# ---- life_event_scheduler_flat ----
life_event_scheduler_flat, wires at chosen ports, followed through buffers:
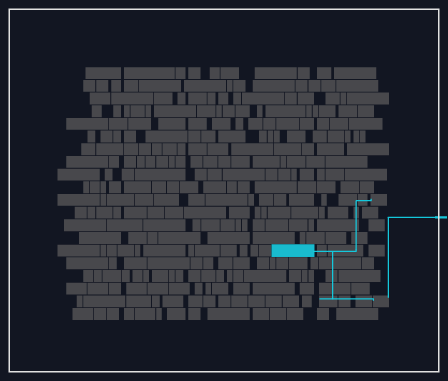

<file path="src/rtl/life_event_scheduler_pkg.sv">
// Shared types and widths for the life event scheduler and its testbench.
package life_pkg;

  localparam int LIFE_W = 3;

  typedef enum logic [1:0] {
    ST_IDLE,
    ST_ISSUE,
    ST_SETTLE,
    ST_DEAD
  } state_e;

  typedef enum logic [1:0] {
    CMD_NONE,
    CMD_SET,
    CMD_ADD,
    CMD_REMOVE
  } cmd_e;

endpackage

</file>
<file path="src/rtl/life_event_scheduler_if.sv">
// Request/ack bus between game logic, the life tracker and the scheduler.
// currLife is driven by the tracker, which sits on the requester side.
interface life_event_scheduler_if;
  import life_pkg::*;

  logic              hitReq;
  logic [LIFE_W-1:0] hitAmount;
  logic              healReq;
  logic [LIFE_W-1:0] healAmount;
  logic              restartReq;
  logic [LIFE_W-1:0] currLife;

  logic [LIFE_W-1:0] amount;
  logic              enableSetLife;
  logic              enableAddLife;
  logic              enableRemoveLife;
  logic              hitAck;
  logic              healAck;
  logic              restartAck;
  logic              invulnerable;
  logic              gameOver;

  modport master (
    output hitReq, hitAmount, healReq, healAmount, restartReq, currLife,
    input  amount, enableSetLife, enableAddLife, enableRemoveLife,
           hitAck, healAck, restartAck, invulnerable, gameOver
  );

  modport slave (
    input  hitReq, hitAmount, healReq, healAmount, restartReq, currLife,
    output amount, enableSetLife, enableAddLife, enableRemoveLife,
           hitAck, healAck, restartAck, invulnerable, gameOver
  );

endinterface

</file>
<file path="src/rtl/life_event_scheduler_invuln_timer.sv">
// Post-hit immunity down-counter. clear wins over load; active while nonzero.
module invuln_timer #(
  parameter int INVULN_CYCLES = 25_000_000
) (
  input  logic clk,
  input  logic resetN,
  input  logic load,
  input  logic clear,
  output logic active
);

  localparam int CNT_W = $clog2(INVULN_CYCLES + 1);

  logic [CNT_W-1:0] r_count;

  // Count down once per cycle after a load; restart forces the window closed.
  always_ff @(posedge clk or negedge resetN) begin
    if (!resetN) begin
      r_count <= '0;
    end else if (clear) begin
      r_count <= '0;
    end else if (load) begin
      r_count <= CNT_W'(INVULN_CYCLES);
    end else if (r_count != '0) begin
      r_count <= r_count - 1'b1;
    end
  end

  assign active = (r_count != '0);

endmodule

</file>
<file path="src/rtl/life_event_scheduler.sv">
// Arbitrates restart/hit/heal requests into single tracker commands,
// enforces the post-hit immunity window, clamps heals and flags game-over.
module life_event_scheduler
  import life_pkg::*;
#(
  parameter int START_LIFE    = 3,
  parameter int MAX_LIFE      = 7,
  parameter int INVULN_CYCLES = 25_000_000
) (
  input logic                   clk,
  input logic                   resetN,
  life_event_scheduler_if.slave bus
);

  state_e            r_state;
  cmd_e              r_cmd;
  logic [LIFE_W-1:0] r_amount;
  logic              r_setStb;
  logic              r_addStb;
  logic              r_remStb;
  logic              r_hitAck;
  logic              r_healAck;
  logic              r_restartAck;
  logic              r_gameOver;

  logic              w_invuln;
  logic              w_ackBusy;
  logic              w_svc;
  logic              w_doRestart;
  logic              w_doHit;
  logic              w_doHeal;
  logic              w_load;
  logic              w_clear;
  logic [LIFE_W-1:0] w_healAmt;

  // Largest heal that keeps life at or below MAX_LIFE; room saturates at 0.
  function automatic logic [LIFE_W-1:0] heal_clamp(
    input logic [LIFE_W-1:0] req,
    input logic [LIFE_W-1:0] curr
  );
    logic [LIFE_W:0] room;
    if ({1'b0, curr} >= (LIFE_W+1)'(MAX_LIFE)) begin
      room = '0;
    end else begin
      room = (LIFE_W+1)'(MAX_LIFE) - {1'b0, curr};
    end
    if ({1'b0, req} < room) begin
      heal_clamp = req;
    end else begin
      heal_clamp = room[LIFE_W-1:0];
    end
  endfunction

  // A request is only looked at in IDLE/DEAD, and never in the cycle its ack
  // is being shown, so a requester dropping on the ack edge is not re-served.
  always_comb begin
    w_ackBusy   = r_hitAck | r_healAck | r_restartAck;
    w_svc       = ((r_state == ST_IDLE) || (r_state == ST_DEAD)) && !w_ackBusy;
    w_doRestart = w_svc && bus.restartReq;
    w_doHit     = w_svc && !bus.restartReq && bus.hitReq;
    w_doHeal    = w_svc && !bus.restartReq && !bus.hitReq && bus.healReq;
    w_healAmt   = heal_clamp(bus.healAmount, bus.currLife);
    w_clear     = w_doRestart;
    w_load      = (r_state == ST_SETTLE) && (r_cmd == CMD_REMOVE) &&
                  (bus.currLife != '0);
  end

  invuln_timer #(
    .INVULN_CYCLES(INVULN_CYCLES)
  ) u_timer (
    .clk    (clk),
    .resetN (resetN),
    .load   (w_load),
    .clear  (w_clear),
    .active (w_invuln)
  );

  // Main FSM: strobes and acks are single-cycle registered pulses.
  always_ff @(posedge clk or negedge resetN) begin
    if (!resetN) begin
      r_state      <= ST_IDLE;
      r_cmd        <= CMD_NONE;
      r_amount     <= '0;
      r_setStb     <= 1'b0;
      r_addStb     <= 1'b0;
      r_remStb     <= 1'b0;
      r_hitAck     <= 1'b0;
      r_healAck    <= 1'b0;
      r_restartAck <= 1'b0;
      r_gameOver   <= 1'b0;
    end else begin
      r_setStb     <= 1'b0;
      r_addStb     <= 1'b0;
      r_remStb     <= 1'b0;
      r_hitAck     <= 1'b0;
      r_healAck    <= 1'b0;
      r_restartAck <= 1'b0;

      if (w_doRestart) begin
        r_restartAck <= 1'b1;
        r_setStb     <= 1'b1;
        r_amount     <= LIFE_W'(START_LIFE);
        r_cmd        <= CMD_SET;
        r_state      <= ST_ISSUE;
      end else if (w_doHit) begin
        r_hitAck <= 1'b1;
        if ((r_state == ST_IDLE) && !w_invuln) begin
          r_remStb <= 1'b1;
          r_amount <= bus.hitAmount;
          r_cmd    <= CMD_REMOVE;
          r_state  <= ST_ISSUE;
        end
      end else if (w_doHeal) begin
        r_healAck <= 1'b1;
        if ((r_state == ST_IDLE) && (w_healAmt != '0)) begin
          r_addStb <= 1'b1;
          r_amount <= w_healAmt;
          r_cmd    <= CMD_ADD;
          r_state  <= ST_ISSUE;
        end
      end

      case (r_state)
        ST_ISSUE: begin
          r_state <= ST_SETTLE;
        end
        ST_SETTLE: begin
          r_cmd   <= CMD_NONE;
          r_state <= ST_IDLE;
          if ((r_cmd == CMD_REMOVE) && (bus.currLife == '0)) begin
            r_state    <= ST_DEAD;
            r_gameOver <= 1'b1;
          end
          if (r_cmd == CMD_SET) begin
            r_gameOver <= 1'b0;
          end
        end
        default: begin
        end
      endcase
    end
  end

  assign bus.amount           = r_amount;
  assign bus.enableSetLife    = r_setStb;
  assign bus.enableAddLife    = r_addStb;
  assign bus.enableRemoveLife = r_remStb;
  assign bus.hitAck           = r_hitAck;
  assign bus.healAck          = r_healAck;
  assign bus.restartAck       = r_restartAck;
  assign bus.invulnerable     = w_invuln;
  assign bus.gameOver         = r_gameOver;

endmodule

</file>
<file path="src/flat_wrapper.sv">
// flat-port wrapper written by rule: the top's interface ports become plain ports
module life_event_scheduler_flat import life_pkg::*;
#(
  parameter int START_LIFE    = 3,
  parameter int MAX_LIFE      = 7,
  parameter int INVULN_CYCLES = 25_000_000
)
  (clk, resetN, bus_hitReq, bus_hitAmount, bus_healReq, bus_healAmount, bus_restartReq, bus_currLife, bus_amount, bus_enableSetLife, bus_enableAddLife, bus_enableRemoveLife, bus_hitAck, bus_healAck, bus_restartAck, bus_invulnerable, bus_gameOver);
  life_event_scheduler_if bus_i ();
  input logic clk;
  input logic resetN;
  input wire logic [$bits(bus_i.hitReq)-1:0] bus_hitReq;
  input wire logic [$bits(bus_i.hitAmount)-1:0] bus_hitAmount;
  input wire logic [$bits(bus_i.healReq)-1:0] bus_healReq;
  input wire logic [$bits(bus_i.healAmount)-1:0] bus_healAmount;
  input wire logic [$bits(bus_i.restartReq)-1:0] bus_restartReq;
  input wire logic [$bits(bus_i.currLife)-1:0] bus_currLife;
  output wire logic [$bits(bus_i.amount)-1:0] bus_amount;
  output wire logic [$bits(bus_i.enableSetLife)-1:0] bus_enableSetLife;
  output wire logic [$bits(bus_i.enableAddLife)-1:0] bus_enableAddLife;
  output wire logic [$bits(bus_i.enableRemoveLife)-1:0] bus_enableRemoveLife;
  output wire logic [$bits(bus_i.hitAck)-1:0] bus_hitAck;
  output wire logic [$bits(bus_i.healAck)-1:0] bus_healAck;
  output wire logic [$bits(bus_i.restartAck)-1:0] bus_restartAck;
  output wire logic [$bits(bus_i.invulnerable)-1:0] bus_invulnerable;
  output wire logic [$bits(bus_i.gameOver)-1:0] bus_gameOver;
  assign bus_i.hitReq = bus_hitReq;
  assign bus_i.hitAmount = bus_hitAmount;
  assign bus_i.healReq = bus_healReq;
  assign bus_i.healAmount = bus_healAmount;
  assign bus_i.restartReq = bus_restartReq;
  assign bus_i.currLife = bus_currLife;
  assign bus_amount = bus_i.amount;
  assign bus_enableSetLife = bus_i.enableSetLife;
  assign bus_enableAddLife = bus_i.enableAddLife;
  assign bus_enableRemoveLife = bus_i.enableRemoveLife;
  assign bus_hitAck = bus_i.hitAck;
  assign bus_healAck = bus_i.healAck;
  assign bus_restartAck = bus_i.restartAck;
  assign bus_invulnerable = bus_i.invulnerable;
  assign bus_gameOver = bus_i.gameOver;
  life_event_scheduler #(.START_LIFE(START_LIFE), .MAX_LIFE(MAX_LIFE), .INVULN_CYCLES(INVULN_CYCLES)) u_core (.clk(clk), .resetN(resetN), .bus(bus_i));
endmodule
</file>
<file path="config.mk">
export PLATFORM = sky130hd
export DESIGN_NAME = life_event_scheduler_flat
export DESIGN_NICKNAME = d
export VERILOG_FILES = /design/src/rtl/life_event_scheduler_pkg.sv /design/src/rtl/life_event_scheduler_if.sv /design/src/rtl/life_event_scheduler_invuln_timer.sv /design/src/rtl/life_event_scheduler.sv /design/src/flat_wrapper.sv
export SDC_FILE = /design/constraint.sdc
export NUM_CORES = 1
export LEC_CHECK = 0
export CORE_ASPECT_RATIO = 0.8
export CORE_MARGIN = 10
export CORE_UTILIZATION = 50
export DETAILED_ROUTE_END_ITERATION = 10
export PLACE_DENSITY_LB_ADDON = 0.05
export SETUP_SLACK_MARGIN = 0.4
export SYNTH_ARGS = -nofsm -noshare
export SYNTH_HDL_FRONTEND = slang
export SYNTH_SLANG_ARGS = --single-unit
</file>
<file path="constraint.sdc">
create_clock -name clk -period 2.3 [get_ports clk]
set_input_delay 0.345 -clock clk [delete_from_list [all_inputs] [get_ports clk]]
set_output_delay 0.345 -clock clk [all_outputs]
set_load 0.02 [all_outputs]
</file>
# ---- uart_rx_flat ----
$ cat src/rtl/uart_rx_if.sv
// Consumer-side handshake bundle for the uart_rx receiver.
// The master modport is the receiver, which produces bytes; the slave modport is the consumer.
interface uart_rx_if;
   logic       enable_recv;
   logic [7:0] data;
   logic       data_ready;
   logic       waiting_data;
   logic       frame_error;
   logic       parity_error;

   modport master (
      input  enable_recv,
      output data,
      output data_ready,
      output waiting_data,
      output frame_error,
      output parity_error
   );

   modport slave (
      output enable_recv,
      input  data,
      input  data_ready,
      input  waiting_data,
      input  frame_error,
      input  parity_error
   );
endinterface

$ cat src/rtl/uart_rx.sv
// Oversampling 8N1 UART receiver with mid-bit majority vote and a byte handshake.
// Define UART_RX_PARITY_EN to insert an even-parity bit between the data bits and the stop bit.
module uart_rx #(
   parameter int CLK_FREQ   = 50000000,
   parameter int BAUD       = 115200,
   parameter int OVERSAMPLE = 16
) (
   input  logic      clk,
   input  logic      rst,
   input  logic      rxd,
   uart_rx_if.master bus
);

   localparam int TICK_DEN = BAUD * OVERSAMPLE;
   localparam int DIV_RAW  = (CLK_FREQ + TICK_DEN / 2) / TICK_DEN;
   localparam int DIV      = (DIV_RAW < 1) ? 1 : DIV_RAW;
   localparam int DIV_W    = (DIV > 1) ? $clog2(DIV) : 1;
   localparam int OS_W     = $clog2(OVERSAMPLE);
   localparam int M        = OVERSAMPLE / 2;

   localparam logic [DIV_W-1:0] DIV_LAST = DIV_W'(DIV - 1);
   localparam logic [OS_W-1:0]  OS_LAST  = OS_W'(OVERSAMPLE - 1);
   localparam logic [OS_W-1:0]  OS_VOTE0 = OS_W'(M - 1);
   localparam logic [OS_W-1:0]  OS_VOTE1 = OS_W'(M);
   localparam logic [OS_W-1:0]  OS_DECIDE = OS_W'(M + 1);

`ifdef UART_RX_PARITY_EN
   typedef enum logic [2:0] {ST_IDLE, ST_START, ST_DATA, ST_PARITY, ST_STOP, ST_BREAK} state_t;
`else
   typedef enum logic [2:0] {ST_IDLE, ST_START, ST_DATA, ST_STOP, ST_BREAK} state_t;
`endif

   state_t           state_q, state_d;
   logic             sync1_q, sync2_q;
   logic [DIV_W-1:0] div_cnt_q, div_cnt_d;
   logic [OS_W-1:0]  os_q, os_d;
   logic [2:0]       bit_cnt_q, bit_cnt_d;
   logic [7:0]       shift_q, shift_d;
   logic             v0_q, v0_d;
   logic             v1_q, v1_d;
   logic [7:0]       data_q, data_d;
   logic             data_ready_q, data_ready_d;
   logic             waiting_data_q, waiting_data_d;
   logic             frame_error_q, frame_error_d;
`ifdef UART_RX_PARITY_EN
   logic             parity_bit_q, parity_bit_d;
   logic             parity_error_q, parity_error_d;
`endif

   logic rxs;
   logic tick;
   logic decide;
   logic vote;
   logic parity_ok;

   assign rxs    = sync2_q;
   assign tick   = (div_cnt_q == DIV_LAST);
   assign decide = tick && (os_q == OS_DECIDE);
   // Third vote sample is the live line value at the decision tick.
   assign vote   = (v0_q & v1_q) | (v0_q & rxs) | (v1_q & rxs);

`ifdef UART_RX_PARITY_EN
   assign parity_ok = ~(^{shift_q, parity_bit_q});
`else
   assign parity_ok = 1'b1;
`endif

   always_comb begin
      state_d        = state_q;
      div_cnt_d      = div_cnt_q;
      os_d           = os_q;
      bit_cnt_d      = bit_cnt_q;
      shift_d        = shift_q;
      v0_d           = v0_q;
      v1_d           = v1_q;
      data_d         = data_q;
      data_ready_d   = 1'b0;
      frame_error_d  = 1'b0;
`ifdef UART_RX_PARITY_EN
      parity_bit_d   = parity_bit_q;
      parity_error_d = 1'b0;
`endif

      // Tick and oversample counters sit at zero in IDLE so START begins aligned to the edge.
      if (state_q == ST_IDLE) begin
         div_cnt_d = '0;
         os_d      = '0;
      end else begin
         div_cnt_d = tick ? '0 : div_cnt_q + 1'b1;
         if (tick) begin
            os_d = (os_q == OS_LAST) ? '0 : os_q + 1'b1;
            if (os_q == OS_VOTE0) begin
               v0_d = rxs;
            end
            if (os_q == OS_VOTE1) begin
               v1_d = rxs;
            end
         end
      end

      case (state_q)
         ST_IDLE: begin
            if (!rxs && bus.enable_recv) begin
               state_d = ST_START;
            end
         end
         ST_START: begin
            if (decide) begin
               if (!vote) begin
                  state_d   = ST_DATA;
                  bit_cnt_d = '0;
               end else begin
                  state_d = ST_IDLE;
               end
            end
         end
         ST_DATA: begin
            if (decide) begin
               shift_d = {vote, shift_q[7:1]};
               if (bit_cnt_q == 3'd7) begin
`ifdef UART_RX_PARITY_EN
                  state_d = ST_PARITY;
`else
                  state_d = ST_STOP;
`endif
               end else begin
                  bit_cnt_d = bit_cnt_q + 3'd1;
               end
            end
         end
`ifdef UART_RX_PARITY_EN
         ST_PARITY: begin
            if (decide) begin
               parity_bit_d = vote;
               state_d      = ST_STOP;
            end
         end
`endif
         ST_STOP: begin
            // Leaving at mid-stop lets a start edge in the second half of the stop bit resync.
            if (decide) begin
               if (!vote) begin
                  frame_error_d = 1'b1;
                  state_d       = ST_BREAK;
               end else if (parity_ok) begin
                  data_d       = shift_q;
                  data_ready_d = 1'b1;
                  state_d      = ST_IDLE;
               end else begin
`ifdef UART_RX_PARITY_EN
                  parity_error_d = 1'b1;
`endif
                  state_d = ST_IDLE;
               end
            end
         end
         ST_BREAK: begin
            if (rxs) begin
               state_d = ST_IDLE;
            end
         end
         default: begin
            state_d = ST_IDLE;
         end
      endcase

      waiting_data_d = (state_d == ST_IDLE);
   end

   always_ff @(posedge clk or negedge rst) begin
      if (!rst) begin
         state_q        <= ST_IDLE;
         sync1_q        <= 1'b1;
         sync2_q        <= 1'b1;
         div_cnt_q      <= '0;
         os_q           <= '0;
         bit_cnt_q      <= '0;
         shift_q        <= '0;
         v0_q           <= 1'b1;
         v1_q           <= 1'b1;
         data_q         <= '0;
         data_ready_q   <= 1'b0;
         waiting_data_q <= 1'b1;
         frame_error_q  <= 1'b0;
`ifdef UART_RX_PARITY_EN
         parity_bit_q   <= 1'b0;
         parity_error_q <= 1'b0;
`endif
      end else begin
         state_q        <= state_d;
         sync1_q        <= rxd;
         sync2_q        <= sync1_q;
         div_cnt_q      <= div_cnt_d;
         os_q           <= os_d;
         bit_cnt_q      <= bit_cnt_d;
         shift_q        <= shift_d;
         v0_q           <= v0_d;
         v1_q           <= v1_d;
         data_q         <= data_d;
         data_ready_q   <= data_ready_d;
         waiting_data_q <= waiting_data_d;
         frame_error_q  <= frame_error_d;
`ifdef UART_RX_PARITY_EN
         parity_bit_q   <= parity_bit_d;
         parity_error_q <= parity_error_d;
`endif
      end
   end

   assign bus.data         = data_q;
   assign bus.data_ready   = data_ready_q;
   assign bus.waiting_data = waiting_data_q;
   assign bus.frame_error  = frame_error_q;
`ifdef UART_RX_PARITY_EN
   assign bus.parity_error = parity_error_q;
`else
   assign bus.parity_error = 1'b0;
`endif

endmodule

$ cat src/flat_wrapper.sv
// flat-port wrapper written by rule: the top's interface ports become plain ports
module uart_rx_flat 
#(
   parameter int CLK_FREQ   = 50000000,
   parameter int BAUD       = 115200,
   parameter int OVERSAMPLE = 16
)
  (clk, rst, rxd, bus_enable_recv, bus_data, bus_data_ready, bus_waiting_data, bus_frame_error, bus_parity_error);
  uart_rx_if bus_i ();
  input  logic clk;
  input  logic rst;
  input  logic rxd;
  input wire logic [$bits(bus_i.enable_recv)-1:0] bus_enable_recv;
  output wire logic [$bits(bus_i.data)-1:0] bus_data;
  output wire logic [$bits(bus_i.data_ready)-1:0] bus_data_ready;
  output wire logic [$bits(bus_i.waiting_data)-1:0] bus_waiting_data;
  output wire logic [$bits(bus_i.frame_error)-1:0] bus_frame_error;
  output wire logic [$bits(bus_i.parity_error)-1:0] bus_parity_error;
  assign bus_i.enable_recv = bus_enable_recv;
  assign bus_data = bus_i.data;
  assign bus_data_ready = bus_i.data_ready;
  assign bus_waiting_data = bus_i.waiting_data;
  assign bus_frame_error = bus_i.frame_error;
  assign bus_parity_error = bus_i.parity_error;
  uart_rx #(.CLK_FREQ(CLK_FREQ), .BAUD(BAUD), .OVERSAMPLE(OVERSAMPLE)) u_core (.clk(clk), .rst(rst), .rxd(rxd), .bus(bus_i));
endmodule
$ cat config.mk
export PLATFORM = sky130hd
export DESIGN_NAME = uart_rx_flat
export DESIGN_NICKNAME = d
export VERILOG_FILES = /design/src/rtl/uart_rx_if.sv /design/src/rtl/uart_rx.sv /design/src/flat_wrapper.sv
export SDC_FILE = /design/constraint.sdc
export NUM_CORES = 1
export LEC_CHECK = 0
export CELL_PAD_IN_SITES_DETAIL_PLACEMENT = 1
export CELL_PAD_IN_SITES_GLOBAL_PLACEMENT = 1
export CORE_AREA = 4 4 71 73
export CTS_CLUSTER_SIZE = 16
export DETAILED_ROUTE_END_ITERATION = 8
export DIE_AREA = 0 0 75 77
export MAX_ROUTING_LAYER = met4
export PLACE_DENSITY_LB_ADDON = 0.1
export SYNTH_ARGS = -nofsm -noshare
export SYNTH_HDL_FRONTEND = slang
export SYNTH_SLANG_ARGS = --single-unit
$ cat constraint.sdc
create_clock -name clk -period 1.63 [get_ports clk]
set_input_delay 0.326 -clock clk [delete_from_list [all_inputs] [get_ports clk]]
set_output_delay 0.326 -clock clk [all_outputs]
set_load 0.1 [all_outputs]
# ---- led_pwm_ctrl ----
File: config.mk
export PLATFORM = sky130hd
export DESIGN_NAME = led_pwm_ctrl
export DESIGN_NICKNAME = d
export VERILOG_FILES = /design/src/rtl/led_pwm_ctrl_pkg.sv /design/src/rtl/led_pwm_timebase.sv /design/src/rtl/led_pwm_ctrl.sv
export SDC_FILE = /design/constraint.sdc
export NUM_CORES = 1
export LEC_CHECK = 0
export ABC_AREA = 1
export CAP_MARGIN = 40
export CORE_UTILIZATION = 28
export CTS_CLUSTER_DIAMETER = 50
export DETAILED_ROUTE_END_ITERATION = 12
export SLEW_MARGIN = 10
export SYNTH_ARGS = -nofsm -noshare
export SYNTH_HDL_FRONTEND = slang
export SYNTH_HIERARCHICAL = 1
export SYNTH_SLANG_ARGS = --single-unit
export TNS_END_PERCENT = 10
File: constraint.sdc
create_clock -name clk -period 1.8 [get_ports clk]
set_input_delay 0.36 -clock clk [delete_from_list [all_inputs] [get_ports clk]]
set_output_delay 0.36 -clock clk [all_outputs]
set_load 0.05 [all_outputs]
File: src/rtl/led_pwm_ctrl_pkg.sv
// Shared MMIO constants and ctrl-register field layout for the LED PWM output stage.
package led_pwm_ctrl_pkg;

  localparam logic [31:0] LED_PWM_CTRL_ADDR = 32'hFFFFF064;

  localparam int DUTY_LSB     = 0;
  localparam int DUTY_W       = 8;
  localparam int BLINK_EN_BIT = 8;
  localparam int HALF_LSB     = 16;
  localparam int HALF_W       = 8;

  localparam logic [31:0] CTRL_RST  = 32'h000000FF;
  localparam logic [31:0] CTRL_MASK = 32'h00FF01FF;

  // Duty 255 means solid on, so the compare alone would leave one dark slot per period.
  function automatic logic pwm_level(input logic [7:0] cnt, input logic [7:0] duty);
    if (duty == 8'd0)
      return 1'b0;
    else if (duty == 8'd255)
      return 1'b1;
    else
      return (cnt < duty);
  endfunction

endpackage

File: src/rtl/led_pwm_timebase.sv
// PWM timebase: prescaler dividing clk into ticks, and an 8-bit PWM slot counter.
module led_pwm_timebase #(
  parameter int PRESCALE = 4
) (
  input  logic       clk,
  input  logic       rst_n,
  output logic [7:0] pwm_cnt_o,
  output logic       period_end_o
);

  localparam int PW = (PRESCALE > 1) ? $clog2(PRESCALE) : 1;
  localparam logic [PW-1:0] PRE_LAST = PW'(PRESCALE - 1);

  logic [PW-1:0] presc_q, presc_d;
  logic [7:0]    cnt_q, cnt_d;
  logic          tick;

  always_comb begin
    tick    = (presc_q == PRE_LAST);
    presc_d = tick ? '0 : presc_q + 1'b1;
    cnt_d   = tick ? cnt_q + 8'd1 : cnt_q;
  end

  always_ff @(posedge clk or negedge rst_n) begin
    if (!rst_n) begin
      presc_q <= '0;
      cnt_q   <= '0;
    end else begin
      presc_q <= presc_d;
      cnt_q   <= cnt_d;
    end
  end

  assign pwm_cnt_o    = cnt_q;
  assign period_end_o = tick && (cnt_q == 8'd255);

endmodule

File: src/rtl/led_pwm_ctrl.sv
// LED output stage: applies PWM brightness and optional blink to the LED register pattern.
module led_pwm_ctrl
  import led_pwm_ctrl_pkg::*;
#(
  parameter logic [31:0] CTRL_ADDR = LED_PWM_CTRL_ADDR,
  parameter int          PRESCALE  = 4
) (
  input  logic        clk,
  input  logic        rst_n,
  input  logic [31:0] addr,
  input  logic        we,
  input  logic [31:0] wdata,
  input  logic [23:0] led_in,
  output logic [31:0] rdata,
  output logic [23:0] led_out
);

  logic [31:0] ctrl_q, ctrl_d;
  logic [7:0]  duty_act_q, duty_act_d;
  logic        blink_en_act_q, blink_en_act_d;
  logic [7:0]  half_act_q, half_act_d;
  logic [7:0]  blink_cnt_q, blink_cnt_d;
  logic        phase_q, phase_d;
  logic [23:0] led_q, led_d;

  logic [7:0]  pwm_cnt;
  logic        period_end;
  logic        sel;
  logic [7:0]  half_eff;
  logic        blink_wrap;
  logic        phase_eff;
  logic        pwm_on;

  led_pwm_timebase #(.PRESCALE(PRESCALE)) u_timebase (
    .clk          (clk),
    .rst_n        (rst_n),
    .pwm_cnt_o    (pwm_cnt),
    .period_end_o (period_end)
  );

  assign sel   = (addr == CTRL_ADDR);
  assign rdata = sel ? (ctrl_q & CTRL_MASK) : 32'h0;

  always_comb begin
    ctrl_d         = ctrl_q;
    duty_act_d     = duty_act_q;
    blink_en_act_d = blink_en_act_q;
    half_act_d     = half_act_q;
    if (we && sel)
      ctrl_d = wdata & CTRL_MASK;
    // Shadow samples the pre-write ctrl, so a write on period_end lands one period later.
    if (period_end) begin
      duty_act_d     = ctrl_q[DUTY_LSB +: DUTY_W];
      blink_en_act_d = ctrl_q[BLINK_EN_BIT];
      half_act_d     = ctrl_q[HALF_LSB +: HALF_W];
    end
  end

  always_comb begin
    half_eff    = (half_act_q == 8'd0) ? 8'd1 : half_act_q;
    blink_wrap  = ({1'b0, blink_cnt_q} + 9'd1) >= {1'b0, half_eff};
    blink_cnt_d = blink_cnt_q;
    phase_d     = phase_q;
    if (!blink_en_act_q) begin
      blink_cnt_d = 8'd0;
      phase_d     = 1'b1;
    end else if (period_end) begin
      if (blink_wrap) begin
        blink_cnt_d = 8'd0;
        phase_d     = ~phase_q;
      end else begin
        blink_cnt_d = blink_cnt_q + 8'd1;
      end
    end
  end

  // phase_q may still hold an off phase in the first cycle after blink is switched off.
  assign phase_eff = phase_q | ~blink_en_act_q;
  assign pwm_on    = pwm_level(pwm_cnt, duty_act_q);
  assign led_d     = (pwm_on && phase_eff) ? led_in : 24'h0;

  always_ff @(posedge clk or negedge rst_n) begin
    if (!rst_n) begin
      ctrl_q         <= CTRL_RST;
      duty_act_q     <= 8'd255;
      blink_en_act_q <= 1'b0;
      half_act_q     <= 8'd0;
      blink_cnt_q    <= 8'd0;
      phase_q        <= 1'b1;
      led_q          <= 24'h0;
    end else begin
      ctrl_q         <= ctrl_d;
      duty_act_q     <= duty_act_d;
      blink_en_act_q <= blink_en_act_d;
      half_act_q     <= half_act_d;
      blink_cnt_q    <= blink_cnt_d;
      phase_q        <= phase_d;
      led_q          <= led_d;
    end
  end

  assign led_out = led_q;

endmodule

# ---- noc_output_switch_rr ----
===== src/rtl/noc_config_pkg.sv =====
// noc_config_pkg: shared switch state type and round-robin pick helper
package noc_config_pkg;
  localparam int MAX_INPUTS = 16;
  typedef enum logic {IDLE, BUSY} noc_switch_state_e;
  function automatic logic [3:0] noc_rr_pick(input logic [MAX_INPUTS-1:0] req, input logic [3:0] last, input int n);
    logic found;
    int idx;
    noc_rr_pick = last;
    found = 1'b0;
    for (int k = 1; k <= MAX_INPUTS; k++) begin
      idx = (int'(last) + k) % n;
      if (k <= n && !found && req[idx[3:0]]) begin
        noc_rr_pick = idx[3:0];
        found = 1'b1;
      end
    end
  endfunction
endpackage


===== src/rtl/noc_flit_fifo.sv =====
// noc_flit_fifo: registered power-of-two FIFO with push/pop/full/empty
module noc_flit_fifo #(
  parameter int WIDTH = 65,
  parameter int DEPTH = 2
) (
  input  logic             clk,
  input  logic             rst,
  input  logic             push,
  input  logic [WIDTH-1:0] wdata,
  output logic             full,
  input  logic             pop,
  output logic [WIDTH-1:0] rdata,
  output logic             empty
);
  localparam int AW = $clog2(DEPTH);
  logic [WIDTH-1:0] mem [DEPTH];
  logic [AW-1:0] wr_ptr, rd_ptr;
  logic [AW:0] count;
  logic do_push, do_pop;
  assign full = count == (AW+1)'(DEPTH);
  assign empty = count == '0;
  assign do_push = push && !full;
  assign do_pop = pop && !empty;
  assign rdata = mem[rd_ptr];
  always_ff @(posedge clk)
    if (do_push) mem[wr_ptr] <= wdata;
  always_ff @(posedge clk) begin
    if (rst) begin
      wr_ptr <= '0;
      rd_ptr <= '0;
      count <= '0;
    end else begin
      if (do_push) wr_ptr <= wr_ptr + 1'b1;
      if (do_pop) rd_ptr <= rd_ptr + 1'b1;
      count <= count + (AW+1)'(do_push) - (AW+1)'(do_pop);
    end
  end
endmodule


===== src/rtl/noc_output_switch_rr.sv =====
// noc_output_switch_rr: N-input round-robin wormhole output port with registered output FIFO
module noc_output_switch_rr
  import noc_config_pkg::*;
#(
  parameter int N_INPUTS = 5,
  parameter int FLIT_W = 64,
  parameter int OUT_DEPTH = 2,
  localparam int ID_W = $clog2(N_INPUTS)
) (
  input  logic                         clk,
  input  logic                         rst,
  input  logic [N_INPUTS-1:0]          flit_in_valid,
  output logic [N_INPUTS-1:0]          flit_in_ready,
  input  logic [N_INPUTS*FLIT_W-1:0]   flit_in_data,
  input  logic [N_INPUTS-1:0]          flit_in_last,
  output logic                         flit_out_valid,
  input  logic                         flit_out_ready,
  output logic [FLIT_W-1:0]            flit_out_data,
  output logic                         flit_out_last,
  output logic                         busy,
  output logic [ID_W-1:0]              grant_id
);
  noc_switch_state_e state, state_d;
  logic [ID_W-1:0] grant, grant_d, last_grant, last_grant_d;
  logic full, empty, in_fire, sel_last;
  logic [FLIT_W-1:0] sel_data;
  always_comb begin
    sel_data = flit_in_data[grant*FLIT_W +: FLIT_W];
    sel_last = flit_in_last[grant];
    in_fire = state == BUSY && !full && flit_in_valid[grant];
    flit_in_ready = (state == BUSY && !full) ? N_INPUTS'(1) << grant : '0;
    state_d = state;
    grant_d = grant;
    last_grant_d = last_grant;
    if (state == IDLE && |flit_in_valid) begin
      state_d = BUSY;
      grant_d = ID_W'(noc_rr_pick(MAX_INPUTS'(flit_in_valid), 4'(last_grant), N_INPUTS));
    end
    // the grant is held until the tail flit is actually accepted
    if (in_fire && sel_last) begin
      state_d = IDLE;
      last_grant_d = grant;
    end
  end
  always_ff @(posedge clk) begin
    if (rst) begin
      state <= IDLE;
      grant <= '0;
      last_grant <= ID_W'(N_INPUTS - 1);
    end else begin
      state <= state_d;
      grant <= grant_d;
      last_grant <= last_grant_d;
    end
  end
  assign busy = state == BUSY;
  assign grant_id = grant;
  assign flit_out_valid = !empty;
  noc_flit_fifo #(.WIDTH(FLIT_W + 1), .DEPTH(OUT_DEPTH)) u_fifo (
    .clk(clk),
    .rst(rst),
    .push(in_fire),
    .wdata({sel_last, sel_data}),
    .full(full),
    .pop(flit_out_ready),
    .rdata({flit_out_last, flit_out_data}),
    .empty(empty)
  );
endmodule


===== config.mk =====
export PLATFORM = sky130hd
export DESIGN_NAME = noc_output_switch_rr
export DESIGN_NICKNAME = d
export VERILOG_FILES = /design/src/rtl/noc_config_pkg.sv /design/src/rtl/noc_flit_fifo.sv /design/src/rtl/noc_output_switch_rr.sv
export SDC_FILE = /design/constraint.sdc
export NUM_CORES = 1
export LEC_CHECK = 0
export CAP_MARGIN = 30
export CORE_AREA = 5 5 156 158
export CTS_CLUSTER_SIZE = 25
export DETAILED_ROUTE_END_ITERATION = 7
export DIE_AREA = 0 0 161 163
export PLACE_DENSITY = 0.81
export SLEW_MARGIN = 25
export SYNTH_ARGS = -nofsm -noshare
export SYNTH_HDL_FRONTEND = slang
export SYNTH_HIERARCHICAL = 1
export SYNTH_SLANG_ARGS = --single-unit

===== constraint.sdc =====
create_clock -name clk -period 14.5 [get_ports clk]
set_clock_uncertainty 0.2 [all_clocks]
set_input_delay 1.45 -clock clk [delete_from_list [all_inputs] [get_ports clk]]
set_output_delay 1.45 -clock clk [all_outputs]
set_load 0.1 [all_outputs]

uart_rx_flat, cells colored by class:
Fill, decap, tap and diode cells in gray.
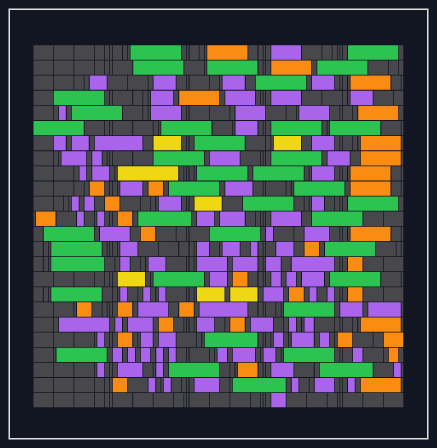
class	color	cells
remaining logic cells	purple	98
remaining buffers and delay cells	orange	34
clock drivers and dummy loads	yellow	7
registers	green	38
FP Rows: 24
Core ar.: 0.00435 mm^2

==> flow_metrics.tcl, uart_rx_flat <==
# metrics dict for downstream scripts
set metrics [dict create \
    outcome "finished with violations" \
    violations "negative setup slack" \
    setup_violations 10 \
    ys_seq_share_pct 54.4 \
    cts_sinks 38 \
    post-place-ws_ns -0.103 \
    setup_ws_ns -0.0265 \
    totalPowerFinal_mw 1.80 \
    register_area_um2 957 \
    fp_util_pct 40.4 \
    crit_path_start "u_core.div_cnt_q[0]" \
    reg2regPathDepth 6 \
    pwr-share-comb_pct 2.5 \
    swShare_pct 19.3 \
    grt_pass1_vias 1347 \
    clk_path_buf_depth 2 \
    worst_ep_required_time_ns 1.80 \
    synthesis.nets 150 \
    min-delay-start "u_core.sync1_q" \
    synth.cell_area_mm2 0.00176 \
    dominant-cell-class "registers" \
    ys_sh_xor_pct 1.99 \
]
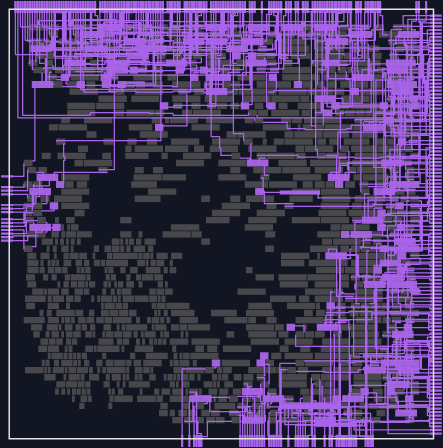
noc_output_switch_rr: wires at chosen ports, followed through buffers
port	color	bits	direction	end cells	buffers	wire
flit_in_data	purple	320	input	128	320	12800 um
I/O Buffers: 407
IO Count: 408

noc_output_switch_rr, placement view:
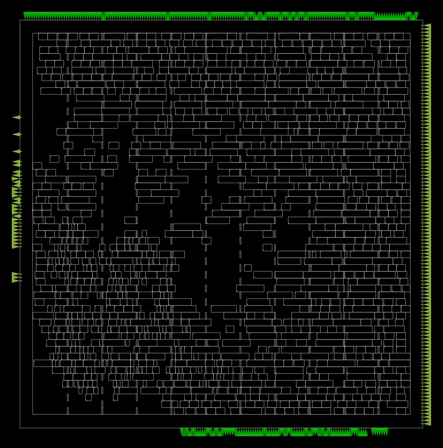
FILL cells: 1746
FP Rows: 56
Core ar.: 0.0230 mm^2
# Taps: 290

==> flow_metrics.tcl, noc_output_switch_rr <==
# metrics dict for downstream scripts
set metrics [dict create \
    outcome "completed" \
    cp_cell_sequence "buf_4 > inv_1 > ha_1 > inv_1 > ha_1 > inv_1 > ha_1 > nor2b_1 > nor3_1 > a311oi_1 > a21oi_1 > o21ai_0 > o31ai_2 > or3b_1 > or4_1 > o2111ai_1 > a41oi_2" \
    drt_iter0_markers 752 \
    avgSynthCellArea_um2 13.3 \
    crit_family "adder cells" \
    drv_cap 0 \
    fin_nets 1471 \
    setup_violations 0 \
    top_cells_by_count "130 x edfxtp_1, 69 x mux2_2, 69 x mux4_2" \
    p_clk_mw 0.394 \
    antenna_found_initial 6 \
    leakagePower_nw 5.31 \
    routed.top_layer "met5" \
    power_density_mw_per_mm2 207 \
    worstSetupPathType "reg2reg" \
    seq_area_share_pct 28.1 \
]
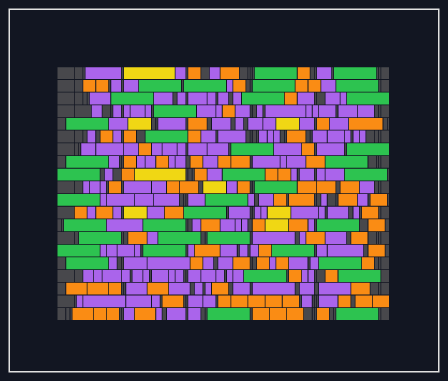
life_event_scheduler_flat: cells colored by class
Fill, decap, tap and diode cells in gray.
class	color	cells
clock drivers and dummy loads	yellow	8
registers	green	38
remaining buffers and delay cells	orange	84
remaining logic cells	purple	168
final core occ: 86.5%
FP Rows: 20

About 'wires at chosen ports, followed through buffers' of life_event_scheduler_flat:
port	color	bits	direction	end cells	buffers	wire
bus_enableSetLife	cyan	1	output	1	1	73.2 um

==> flow_metrics.tcl, life_event_scheduler_flat <==
# metrics dict for downstream scripts
set metrics [dict create \
    wire_per_inst_um 20.0 \
    yosysMostFrequentCell "dfrtp_1" \
    crit_buf_inv 2 \
    io_buffers 24 \
    fin_nets 318 \
    instances_no_fill 353 \
    largest_register "u_core.u_timer.r_count" \
    skew_ns 0.0145 \
    violations "negative setup slack" \
    post-place-ws_ns -0.255 \
    crit_family "simple AND/OR/NAND/NOR gates" \
    nWellTaps 55 \
    hold_path_class "in2async" \
    outcome "finished with violations" \
    ys_cells 212 \
    setup_ws_ns -0.0988 \
    ys_sh_mux_pct 1.52 \
    yosysWarnings 0 \
    setup_violations 7 \
    fp_util_pct 53.2 \
    cp_cell_sequence "inv_2 > ha_4 > or4_4 > nor3b_4 > buf_6 > nand4_1 > a22oi_2 > o21a_2 > o22a_1" \
    die_y_um 77.5 \
    dominant-cell-class "multi-input combinational cells" \
    regToRegEndpoint "u_core.bus.amount[1]" \
    nNonClkInverters 12 \
    power_density_mw_per_mm2 1440 \
    drt-met1-wl_um 2910 \
    cts_buffers 5 \
    yosys.area_share.adder_pct 4.24 \
    largest_reg_flops 25 \
]
led_pwm_ctrl, M2 wires:
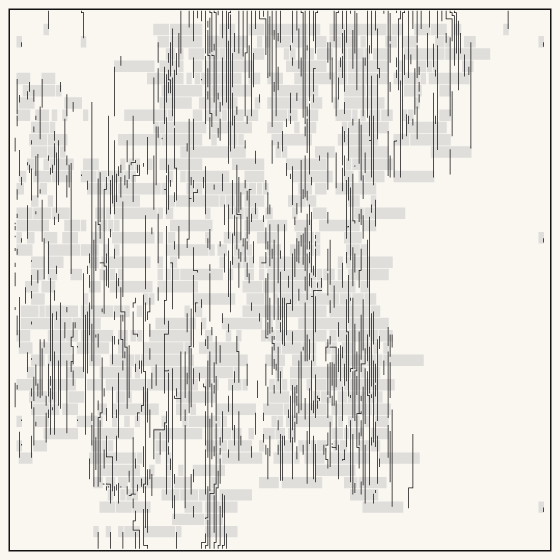
longest straight run	54.7 um
nets with wire on the layer	587
share of all routed wire	53%
main direction	vertical

==> flow_metrics.tcl, led_pwm_ctrl <==
# metrics dict for downstream scripts
set metrics [dict create \
    outcome "finished with violations" \
    ys_seq_share_pct 50.0 \
    comb-power_mw 0.285 \
    skew_ns 0.00823 \
    nWellTaps 176 \
    die_x_um 120 \
    final_util_pct 46.1 \
    top_logic_kind "simple AND/OR/NAND/NOR gates" \
    finalClockPeriodUsage_pct 112 \
    drv_cap 0 \
    syn_inst 459 \
    met1_usage_pct 16.8 \
    setup_ws_ns -0.222 \
    drt-met1-wl_um 3860 \
    worstSkewPairLatency_ns 0.34 \
    setup_violations 26 \
    cp-end-kind "flop" \
    ys_sh_simple_pct 25.1 \
    synthTopCellsByArea "dfrtp_1 39%, dfstp_2 11%, nand2_1 11%" \
    wire_per_inst_um 12.2 \
    rrSetupSlack_ns -0.22 \
    buffer_area_share_pct 24.1 \
    top_cell_area_share_pct 38.6 \
    crit_cells 10 \
    hold_viol_final 0 \
    swShare_pct 20.2 \
    holdWs_ns 0.0362 \
    drive_gt1_share_pct 31.5 \
    violations "negative setup slack" \
    grt_pass1_vias 3382 \
]

# ---- drv_audio_i2s_codec ----
`config.mk`:
```
export PLATFORM = sky130hd
export DESIGN_NAME = drv_audio_i2s_codec
export DESIGN_NICKNAME = d
export VERILOG_FILES = /design/src/rtl/drv_audio_i2s_codec.sv
export SDC_FILE = /design/constraint.sdc
export NUM_CORES = 1
export LEC_CHECK = 0
export ABC_CLOCK_PERIOD_IN_PS = 3500
export CAP_MARGIN = 30
export CORE_ASPECT_RATIO = 1.2
export CORE_UTILIZATION = 45
export CTS_BUF_LIST = sky130_fd_sc_hd__clkbuf_4 sky130_fd_sc_hd__clkbuf_8 sky130_fd_sc_hd__clkbuf_16
export DETAILED_ROUTE_END_ITERATION = 10
export HOLD_SLACK_MARGIN = 0.1
export PLACE_DENSITY = 0.73
export SLEW_MARGIN = 15
export SYNTH_ARGS = -nofsm -noshare
export SYNTH_HDL_FRONTEND = slang
export SYNTH_SLANG_ARGS = --single-unit
```
`constraint.sdc`:
```
create_clock -name i_clk -period 3.5 [get_ports i_clk]
set_clock_uncertainty 0.2 [all_clocks]
set_input_delay 0.35 -clock i_clk [delete_from_list [all_inputs] [get_ports i_clk]]
set_output_delay 0.35 -clock i_clk [all_outputs]
set_load 0.01 [all_outputs]
```
`src/rtl/drv_audio_i2s_codec.sv`:
```
// drv_audio_i2s_codec: I2S master for WM8731-class codecs
// Generates XCK/BCLK/LRCK from i_clk, serialises double-buffered stereo DAC samples
// taken over a valid/ready handshake, and optionally deserialises stereo ADC samples.
// Ports: i_clk/i_rst (sync, active-low); o_drv_xck, o_drv_bclk, o_drv_dac_lrck,
//   o_drv_dac_dat, o_drv_adc_lrck, i_drv_adc_dat (codec pins); i_smp_l/i_smp_r/
//   i_smp_val/o_smp_rdy (DAC sample handshake); o_frame, o_underrun (status pulses);
//   o_adc_l/o_adc_r/o_adc_val (captured ADC pair).
// Build option: define DRV_AUDIO_ADC_EN to include the ADC capture path.
module drv_audio_i2s_codec #(
    parameter int p_width    = 16,
    parameter int p_slot     = 32,
    parameter int p_bclk_div = 8,
    parameter int p_xck_div  = 2
) (
    input  logic               i_clk,
    input  logic               i_rst,
    output logic               o_drv_xck,
    output logic               o_drv_bclk,
    output logic               o_drv_dac_lrck,
    output logic               o_drv_dac_dat,
    output logic               o_drv_adc_lrck,
    input  logic               i_drv_adc_dat,
    input  logic [p_width-1:0] i_smp_l,
    input  logic [p_width-1:0] i_smp_r,
    input  logic               i_smp_val,
    output logic               o_smp_rdy,
    output logic               o_frame,
    output logic               o_underrun,
    output logic [p_width-1:0] o_adc_l,
    output logic [p_width-1:0] o_adc_r,
    output logic               o_adc_val
);
    localparam int CW = $clog2(2 * p_slot);
    localparam int BW = $clog2(p_bclk_div + 1);
    localparam int XW = $clog2(p_xck_div + 1);
    localparam logic [CW-1:0] LAST = CW'(2 * p_slot - 1);
    localparam logic [CW-1:0] SLOT = CW'(p_slot);
    localparam logic [CW-1:0] WID  = CW'(p_width);
    localparam logic [BW-1:0] BLAST = BW'(p_bclk_div - 1);
    localparam logic [XW-1:0] XLAST = XW'(p_xck_div - 1);

    logic [BW-1:0]          bdiv;
    logic [XW-1:0]          xdiv;
    logic [CW-1:0]          bit_cnt, nxt, nj;
    logic                   tick, fall, fs, xfer, nbit, hold_full;
    logic [2*p_width-1:0]   shift, hold;

    always_comb begin
        tick           = bdiv == BLAST;
        fall           = tick & o_drv_bclk;
        fs             = fall && bit_cnt == LAST;
        nxt            = bit_cnt == LAST ? '0 : bit_cnt + 1'b1;
        nj             = nxt >= SLOT ? nxt - SLOT : nxt;
        nbit           = nj != '0 && nj <= WID;
        xfer           = i_smp_val & ~hold_full;
        o_smp_rdy      = ~hold_full;
        o_drv_adc_lrck = o_drv_dac_lrck;
    end

    // The shift register holds {L,R}; each data slot bit pops the MSB, so the left
    // slot drains L and the right slot drains R. nbit is evaluated for the slot
    // position the fall is moving into, which gives the one-BCLK I2S delay.
    always_ff @(posedge i_clk) begin
        if (!i_rst) begin
            xdiv           <= '0;
            bdiv           <= '0;
            o_drv_xck      <= 1'b0;
            o_drv_bclk     <= 1'b1;
            o_drv_dac_lrck <= 1'b1;
            o_drv_dac_dat  <= 1'b0;
            o_frame        <= 1'b0;
            o_underrun     <= 1'b0;
            bit_cnt        <= LAST;
            hold_full      <= 1'b0;
            hold           <= '0;
            shift          <= '0;
        end else begin
            xdiv       <= xdiv == XLAST ? '0 : xdiv + 1'b1;
            o_drv_xck  <= xdiv == XLAST ? ~o_drv_xck : o_drv_xck;
            bdiv       <= tick ? '0 : bdiv + 1'b1;
            o_drv_bclk <= tick ? ~o_drv_bclk : o_drv_bclk;
            o_frame    <= fs;
            o_underrun <= fs & ~hold_full;
            hold_full  <= xfer | (hold_full & ~fs);
            if (xfer) hold <= {i_smp_l, i_smp_r};
            if (fall) begin
                bit_cnt        <= nxt;
                o_drv_dac_lrck <= nxt >= SLOT;
                o_drv_dac_dat  <= nbit & shift[2*p_width-1];
                shift          <= fs ? (hold_full ? hold : '0) : nbit ? {shift[2*p_width-2:0], 1'b0} : shift;
            end
        end
    end

`ifdef DRV_AUDIO_ADC_EN
    logic [p_width-1:0] sh_l, sh_r;
    logic [CW-1:0]      cj;
    logic               rise, cbit;

    always_comb begin
        rise = tick & ~o_drv_bclk;
        cj   = bit_cnt >= SLOT ? bit_cnt - SLOT : bit_cnt;
        cbit = rise && cj != '0 && cj <= WID;
    end

    // Shifting in MSB first leaves the sample bit-aligned once all p_width slot
    // bits of the channel have been taken.
    always_ff @(posedge i_clk) begin
        if (!i_rst) begin
            sh_l      <= '0;
            sh_r      <= '0;
            o_adc_l   <= '0;
            o_adc_r   <= '0;
            o_adc_val <= 1'b0;
        end else begin
            if (cbit && bit_cnt >= SLOT) sh_r <= {sh_r[p_width-2:0], i_drv_adc_dat};
            if (cbit && bit_cnt < SLOT) sh_l <= {sh_l[p_width-2:0], i_drv_adc_dat};
            o_adc_val <= fs;
            if (fs) begin
                o_adc_l <= sh_l;
                o_adc_r <= sh_r;
            end
        end
    end
`else
    logic unused_adc;

    always_comb begin
        unused_adc = i_drv_adc_dat;
        o_adc_l    = '0;
        o_adc_r    = '0;
        o_adc_val  = 1'b0;
    end
`endif
endmodule

```
# ---- fetch_stage ----
$ cat config.mk
export PLATFORM = sky130hd
export DESIGN_NAME = fetch_stage
export DESIGN_NICKNAME = d
export VERILOG_FILES = /design/src/rtl/cpu_pkg.sv /design/src/rtl/next_pc_calc.sv /design/src/rtl/fetch_stage.sv
export SDC_FILE = /design/constraint.sdc
export NUM_CORES = 1
export LEC_CHECK = 0
export ABC_CLOCK_PERIOD_IN_PS = 5000
export CAP_MARGIN = 40
export CORE_MARGIN = 2
export CORE_UTILIZATION = 50
export DETAILED_ROUTE_END_ITERATION = 10
export PLACE_DENSITY = 0.84
export REMOVE_ABC_BUFFERS = 1
export SYNTH_ARGS = -nofsm -noshare
export SYNTH_HDL_FRONTEND = slang
export SYNTH_HIERARCHICAL = 1
export SYNTH_SLANG_ARGS = --single-unit
export TNS_END_PERCENT = 5
$ cat constraint.sdc
create_clock -name clk -period 5 [get_ports clk]
set_clock_uncertainty 0.05 [all_clocks]
set_input_delay 1 -clock clk [delete_from_list [all_inputs] [get_ports clk]]
set_output_delay 1 -clock clk [all_outputs]
set_load 0.05 [all_outputs]
$ cat src/rtl/cpu_pkg.sv
// rtl/cpu_pkg.sv - opcode and field constants plus the fetch state type for the 8-bit core
package cpu_pkg;

  localparam logic [1:0] OP_ADD = 2'b00;
  localparam logic [1:0] OP_LW  = 2'b01;
  localparam logic [1:0] OP_SW  = 2'b10;
  localparam logic [1:0] OP_J   = 2'b11;

  localparam int OPC_HI  = 7;
  localparam int OPC_LO  = 6;
  localparam int RS_HI   = 5;
  localparam int RS_LO   = 4;
  localparam int RT_HI   = 3;
  localparam int RT_LO   = 2;
  localparam int RD_HI   = 1;
  localparam int RD_LO   = 0;
  localparam int JOFF_HI = 5;
  localparam int JOFF_W  = 6;

  typedef enum logic [1:0] {
    ST_IDLE,
    ST_RUN,
    ST_DONE
  } fetch_state_t;

endpackage

$ cat src/rtl/next_pc_calc.sv
// rtl/next_pc_calc.sv - sequential or jump-target next PC for the instruction at pc
module next_pc_calc
  import cpu_pkg::*;
#(
  parameter int PC_W = 8
) (
  input  logic [PC_W-1:0] pc,
  input  logic [7:0]      instr,
  output logic [PC_W-1:0] next_pc,
  output logic            is_jump
);

  logic [PC_W-1:0] offset;

  // Jump offset is relative to pc+1 and sign-extended; PC_W must exceed JOFF_W.
  always_comb begin
    is_jump = (instr[OPC_HI:OPC_LO] == OP_J);
    offset  = is_jump ? {{(PC_W-JOFF_W){instr[JOFF_HI]}}, instr[JOFF_HI:0]} : '0;
    next_pc = pc + PC_W'(1) + offset;
  end

endmodule

$ cat src/rtl/fetch_stage.sv
// rtl/fetch_stage.sv - PC, IMEM addressing, jump folding and IF/ID register
// Optional issue counter on fetch_cnt enabled by IF_PERF_CNT_EN.
module fetch_stage
  import cpu_pkg::*;
#(
  parameter int PC_W     = 8,
  parameter int PROG_LEN = 32
) (
  input  logic            clk,
  input  logic            reset,
  input  logic            start,
  input  logic            stall,
  output logic [PC_W-1:0] imem_addr,
  input  logic [7:0]      imem_instr,
  output logic            if_valid,
  output logic [7:0]      if_instr,
  output logic [PC_W-1:0] if_pc,
  output logic            done,
  output logic [7:0]      fetch_cnt
);

  localparam int unsigned PROG_END = PROG_LEN;

  fetch_state_t    state, state_n;
  logic [PC_W-1:0] pc, pc_n, if_pc_n, next_pc;
  logic [7:0]      if_instr_n;
  logic            if_valid_n, is_jump, pc_end, issue, restart;

  next_pc_calc #(.PC_W(PC_W)) u_next_pc (
    .pc      (pc),
    .instr   (imem_instr),
    .next_pc (next_pc),
    .is_jump (is_jump)
  );

  assign pc_end    = 32'(pc) >= PROG_END;
  assign imem_addr = pc;
  assign done      = (state == ST_DONE);

  always_ff @(posedge clk or posedge reset) begin
    if (reset) begin
      state    <= ST_IDLE;
      pc       <= '0;
      if_valid <= 1'b0;
      if_instr <= '0;
      if_pc    <= '0;
    end else begin
      state    <= state_n;
      pc       <= pc_n;
      if_valid <= if_valid_n;
      if_instr <= if_instr_n;
      if_pc    <= if_pc_n;
    end
  end

  always_comb begin
    state_n    = state;
    pc_n       = pc;
    if_valid_n = if_valid;
    if_instr_n = if_instr;
    if_pc_n    = if_pc;
    issue      = 1'b0;
    restart    = 1'b0;
    case (state)
      ST_IDLE, ST_DONE: begin
        if_valid_n = 1'b0;
        if (start) begin
          state_n = ST_RUN;
          pc_n    = '0;
          restart = 1'b1;
        end
      end
      ST_RUN: begin
        if (!stall) begin
          if (pc_end) begin
            state_n    = ST_DONE;
            if_valid_n = 1'b0;
          end else if (is_jump) begin
            // Jumps never reach the decoder: one bubble, redirect pc.
            if_valid_n = 1'b0;
            pc_n       = next_pc;
          end else begin
            if_valid_n = 1'b1;
            if_instr_n = imem_instr;
            if_pc_n    = pc;
            pc_n       = next_pc;
            issue      = 1'b1;
          end
        end
      end
      default: state_n = ST_IDLE;
    endcase
  end

`ifdef IF_PERF_CNT_EN
  logic [7:0] cnt;

  always_ff @(posedge clk or posedge reset) begin
    if (reset)
      cnt <= '0;
    else if (restart)
      cnt <= '0;
    else if (issue && cnt != 8'hFF)
      cnt <= cnt + 8'd1;
  end

  assign fetch_cnt = cnt;
`else
  logic unused_perf;

  assign unused_perf = issue ^ restart;
  assign fetch_cnt   = 8'd0;
`endif

endmodule

# ---- display_scan_driver ----
===== config.mk =====
export PLATFORM = sky130hd
export DESIGN_NAME = display_scan_driver
export DESIGN_NICKNAME = d
export VERILOG_FILES = /design/src/rtl/display_scan_driver.sv
export SDC_FILE = /design/constraint.sdc
export NUM_CORES = 1
export LEC_CHECK = 0
export CAP_MARGIN = 0
export CORE_MARGIN = 4
export CORE_UTILIZATION = 55
export DETAILED_ROUTE_END_ITERATION = 12
export MAX_ROUTING_LAYER = met4
export PLACE_DENSITY = 0.88
export SYNTH_ARGS = -nofsm -noshare
export SYNTH_HDL_FRONTEND = slang
export SYNTH_SLANG_ARGS = --single-unit

===== constraint.sdc =====
create_clock -name clk_clk -period 3.6 [get_ports clk_clk]
set_input_delay 0.36 -clock clk_clk [delete_from_list [all_inputs] [get_ports clk_clk]]
set_output_delay 0.36 -clock clk_clk [all_outputs]
set_load 0.02 [all_outputs]

===== src/rtl/display_scan_driver.sv =====
// Six-digit multiplexed 7-segment scan driver with per-frame snapshot and anode guard.
// Optional alarm blink enabled by defining DISPLAY_BLINK_EN.
module display_scan_driver #(
  parameter int unsigned SCAN_DIV    = 50000,
  parameter int unsigned GUARD       = 16,
  parameter int unsigned BLINK_TICKS = 500,
  parameter int unsigned LZB         = 1
) (
  input  logic       clk_clk,
  input  logic       reset_reset_n,
  input  logic [3:0] h1_i,
  input  logic [3:0] h0_i,
  input  logic [3:0] m1_i,
  input  logic [3:0] m0_i,
  input  logic [3:0] s1_i,
  input  logic [3:0] s0_i,
  input  logic       alarm_i,
  output logic [6:0] seg_n,
  output logic       dp_n,
  output logic [5:0] an_n,
  output logic       frame_o
);

  localparam int unsigned   CntW     = (SCAN_DIV > 1) ? $clog2(SCAN_DIV) : 1;
  localparam logic [CntW-1:0] CntMax   = CntW'(SCAN_DIV - 1);
  localparam logic [CntW-1:0] GuardCnt = CntW'(GUARD);

  logic [CntW-1:0]  cnt_q, cnt_d;
  logic [2:0]       idx_q, idx_d;
  logic [5:0][3:0]  snap_q, snap_d;
  logic [6:0]       seg_q, seg_d;
  logic [5:0]       an_q, an_d;
  logic             dp_q, dp_d;
  logic             frame_q, frame_d;
  logic             tick, wrap, blink_off;

  function automatic logic [6:0] seg_decode(input logic [3:0] d);
    logic [6:0] s;
    case (d)
      4'd0:    s = 7'b1000000;
      4'd1:    s = 7'b1111001;
      4'd2:    s = 7'b0100100;
      4'd3:    s = 7'b0110000;
      4'd4:    s = 7'b0011001;
      4'd5:    s = 7'b0010010;
      4'd6:    s = 7'b0000010;
      4'd7:    s = 7'b1111000;
      4'd8:    s = 7'b0000000;
      4'd9:    s = 7'b0010000;
      default: s = 7'b0111111;
    endcase
    return s;
  endfunction

  function automatic logic [3:0] slot_sel(input logic [5:0][3:0] s, input logic [2:0] i);
    logic [3:0] d;
    case (i)
      3'd0:    d = s[0];
      3'd1:    d = s[1];
      3'd2:    d = s[2];
      3'd3:    d = s[3];
      3'd4:    d = s[4];
      3'd5:    d = s[5];
      default: d = 4'h0;
    endcase
    return d;
  endfunction

  assign tick = (cnt_q == CntMax);
  assign wrap = tick && (idx_q == 3'd5);

`ifdef DISPLAY_BLINK_EN
  localparam int unsigned      BlinkW   = (BLINK_TICKS > 1) ? $clog2(BLINK_TICKS) : 1;
  localparam logic [BlinkW-1:0] BlinkMax = BlinkW'(BLINK_TICKS - 1);

  logic [BlinkW-1:0] blink_cnt_q, blink_cnt_d;
  logic              blink_on_q, blink_on_d;

  always_comb begin
    blink_cnt_d = blink_cnt_q;
    blink_on_d  = blink_on_q;
    if (!alarm_i) begin
      blink_cnt_d = '0;
      blink_on_d  = 1'b1;
    end else if (tick) begin
      if (blink_cnt_q == BlinkMax) begin
        blink_cnt_d = '0;
        blink_on_d  = ~blink_on_q;
      end else begin
        blink_cnt_d = blink_cnt_q + 1'b1;
      end
    end
  end

  always_ff @(posedge clk_clk or negedge reset_reset_n) begin
    if (!reset_reset_n) begin
      blink_cnt_q <= '0;
      blink_on_q  <= 1'b1;
    end else begin
      blink_cnt_q <= blink_cnt_d;
      blink_on_q  <= blink_on_d;
    end
  end

  assign blink_off = ~blink_on_d;
`else
  logic unused_alarm;
  assign unused_alarm = alarm_i ^ (BLINK_TICKS == 0);
  assign blink_off    = 1'b0;
`endif

  // Outputs are registered from next-state values so an_n/dp_n track the current cnt/idx.
  always_comb begin
    cnt_d   = tick ? '0 : cnt_q + 1'b1;
    idx_d   = idx_q;
    if (tick) idx_d = (idx_q == 3'd5) ? 3'd0 : idx_q + 3'd1;
    snap_d  = wrap ? {h1_i, h0_i, m1_i, m0_i, s1_i, s0_i} : snap_q;
    seg_d   = tick ? seg_decode(slot_sel(snap_d, idx_d)) : seg_q;
    frame_d = wrap;
    if ((cnt_d < GuardCnt) || blink_off ||
        ((LZB != 0) && (idx_d == 3'd5) && (snap_d[5] == 4'h0))) begin
      an_d = 6'h3F;
    end else begin
      an_d = ~(6'b000001 << idx_d);
    end
    dp_d = an_d[2] & an_d[4];
  end

  always_ff @(posedge clk_clk or negedge reset_reset_n) begin
    if (!reset_reset_n) begin
      cnt_q   <= '0;
      idx_q   <= 3'd0;
      snap_q  <= '0;
      seg_q   <= 7'h7F;
      an_q    <= 6'h3F;
      dp_q    <= 1'b1;
      frame_q <= 1'b0;
    end else begin
      cnt_q   <= cnt_d;
      idx_q   <= idx_d;
      snap_q  <= snap_d;
      seg_q   <= seg_d;
      an_q    <= an_d;
      dp_q    <= dp_d;
      frame_q <= frame_d;
    end
  end

  assign seg_n   = seg_q;
  assign an_n    = an_q;
  assign dp_n    = dp_q;
  assign frame_o = frame_q;

endmodule


# ---- hazard_stall_ctrl_flat ----
<file path="src/rtl/hazard_stall_ctrl_pkg.sv">
// hazard_stall_ctrl_pkg
// Shared definitions for the pipeline hazard controller: FSM state
// encodings, the x0 register address and the default event counter width.
package hazard_stall_ctrl_pkg;

   typedef enum logic {
      HZD_RUN   = 1'b0,
      HZD_FLUSH = 1'b1
   } hzd_state_e;

   localparam logic [4:0] HZD_X0 = 5'd0;

   localparam int HZD_CNT_W_DEF = 16;

endpackage

</file>
<file path="src/rtl/hazard_stall_ctrl_if.sv">
// hazard_stall_ctrl_if
// Bundles the pipeline-side hazard information (ID source fields, ID/EX and
// EX/MEM destination state, redirect) and the enable/bubble controls that
// the hazard controller returns to the PC and pipeline registers.
//   master : pipeline side, drives hazard info and consumes controls
//   slave  : hazard controller, consumes hazard info and drives controls
interface hazard_stall_ctrl_if;

   logic [4:0] Rs1_addr_HZD;
   logic [4:0] Rs2_addr_HZD;
   logic       Rs1_used_HZD;
   logic       Rs2_used_HZD;
   logic [4:0] Rd_IDEX_HZD;
   logic       RegWrite_IDEX_HZD;
   logic       valid_IDEX_HZD;
   logic [4:0] Rd_EXMEM_HZD;
   logic       RegWrite_EXMEM_HZD;
   logic       valid_EXMEM_HZD;
   logic       Redirect_HZD;

   logic       en_PC_HZD;
   logic       en_IFID_HZD;
   logic       NOP_IFID_HZD;
   logic       NOP_IDEX_HZD;
   logic       NOP_EXMEM_HZD;

   modport master (
      output Rs1_addr_HZD, Rs2_addr_HZD, Rs1_used_HZD, Rs2_used_HZD,
             Rd_IDEX_HZD, RegWrite_IDEX_HZD, valid_IDEX_HZD,
             Rd_EXMEM_HZD, RegWrite_EXMEM_HZD, valid_EXMEM_HZD,
             Redirect_HZD,
      input  en_PC_HZD, en_IFID_HZD, NOP_IFID_HZD, NOP_IDEX_HZD, NOP_EXMEM_HZD
   );

   modport slave (
      input  Rs1_addr_HZD, Rs2_addr_HZD, Rs1_used_HZD, Rs2_used_HZD,
             Rd_IDEX_HZD, RegWrite_IDEX_HZD, valid_IDEX_HZD,
             Rd_EXMEM_HZD, RegWrite_EXMEM_HZD, valid_EXMEM_HZD,
             Redirect_HZD,
      output en_PC_HZD, en_IFID_HZD, NOP_IFID_HZD, NOP_IDEX_HZD, NOP_EXMEM_HZD
   );

endinterface

</file>
<file path="src/rtl/hazard_stall_ctrl_sat_counter.sv">
// hzd_sat_counter
// Saturating up-counter used for performance-debug event counts. Holds at
// all-ones instead of wrapping.
//   clk_HZD   : clock, rising edge
//   rst_n_HZD : asynchronous active-low reset, clears the count
//   inc       : increment enable
//   cnt       : current count
module hzd_sat_counter #(
   parameter int W = 16
) (
   input  logic         clk_HZD,
   input  logic         rst_n_HZD,
   input  logic         inc,
   output logic [W-1:0] cnt
);

   always_ff @(posedge clk_HZD or negedge rst_n_HZD) begin
      if (!rst_n_HZD) begin
         cnt <= '0;
      end else if (inc && (cnt != {W{1'b1}})) begin
         cnt <= cnt + W'(1);
      end
   end

endmodule

</file>
<file path="src/rtl/hazard_stall_ctrl.sv">
// hazard_stall_ctrl
// Hazard controller for the 5-stage core (no forwarding, write-first
// register file). Freezes PC and IF/ID with a bubble into ID/EX while a
// RAW producer sits in ID/EX or EX/MEM, and on a taken branch/jump flushes
// IF/ID, ID/EX and EX/MEM, optionally holding IF/ID in NOP for EXTRA_FLUSH
// further cycles. Control outputs are Mealy (combinational from inputs and
// state) so they act at the same edge the pipeline registers sample.
//
// Ports:
//   clk_HZD        : core clock
//   rst_n_HZD      : asynchronous active-low reset
//   hzd            : hazard info in / enable and bubble controls out
//   stall_cnt_HZD  : saturating count of data-stall cycles
//   flush_cnt_HZD  : saturating count of redirect events
//
// state     | meaning
// ----------+-----------------------------------------------------------
// HZD_RUN   | normal issue; stalls on RAW, flushes on redirect
// HZD_FLUSH | post-redirect IF/ID bubbles, fl_cnt cycles left, RAW ignored
module hazard_stall_ctrl
   import hazard_stall_ctrl_pkg::*;
#(
   parameter int EXTRA_FLUSH = 0,
   parameter int CNT_W       = HZD_CNT_W_DEF
) (
   input  logic             clk_HZD,
   input  logic             rst_n_HZD,
   hazard_stall_ctrl_if.slave hzd,
   output logic [CNT_W-1:0] stall_cnt_HZD,
   output logic [CNT_W-1:0] flush_cnt_HZD
);

   localparam logic [1:0] FL_RELOAD = 2'(EXTRA_FLUSH);

   hzd_state_e state, state_nxt;
   logic [1:0] fl_cnt, fl_cnt_nxt;
   logic       hit_idex, hit_exmem, data_haz;
   logic       stall_inc, flush_inc;

   assign hit_idex = hzd.valid_IDEX_HZD & hzd.RegWrite_IDEX_HZD
                   & (hzd.Rd_IDEX_HZD != HZD_X0)
                   & ((hzd.Rs1_used_HZD & (hzd.Rd_IDEX_HZD == hzd.Rs1_addr_HZD))
                    | (hzd.Rs2_used_HZD & (hzd.Rd_IDEX_HZD == hzd.Rs2_addr_HZD)));

   assign hit_exmem = hzd.valid_EXMEM_HZD & hzd.RegWrite_EXMEM_HZD
                    & (hzd.Rd_EXMEM_HZD != HZD_X0)
                    & ((hzd.Rs1_used_HZD & (hzd.Rd_EXMEM_HZD == hzd.Rs1_addr_HZD))
                     | (hzd.Rs2_used_HZD & (hzd.Rd_EXMEM_HZD == hzd.Rs2_addr_HZD)));

   assign data_haz = hit_idex | hit_exmem;

   always_ff @(posedge clk_HZD or negedge rst_n_HZD) begin
      if (!rst_n_HZD) begin
         state  <= HZD_RUN;
         fl_cnt <= 2'd0;
      end else begin
         state  <= state_nxt;
         fl_cnt <= fl_cnt_nxt;
      end
   end

   always_comb begin
      state_nxt         = state;
      fl_cnt_nxt        = fl_cnt;
      hzd.en_PC_HZD     = 1'b1;
      hzd.en_IFID_HZD   = 1'b1;
      hzd.NOP_IFID_HZD  = 1'b0;
      hzd.NOP_IDEX_HZD  = 1'b0;
      hzd.NOP_EXMEM_HZD = 1'b0;
      stall_inc         = 1'b0;
      flush_inc         = 1'b0;

      case (state)
         HZD_RUN: begin
            // redirect outranks a RAW stall: the stalled instruction is
            // on the wrong path anyway
            if (hzd.Redirect_HZD) begin
               hzd.NOP_IFID_HZD  = 1'b1;
               hzd.NOP_IDEX_HZD  = 1'b1;
               hzd.NOP_EXMEM_HZD = 1'b1;
               flush_inc         = 1'b1;
               if (EXTRA_FLUSH > 0) begin
                  state_nxt  = HZD_FLUSH;
                  fl_cnt_nxt = FL_RELOAD;
               end
            end else if (data_haz) begin
               hzd.en_PC_HZD    = 1'b0;
               hzd.en_IFID_HZD  = 1'b0;
               hzd.NOP_IDEX_HZD = 1'b1;
               stall_inc        = 1'b1;
            end
         end

         HZD_FLUSH: begin
            hzd.NOP_IFID_HZD = 1'b1;
            if (hzd.Redirect_HZD) begin
               hzd.NOP_IDEX_HZD  = 1'b1;
               hzd.NOP_EXMEM_HZD = 1'b1;
               flush_inc         = 1'b1;
               fl_cnt_nxt        = FL_RELOAD;
            end else begin
               fl_cnt_nxt = fl_cnt - 2'd1;
               if (fl_cnt == 2'd1) begin
                  state_nxt = HZD_RUN;
               end
            end
         end

         default: begin
            state_nxt  = HZD_RUN;
            fl_cnt_nxt = 2'd0;
         end
      endcase
   end

   hzd_sat_counter #(.W(CNT_W)) u_stall_cnt (
      .clk_HZD   (clk_HZD),
      .rst_n_HZD (rst_n_HZD),
      .inc       (stall_inc),
      .cnt       (stall_cnt_HZD)
   );

   hzd_sat_counter #(.W(CNT_W)) u_flush_cnt (
      .clk_HZD   (clk_HZD),
      .rst_n_HZD (rst_n_HZD),
      .inc       (flush_inc),
      .cnt       (flush_cnt_HZD)
   );

endmodule

</file>
<file path="src/flat_wrapper.sv">
// flat-port wrapper written by rule: the top's interface ports become plain ports
module hazard_stall_ctrl_flat import hazard_stall_ctrl_pkg::*;
#(
   parameter int EXTRA_FLUSH = 0,
   parameter int CNT_W       = HZD_CNT_W_DEF
)
  (clk_HZD, rst_n_HZD, stall_cnt_HZD, flush_cnt_HZD, hzd_Rs1_addr_HZD, hzd_Rs2_addr_HZD, hzd_Rs1_used_HZD, hzd_Rs2_used_HZD, hzd_Rd_IDEX_HZD, hzd_RegWrite_IDEX_HZD, hzd_valid_IDEX_HZD, hzd_Rd_EXMEM_HZD, hzd_RegWrite_EXMEM_HZD, hzd_valid_EXMEM_HZD, hzd_Redirect_HZD, hzd_en_PC_HZD, hzd_en_IFID_HZD, hzd_NOP_IFID_HZD, hzd_NOP_IDEX_HZD, hzd_NOP_EXMEM_HZD);
  hazard_stall_ctrl_if hzd_i ();
  input  logic clk_HZD;
  input  logic rst_n_HZD;
  output logic [CNT_W-1:0] stall_cnt_HZD;
  output logic [CNT_W-1:0] flush_cnt_HZD;
  input wire logic [$bits(hzd_i.Rs1_addr_HZD)-1:0] hzd_Rs1_addr_HZD;
  input wire logic [$bits(hzd_i.Rs2_addr_HZD)-1:0] hzd_Rs2_addr_HZD;
  input wire logic [$bits(hzd_i.Rs1_used_HZD)-1:0] hzd_Rs1_used_HZD;
  input wire logic [$bits(hzd_i.Rs2_used_HZD)-1:0] hzd_Rs2_used_HZD;
  input wire logic [$bits(hzd_i.Rd_IDEX_HZD)-1:0] hzd_Rd_IDEX_HZD;
  input wire logic [$bits(hzd_i.RegWrite_IDEX_HZD)-1:0] hzd_RegWrite_IDEX_HZD;
  input wire logic [$bits(hzd_i.valid_IDEX_HZD)-1:0] hzd_valid_IDEX_HZD;
  input wire logic [$bits(hzd_i.Rd_EXMEM_HZD)-1:0] hzd_Rd_EXMEM_HZD;
  input wire logic [$bits(hzd_i.RegWrite_EXMEM_HZD)-1:0] hzd_RegWrite_EXMEM_HZD;
  input wire logic [$bits(hzd_i.valid_EXMEM_HZD)-1:0] hzd_valid_EXMEM_HZD;
  input wire logic [$bits(hzd_i.Redirect_HZD)-1:0] hzd_Redirect_HZD;
  output wire logic [$bits(hzd_i.en_PC_HZD)-1:0] hzd_en_PC_HZD;
  output wire logic [$bits(hzd_i.en_IFID_HZD)-1:0] hzd_en_IFID_HZD;
  output wire logic [$bits(hzd_i.NOP_IFID_HZD)-1:0] hzd_NOP_IFID_HZD;
  output wire logic [$bits(hzd_i.NOP_IDEX_HZD)-1:0] hzd_NOP_IDEX_HZD;
  output wire logic [$bits(hzd_i.NOP_EXMEM_HZD)-1:0] hzd_NOP_EXMEM_HZD;
  assign hzd_i.Rs1_addr_HZD = hzd_Rs1_addr_HZD;
  assign hzd_i.Rs2_addr_HZD = hzd_Rs2_addr_HZD;
  assign hzd_i.Rs1_used_HZD = hzd_Rs1_used_HZD;
  assign hzd_i.Rs2_used_HZD = hzd_Rs2_used_HZD;
  assign hzd_i.Rd_IDEX_HZD = hzd_Rd_IDEX_HZD;
  assign hzd_i.RegWrite_IDEX_HZD = hzd_RegWrite_IDEX_HZD;
  assign hzd_i.valid_IDEX_HZD = hzd_valid_IDEX_HZD;
  assign hzd_i.Rd_EXMEM_HZD = hzd_Rd_EXMEM_HZD;
  assign hzd_i.RegWrite_EXMEM_HZD = hzd_RegWrite_EXMEM_HZD;
  assign hzd_i.valid_EXMEM_HZD = hzd_valid_EXMEM_HZD;
  assign hzd_i.Redirect_HZD = hzd_Redirect_HZD;
  assign hzd_en_PC_HZD = hzd_i.en_PC_HZD;
  assign hzd_en_IFID_HZD = hzd_i.en_IFID_HZD;
  assign hzd_NOP_IFID_HZD = hzd_i.NOP_IFID_HZD;
  assign hzd_NOP_IDEX_HZD = hzd_i.NOP_IDEX_HZD;
  assign hzd_NOP_EXMEM_HZD = hzd_i.NOP_EXMEM_HZD;
  hazard_stall_ctrl #(.EXTRA_FLUSH(EXTRA_FLUSH), .CNT_W(CNT_W)) u_core (.clk_HZD(clk_HZD), .rst_n_HZD(rst_n_HZD), .hzd(hzd_i), .stall_cnt_HZD(stall_cnt_HZD), .flush_cnt_HZD(flush_cnt_HZD));
endmodule
</file>
<file path="config.mk">
export PLATFORM = sky130hd
export DESIGN_NAME = hazard_stall_ctrl_flat
export DESIGN_NICKNAME = d
export VERILOG_FILES = /design/src/rtl/hazard_stall_ctrl_pkg.sv /design/src/rtl/hazard_stall_ctrl_if.sv /design/src/rtl/hazard_stall_ctrl_sat_counter.sv /design/src/rtl/hazard_stall_ctrl.sv /design/src/flat_wrapper.sv
export SDC_FILE = /design/constraint.sdc
export NUM_CORES = 1
export LEC_CHECK = 0
export ABC_AREA = 0
export CORE_ASPECT_RATIO = 0.6
export CORE_UTILIZATION = 30
export CTS_CLUSTER_SIZE = 16
export DETAILED_ROUTE_END_ITERATION = 6
export GPL_ROUTABILITY_DRIVEN = 0
export PLACE_DENSITY_LB_ADDON = 0.1
export SYNTH_ARGS = -nofsm -noshare
export SYNTH_HDL_FRONTEND = slang
export SYNTH_SLANG_ARGS = --single-unit
export TNS_END_PERCENT = 5
</file>
<file path="constraint.sdc">
create_clock -name clk_HZD -period 2.6 [get_ports clk_HZD]
set_clock_uncertainty 0.05 [all_clocks]
set_input_delay 0.52 -clock clk_HZD [delete_from_list [all_inputs] [get_ports clk_HZD]]
set_output_delay 0.52 -clock clk_HZD [all_outputs]
set_load 0.02 [all_outputs]
</file>
display_scan_driver, M2 wires:
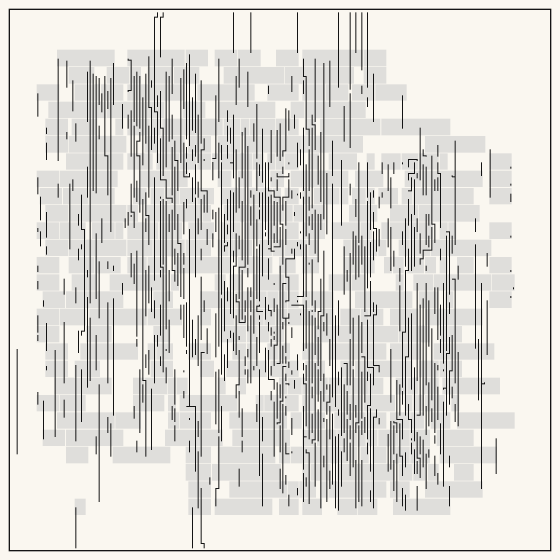
share of all routed wire	49%
longest straight run	38.1 um
met2 usage in global routing: 35.9%
via count: 2751
final wirelength: 7560 um

==> flow_metrics.tcl, display_scan_driver <==
# metrics dict for downstream scripts
set metrics [dict create \
    outcome "completed" \
    tritoncts "done" \
    final-clk-cell-share_pct 6.30 \
    antenna_found_initial 0 \
    hold_viol_final 0 \
    finish.instance_area_mm2 0.00399 \
    maxPowerGroup "clock" \
    drive_gt1_share_pct 21.5 \
    p_seq_mw 0.653 \
    synthTopCellsByArea "dfrtp_1 34%, dfstp_2 11%, mux2_2 9.0%" \
    clk_path_buf_depth 2 \
    crit_cells 11 \
    tns_ns 0 \
    worstReg2RegStart "cnt_q[0]" \
    ant_nets 0 \
    ir_worst_vdd_v 0.000256 \
]
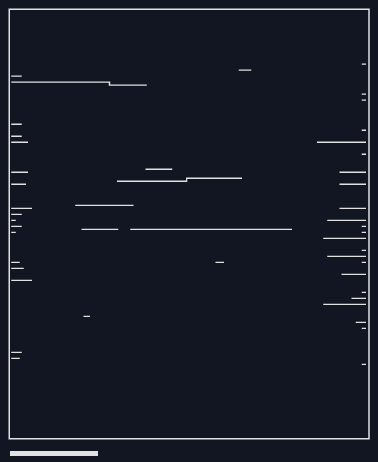
drv_audio_i2s_codec: the metal 3 layer
Scale bar: 20 um.
share of all routed wire	3.9%
main direction	horizontal
final wirelength: 6330 um
via count: 2573
met3 global-route usage: 3.11%

drv_audio_i2s_codec, placement view:
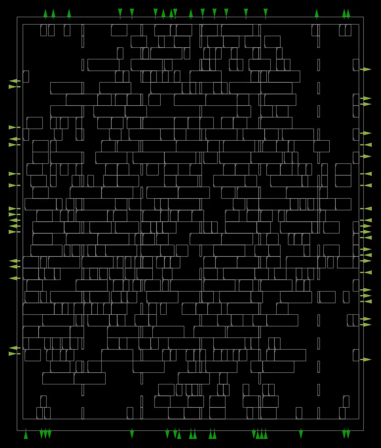
sequential cell area share: 42.6%
Core ar.: 0.00727 mm^2

==> flow_metrics.tcl, drv_audio_i2s_codec <==
# metrics dict for downstream scripts
set metrics [dict create \
    swShare_pct 24.3 \
    flops 83 \
    fp_util_pct 46.5 \
    crit_buf_inv 1 \
    ant_nets 0 \
    final_util_pct 53.6 \
    diodes 0 \
    warnings 27 \
    worst_ep_required_time_ns 3.57 \
    cp-end-kind "flop" \
    leakagePower_nw 1.42 \
    cts_resized 0 \
    clock_power_share_pct 34.6 \
    nWellTaps 90 \
    die_area_mm2 0.00786 \
    outcome "completed" \
    pwr-share-seq_pct 55.6 \
    crit_family "simple AND/OR/NAND/NOR gates" \
    synthFlopType "dfxtp_1" \
    relSlewSlack_pct 53.6 \
]
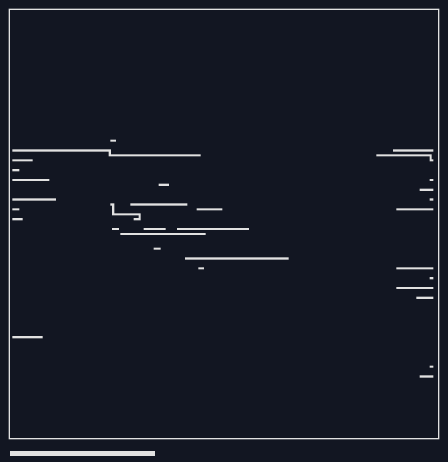
fetch_stage: the metal 3 layer
Scale bar: 20 um.
main direction	horizontal
nets with wire on the layer	28
share of all routed wire	4.1%
longest straight run	14.0 um
wire length on this layer	139 um
final wirelength: 3380 um
via count: 1183

==> flow_metrics.tcl, fetch_stage <==
# metrics dict for downstream scripts
set metrics [dict create \
    num-multi-input-gates 102 \
    place_area_mm2 0.00190 \
    nNonClkBuffers 38 \
    synthFlopType "dfrtp_1" \
    place.gp.congestion 0.908 \
    cp-end-kind "flop" \
    nWellTaps 33 \
    crit_slowest_cell "clkdlybuf4s50_1" \
    tritoncts "done" \
    gr-total-overflow 0 \
    ys_sh_simple_pct 18.2 \
    top_cell_area_share_pct 44.3 \
    logic_area_um2 766 \
    worst_ep_required_time_ns 5.18 \
    ios 46 \
    post-place-cells 208 \
    seq_area_share_pct 35.0 \
    outcome "completed" \
    fp.coreArea_mm2 0.00298 \
    crit_buf_inv 2 \
    reg2regPathDepth 3 \
]
hazard_stall_ctrl_flat, wires at chosen ports, followed through buffers:
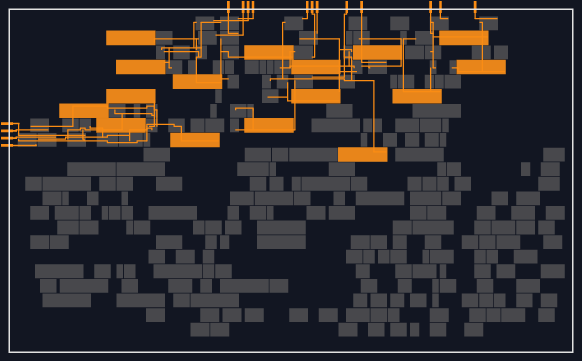
port	color	bits	direction	end cells	buffers	wire
flush_cnt_HZD	orange	16	output	16	16	568 um

hazard_stall_ctrl_flat, M2 wires:
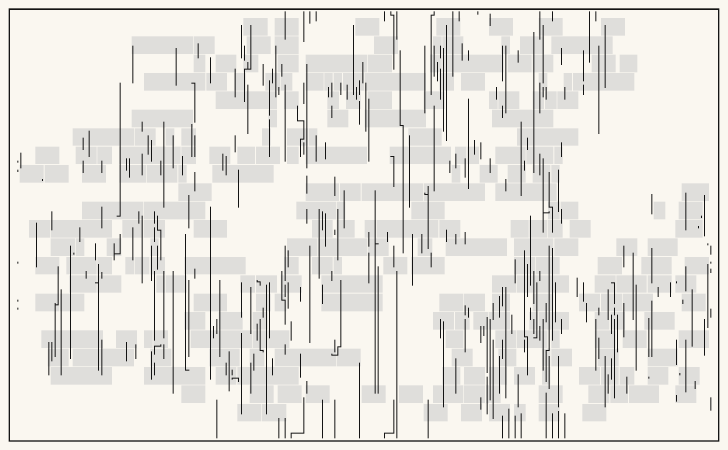
share of all routed wire	36%
main direction	vertical
via count: 1504
met2 usage in global routing: 18.7%

==> flow_metrics.tcl, hazard_stall_ctrl_flat <==
# metrics dict for downstream scripts
set metrics [dict create \
    outcome "completed" \
    ys_chip_area_mm2 0.00190 \
    ctsHoldBuffers 0 \
    busiest_layer "met1" \
    post-place-cells 336 \
    flops 35 \
    nNonClkBuffers 82 \
    clock_power_share_pct 27.8 \
    max_stage_delay_ns 0.38 \
    rsz0062_at_grt "false" \
    switching_power_mw 0.470 \
    yosysMostFrequentCell "xnor2_1" \
    drv_cap 0 \
    lay_top_count "clkdlybuf4s50_1" \
    nWellTaps 84 \
    cts_buffers 5 \
    finish.instance_area_mm2 0.00289 \
    yosys.area_share.adder_pct 1.97 \
    post-place-ws_ns -0.655 \
    tritoncts "done" \
    clock-root-buffer "clkbuf_8" \
    grt_max_degree 36 \
    crit_family "simple AND/OR/NAND/NOR gates" \
    reg2regPathDepth 8 \
    hold_path_class "reg2reg" \
    worst_ep_required_time_ns 2.03 \
    num-multi-input-gates 133 \
    crit_path_max_fanout 3 \
    drive_gt1_share_pct 16.1 \
    avgSynthCellArea_um2 10.9 \
]

==> notes/layouts.md <==
Pictures saved along the way, in no particular order.

Cells colored by class.
Fill, decap, tap and diode cells in gray.
(a)
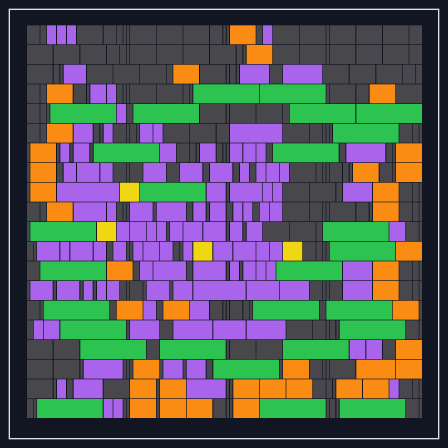
(b)
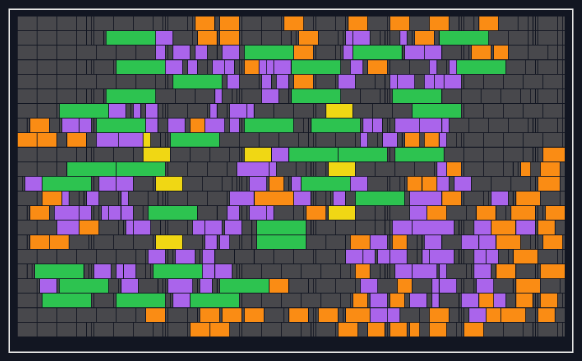
(c)
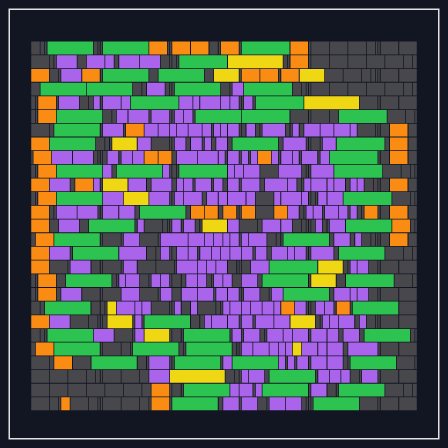
(d)
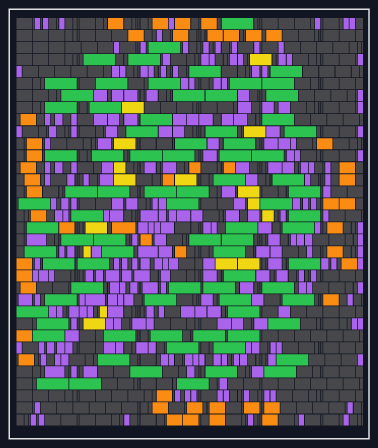
(d) comes from drv_audio_i2s_codec.
(c) comes from display_scan_driver.
(b) comes from hazard_stall_ctrl_flat.
(a) comes from fetch_stage.
The one with the fewest cells is (a).



==> notes/layouts.md <==
Pictures saved along the way, in no particular order.

M2 wires.
shot_01.png
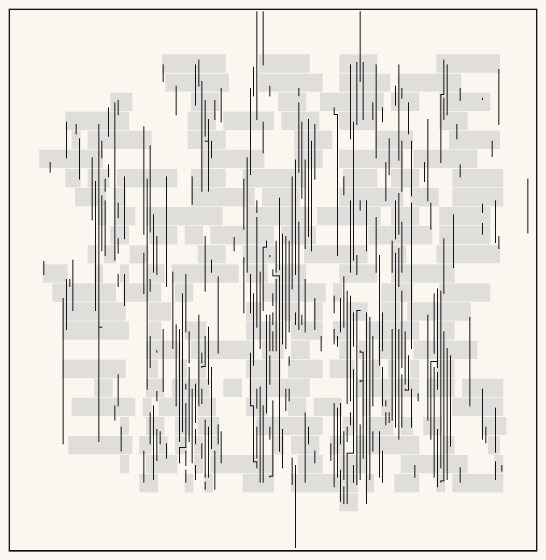
shot_02.png
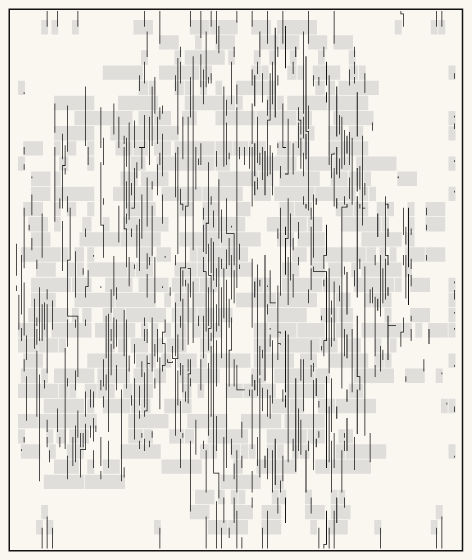
shot_03.png
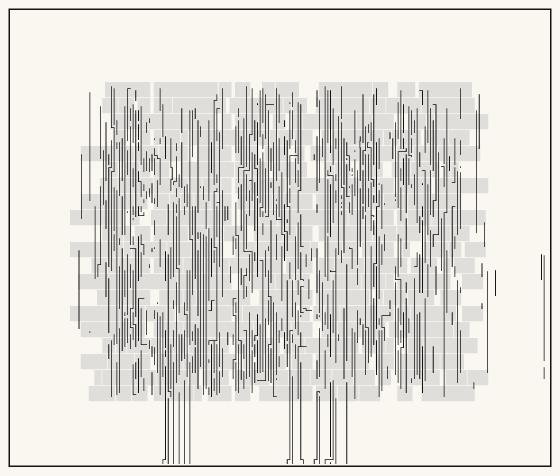
shot_04.png
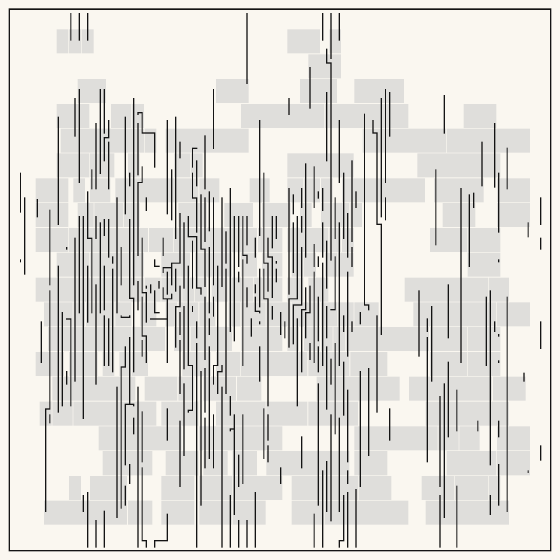
shot_05.png
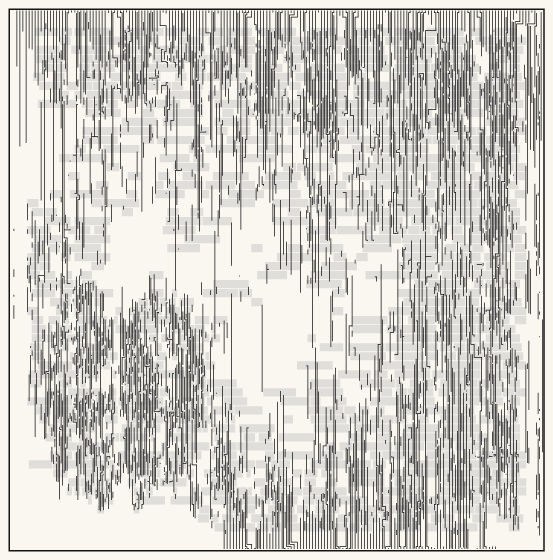
shot_04.png -> fetch_stage
shot_01.png -> uart_rx_flat
shot_02.png -> drv_audio_i2s_codec
shot_05.png -> noc_output_switch_rr
shot_03.png -> life_event_scheduler_flat


==> gallery <==
The metal 3 layer.
picture 1
Scale bar: 20 um.
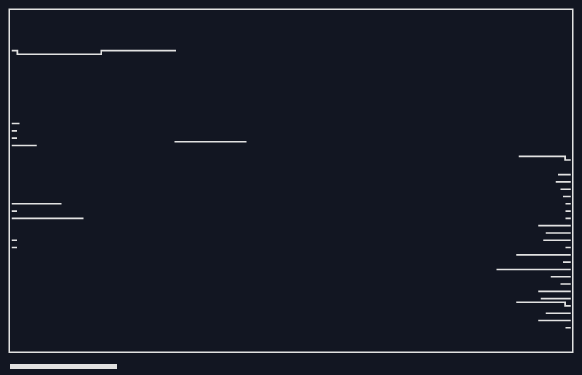
picture 2
Scale bar: 20 um.
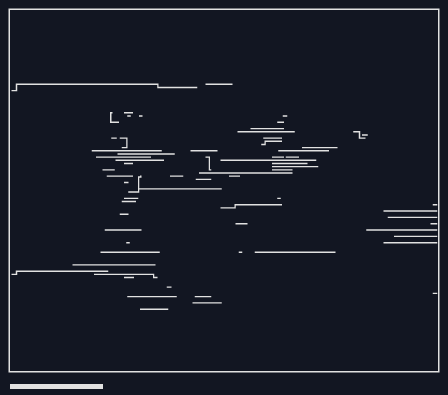
picture 3
Scale bar: 50 um.
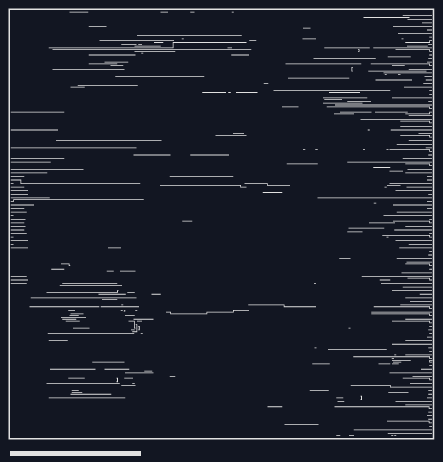
picture 4
Scale bar: 20 um.
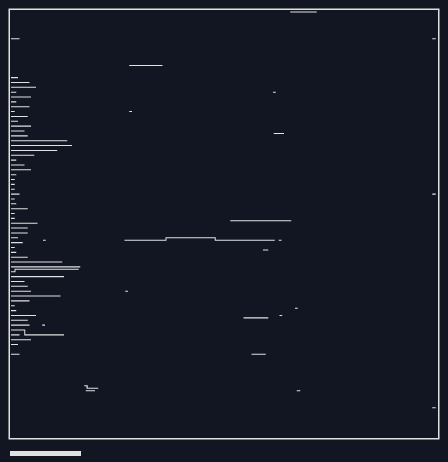
picture 5
Scale bar: 20 um.
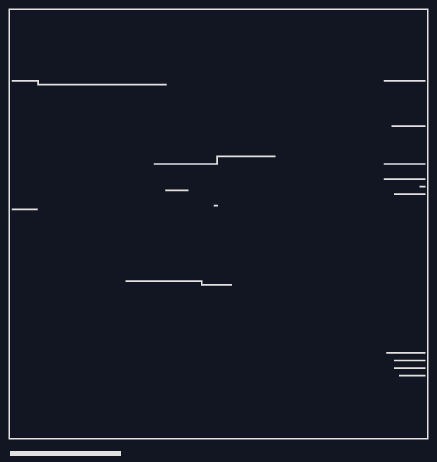
picture 6
Scale bar: 20 um.
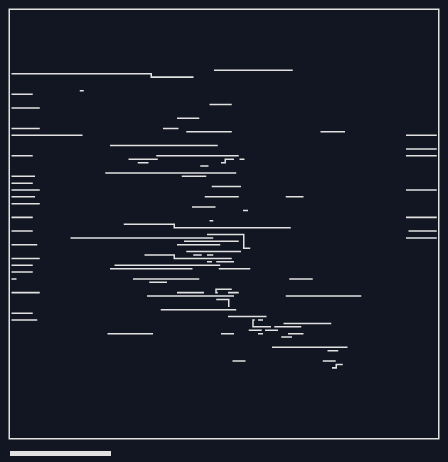
Of these, largest die: picture 3
Of these, smallest die: picture 5
display_scan_driver: picture 6
hazard_stall_ctrl_flat: picture 1
life_event_scheduler_flat: picture 2
noc_output_switch_rr: picture 3
led_pwm_ctrl: picture 4
uart_rx_flat: picture 5

Power and IR drop assume default switching activity.
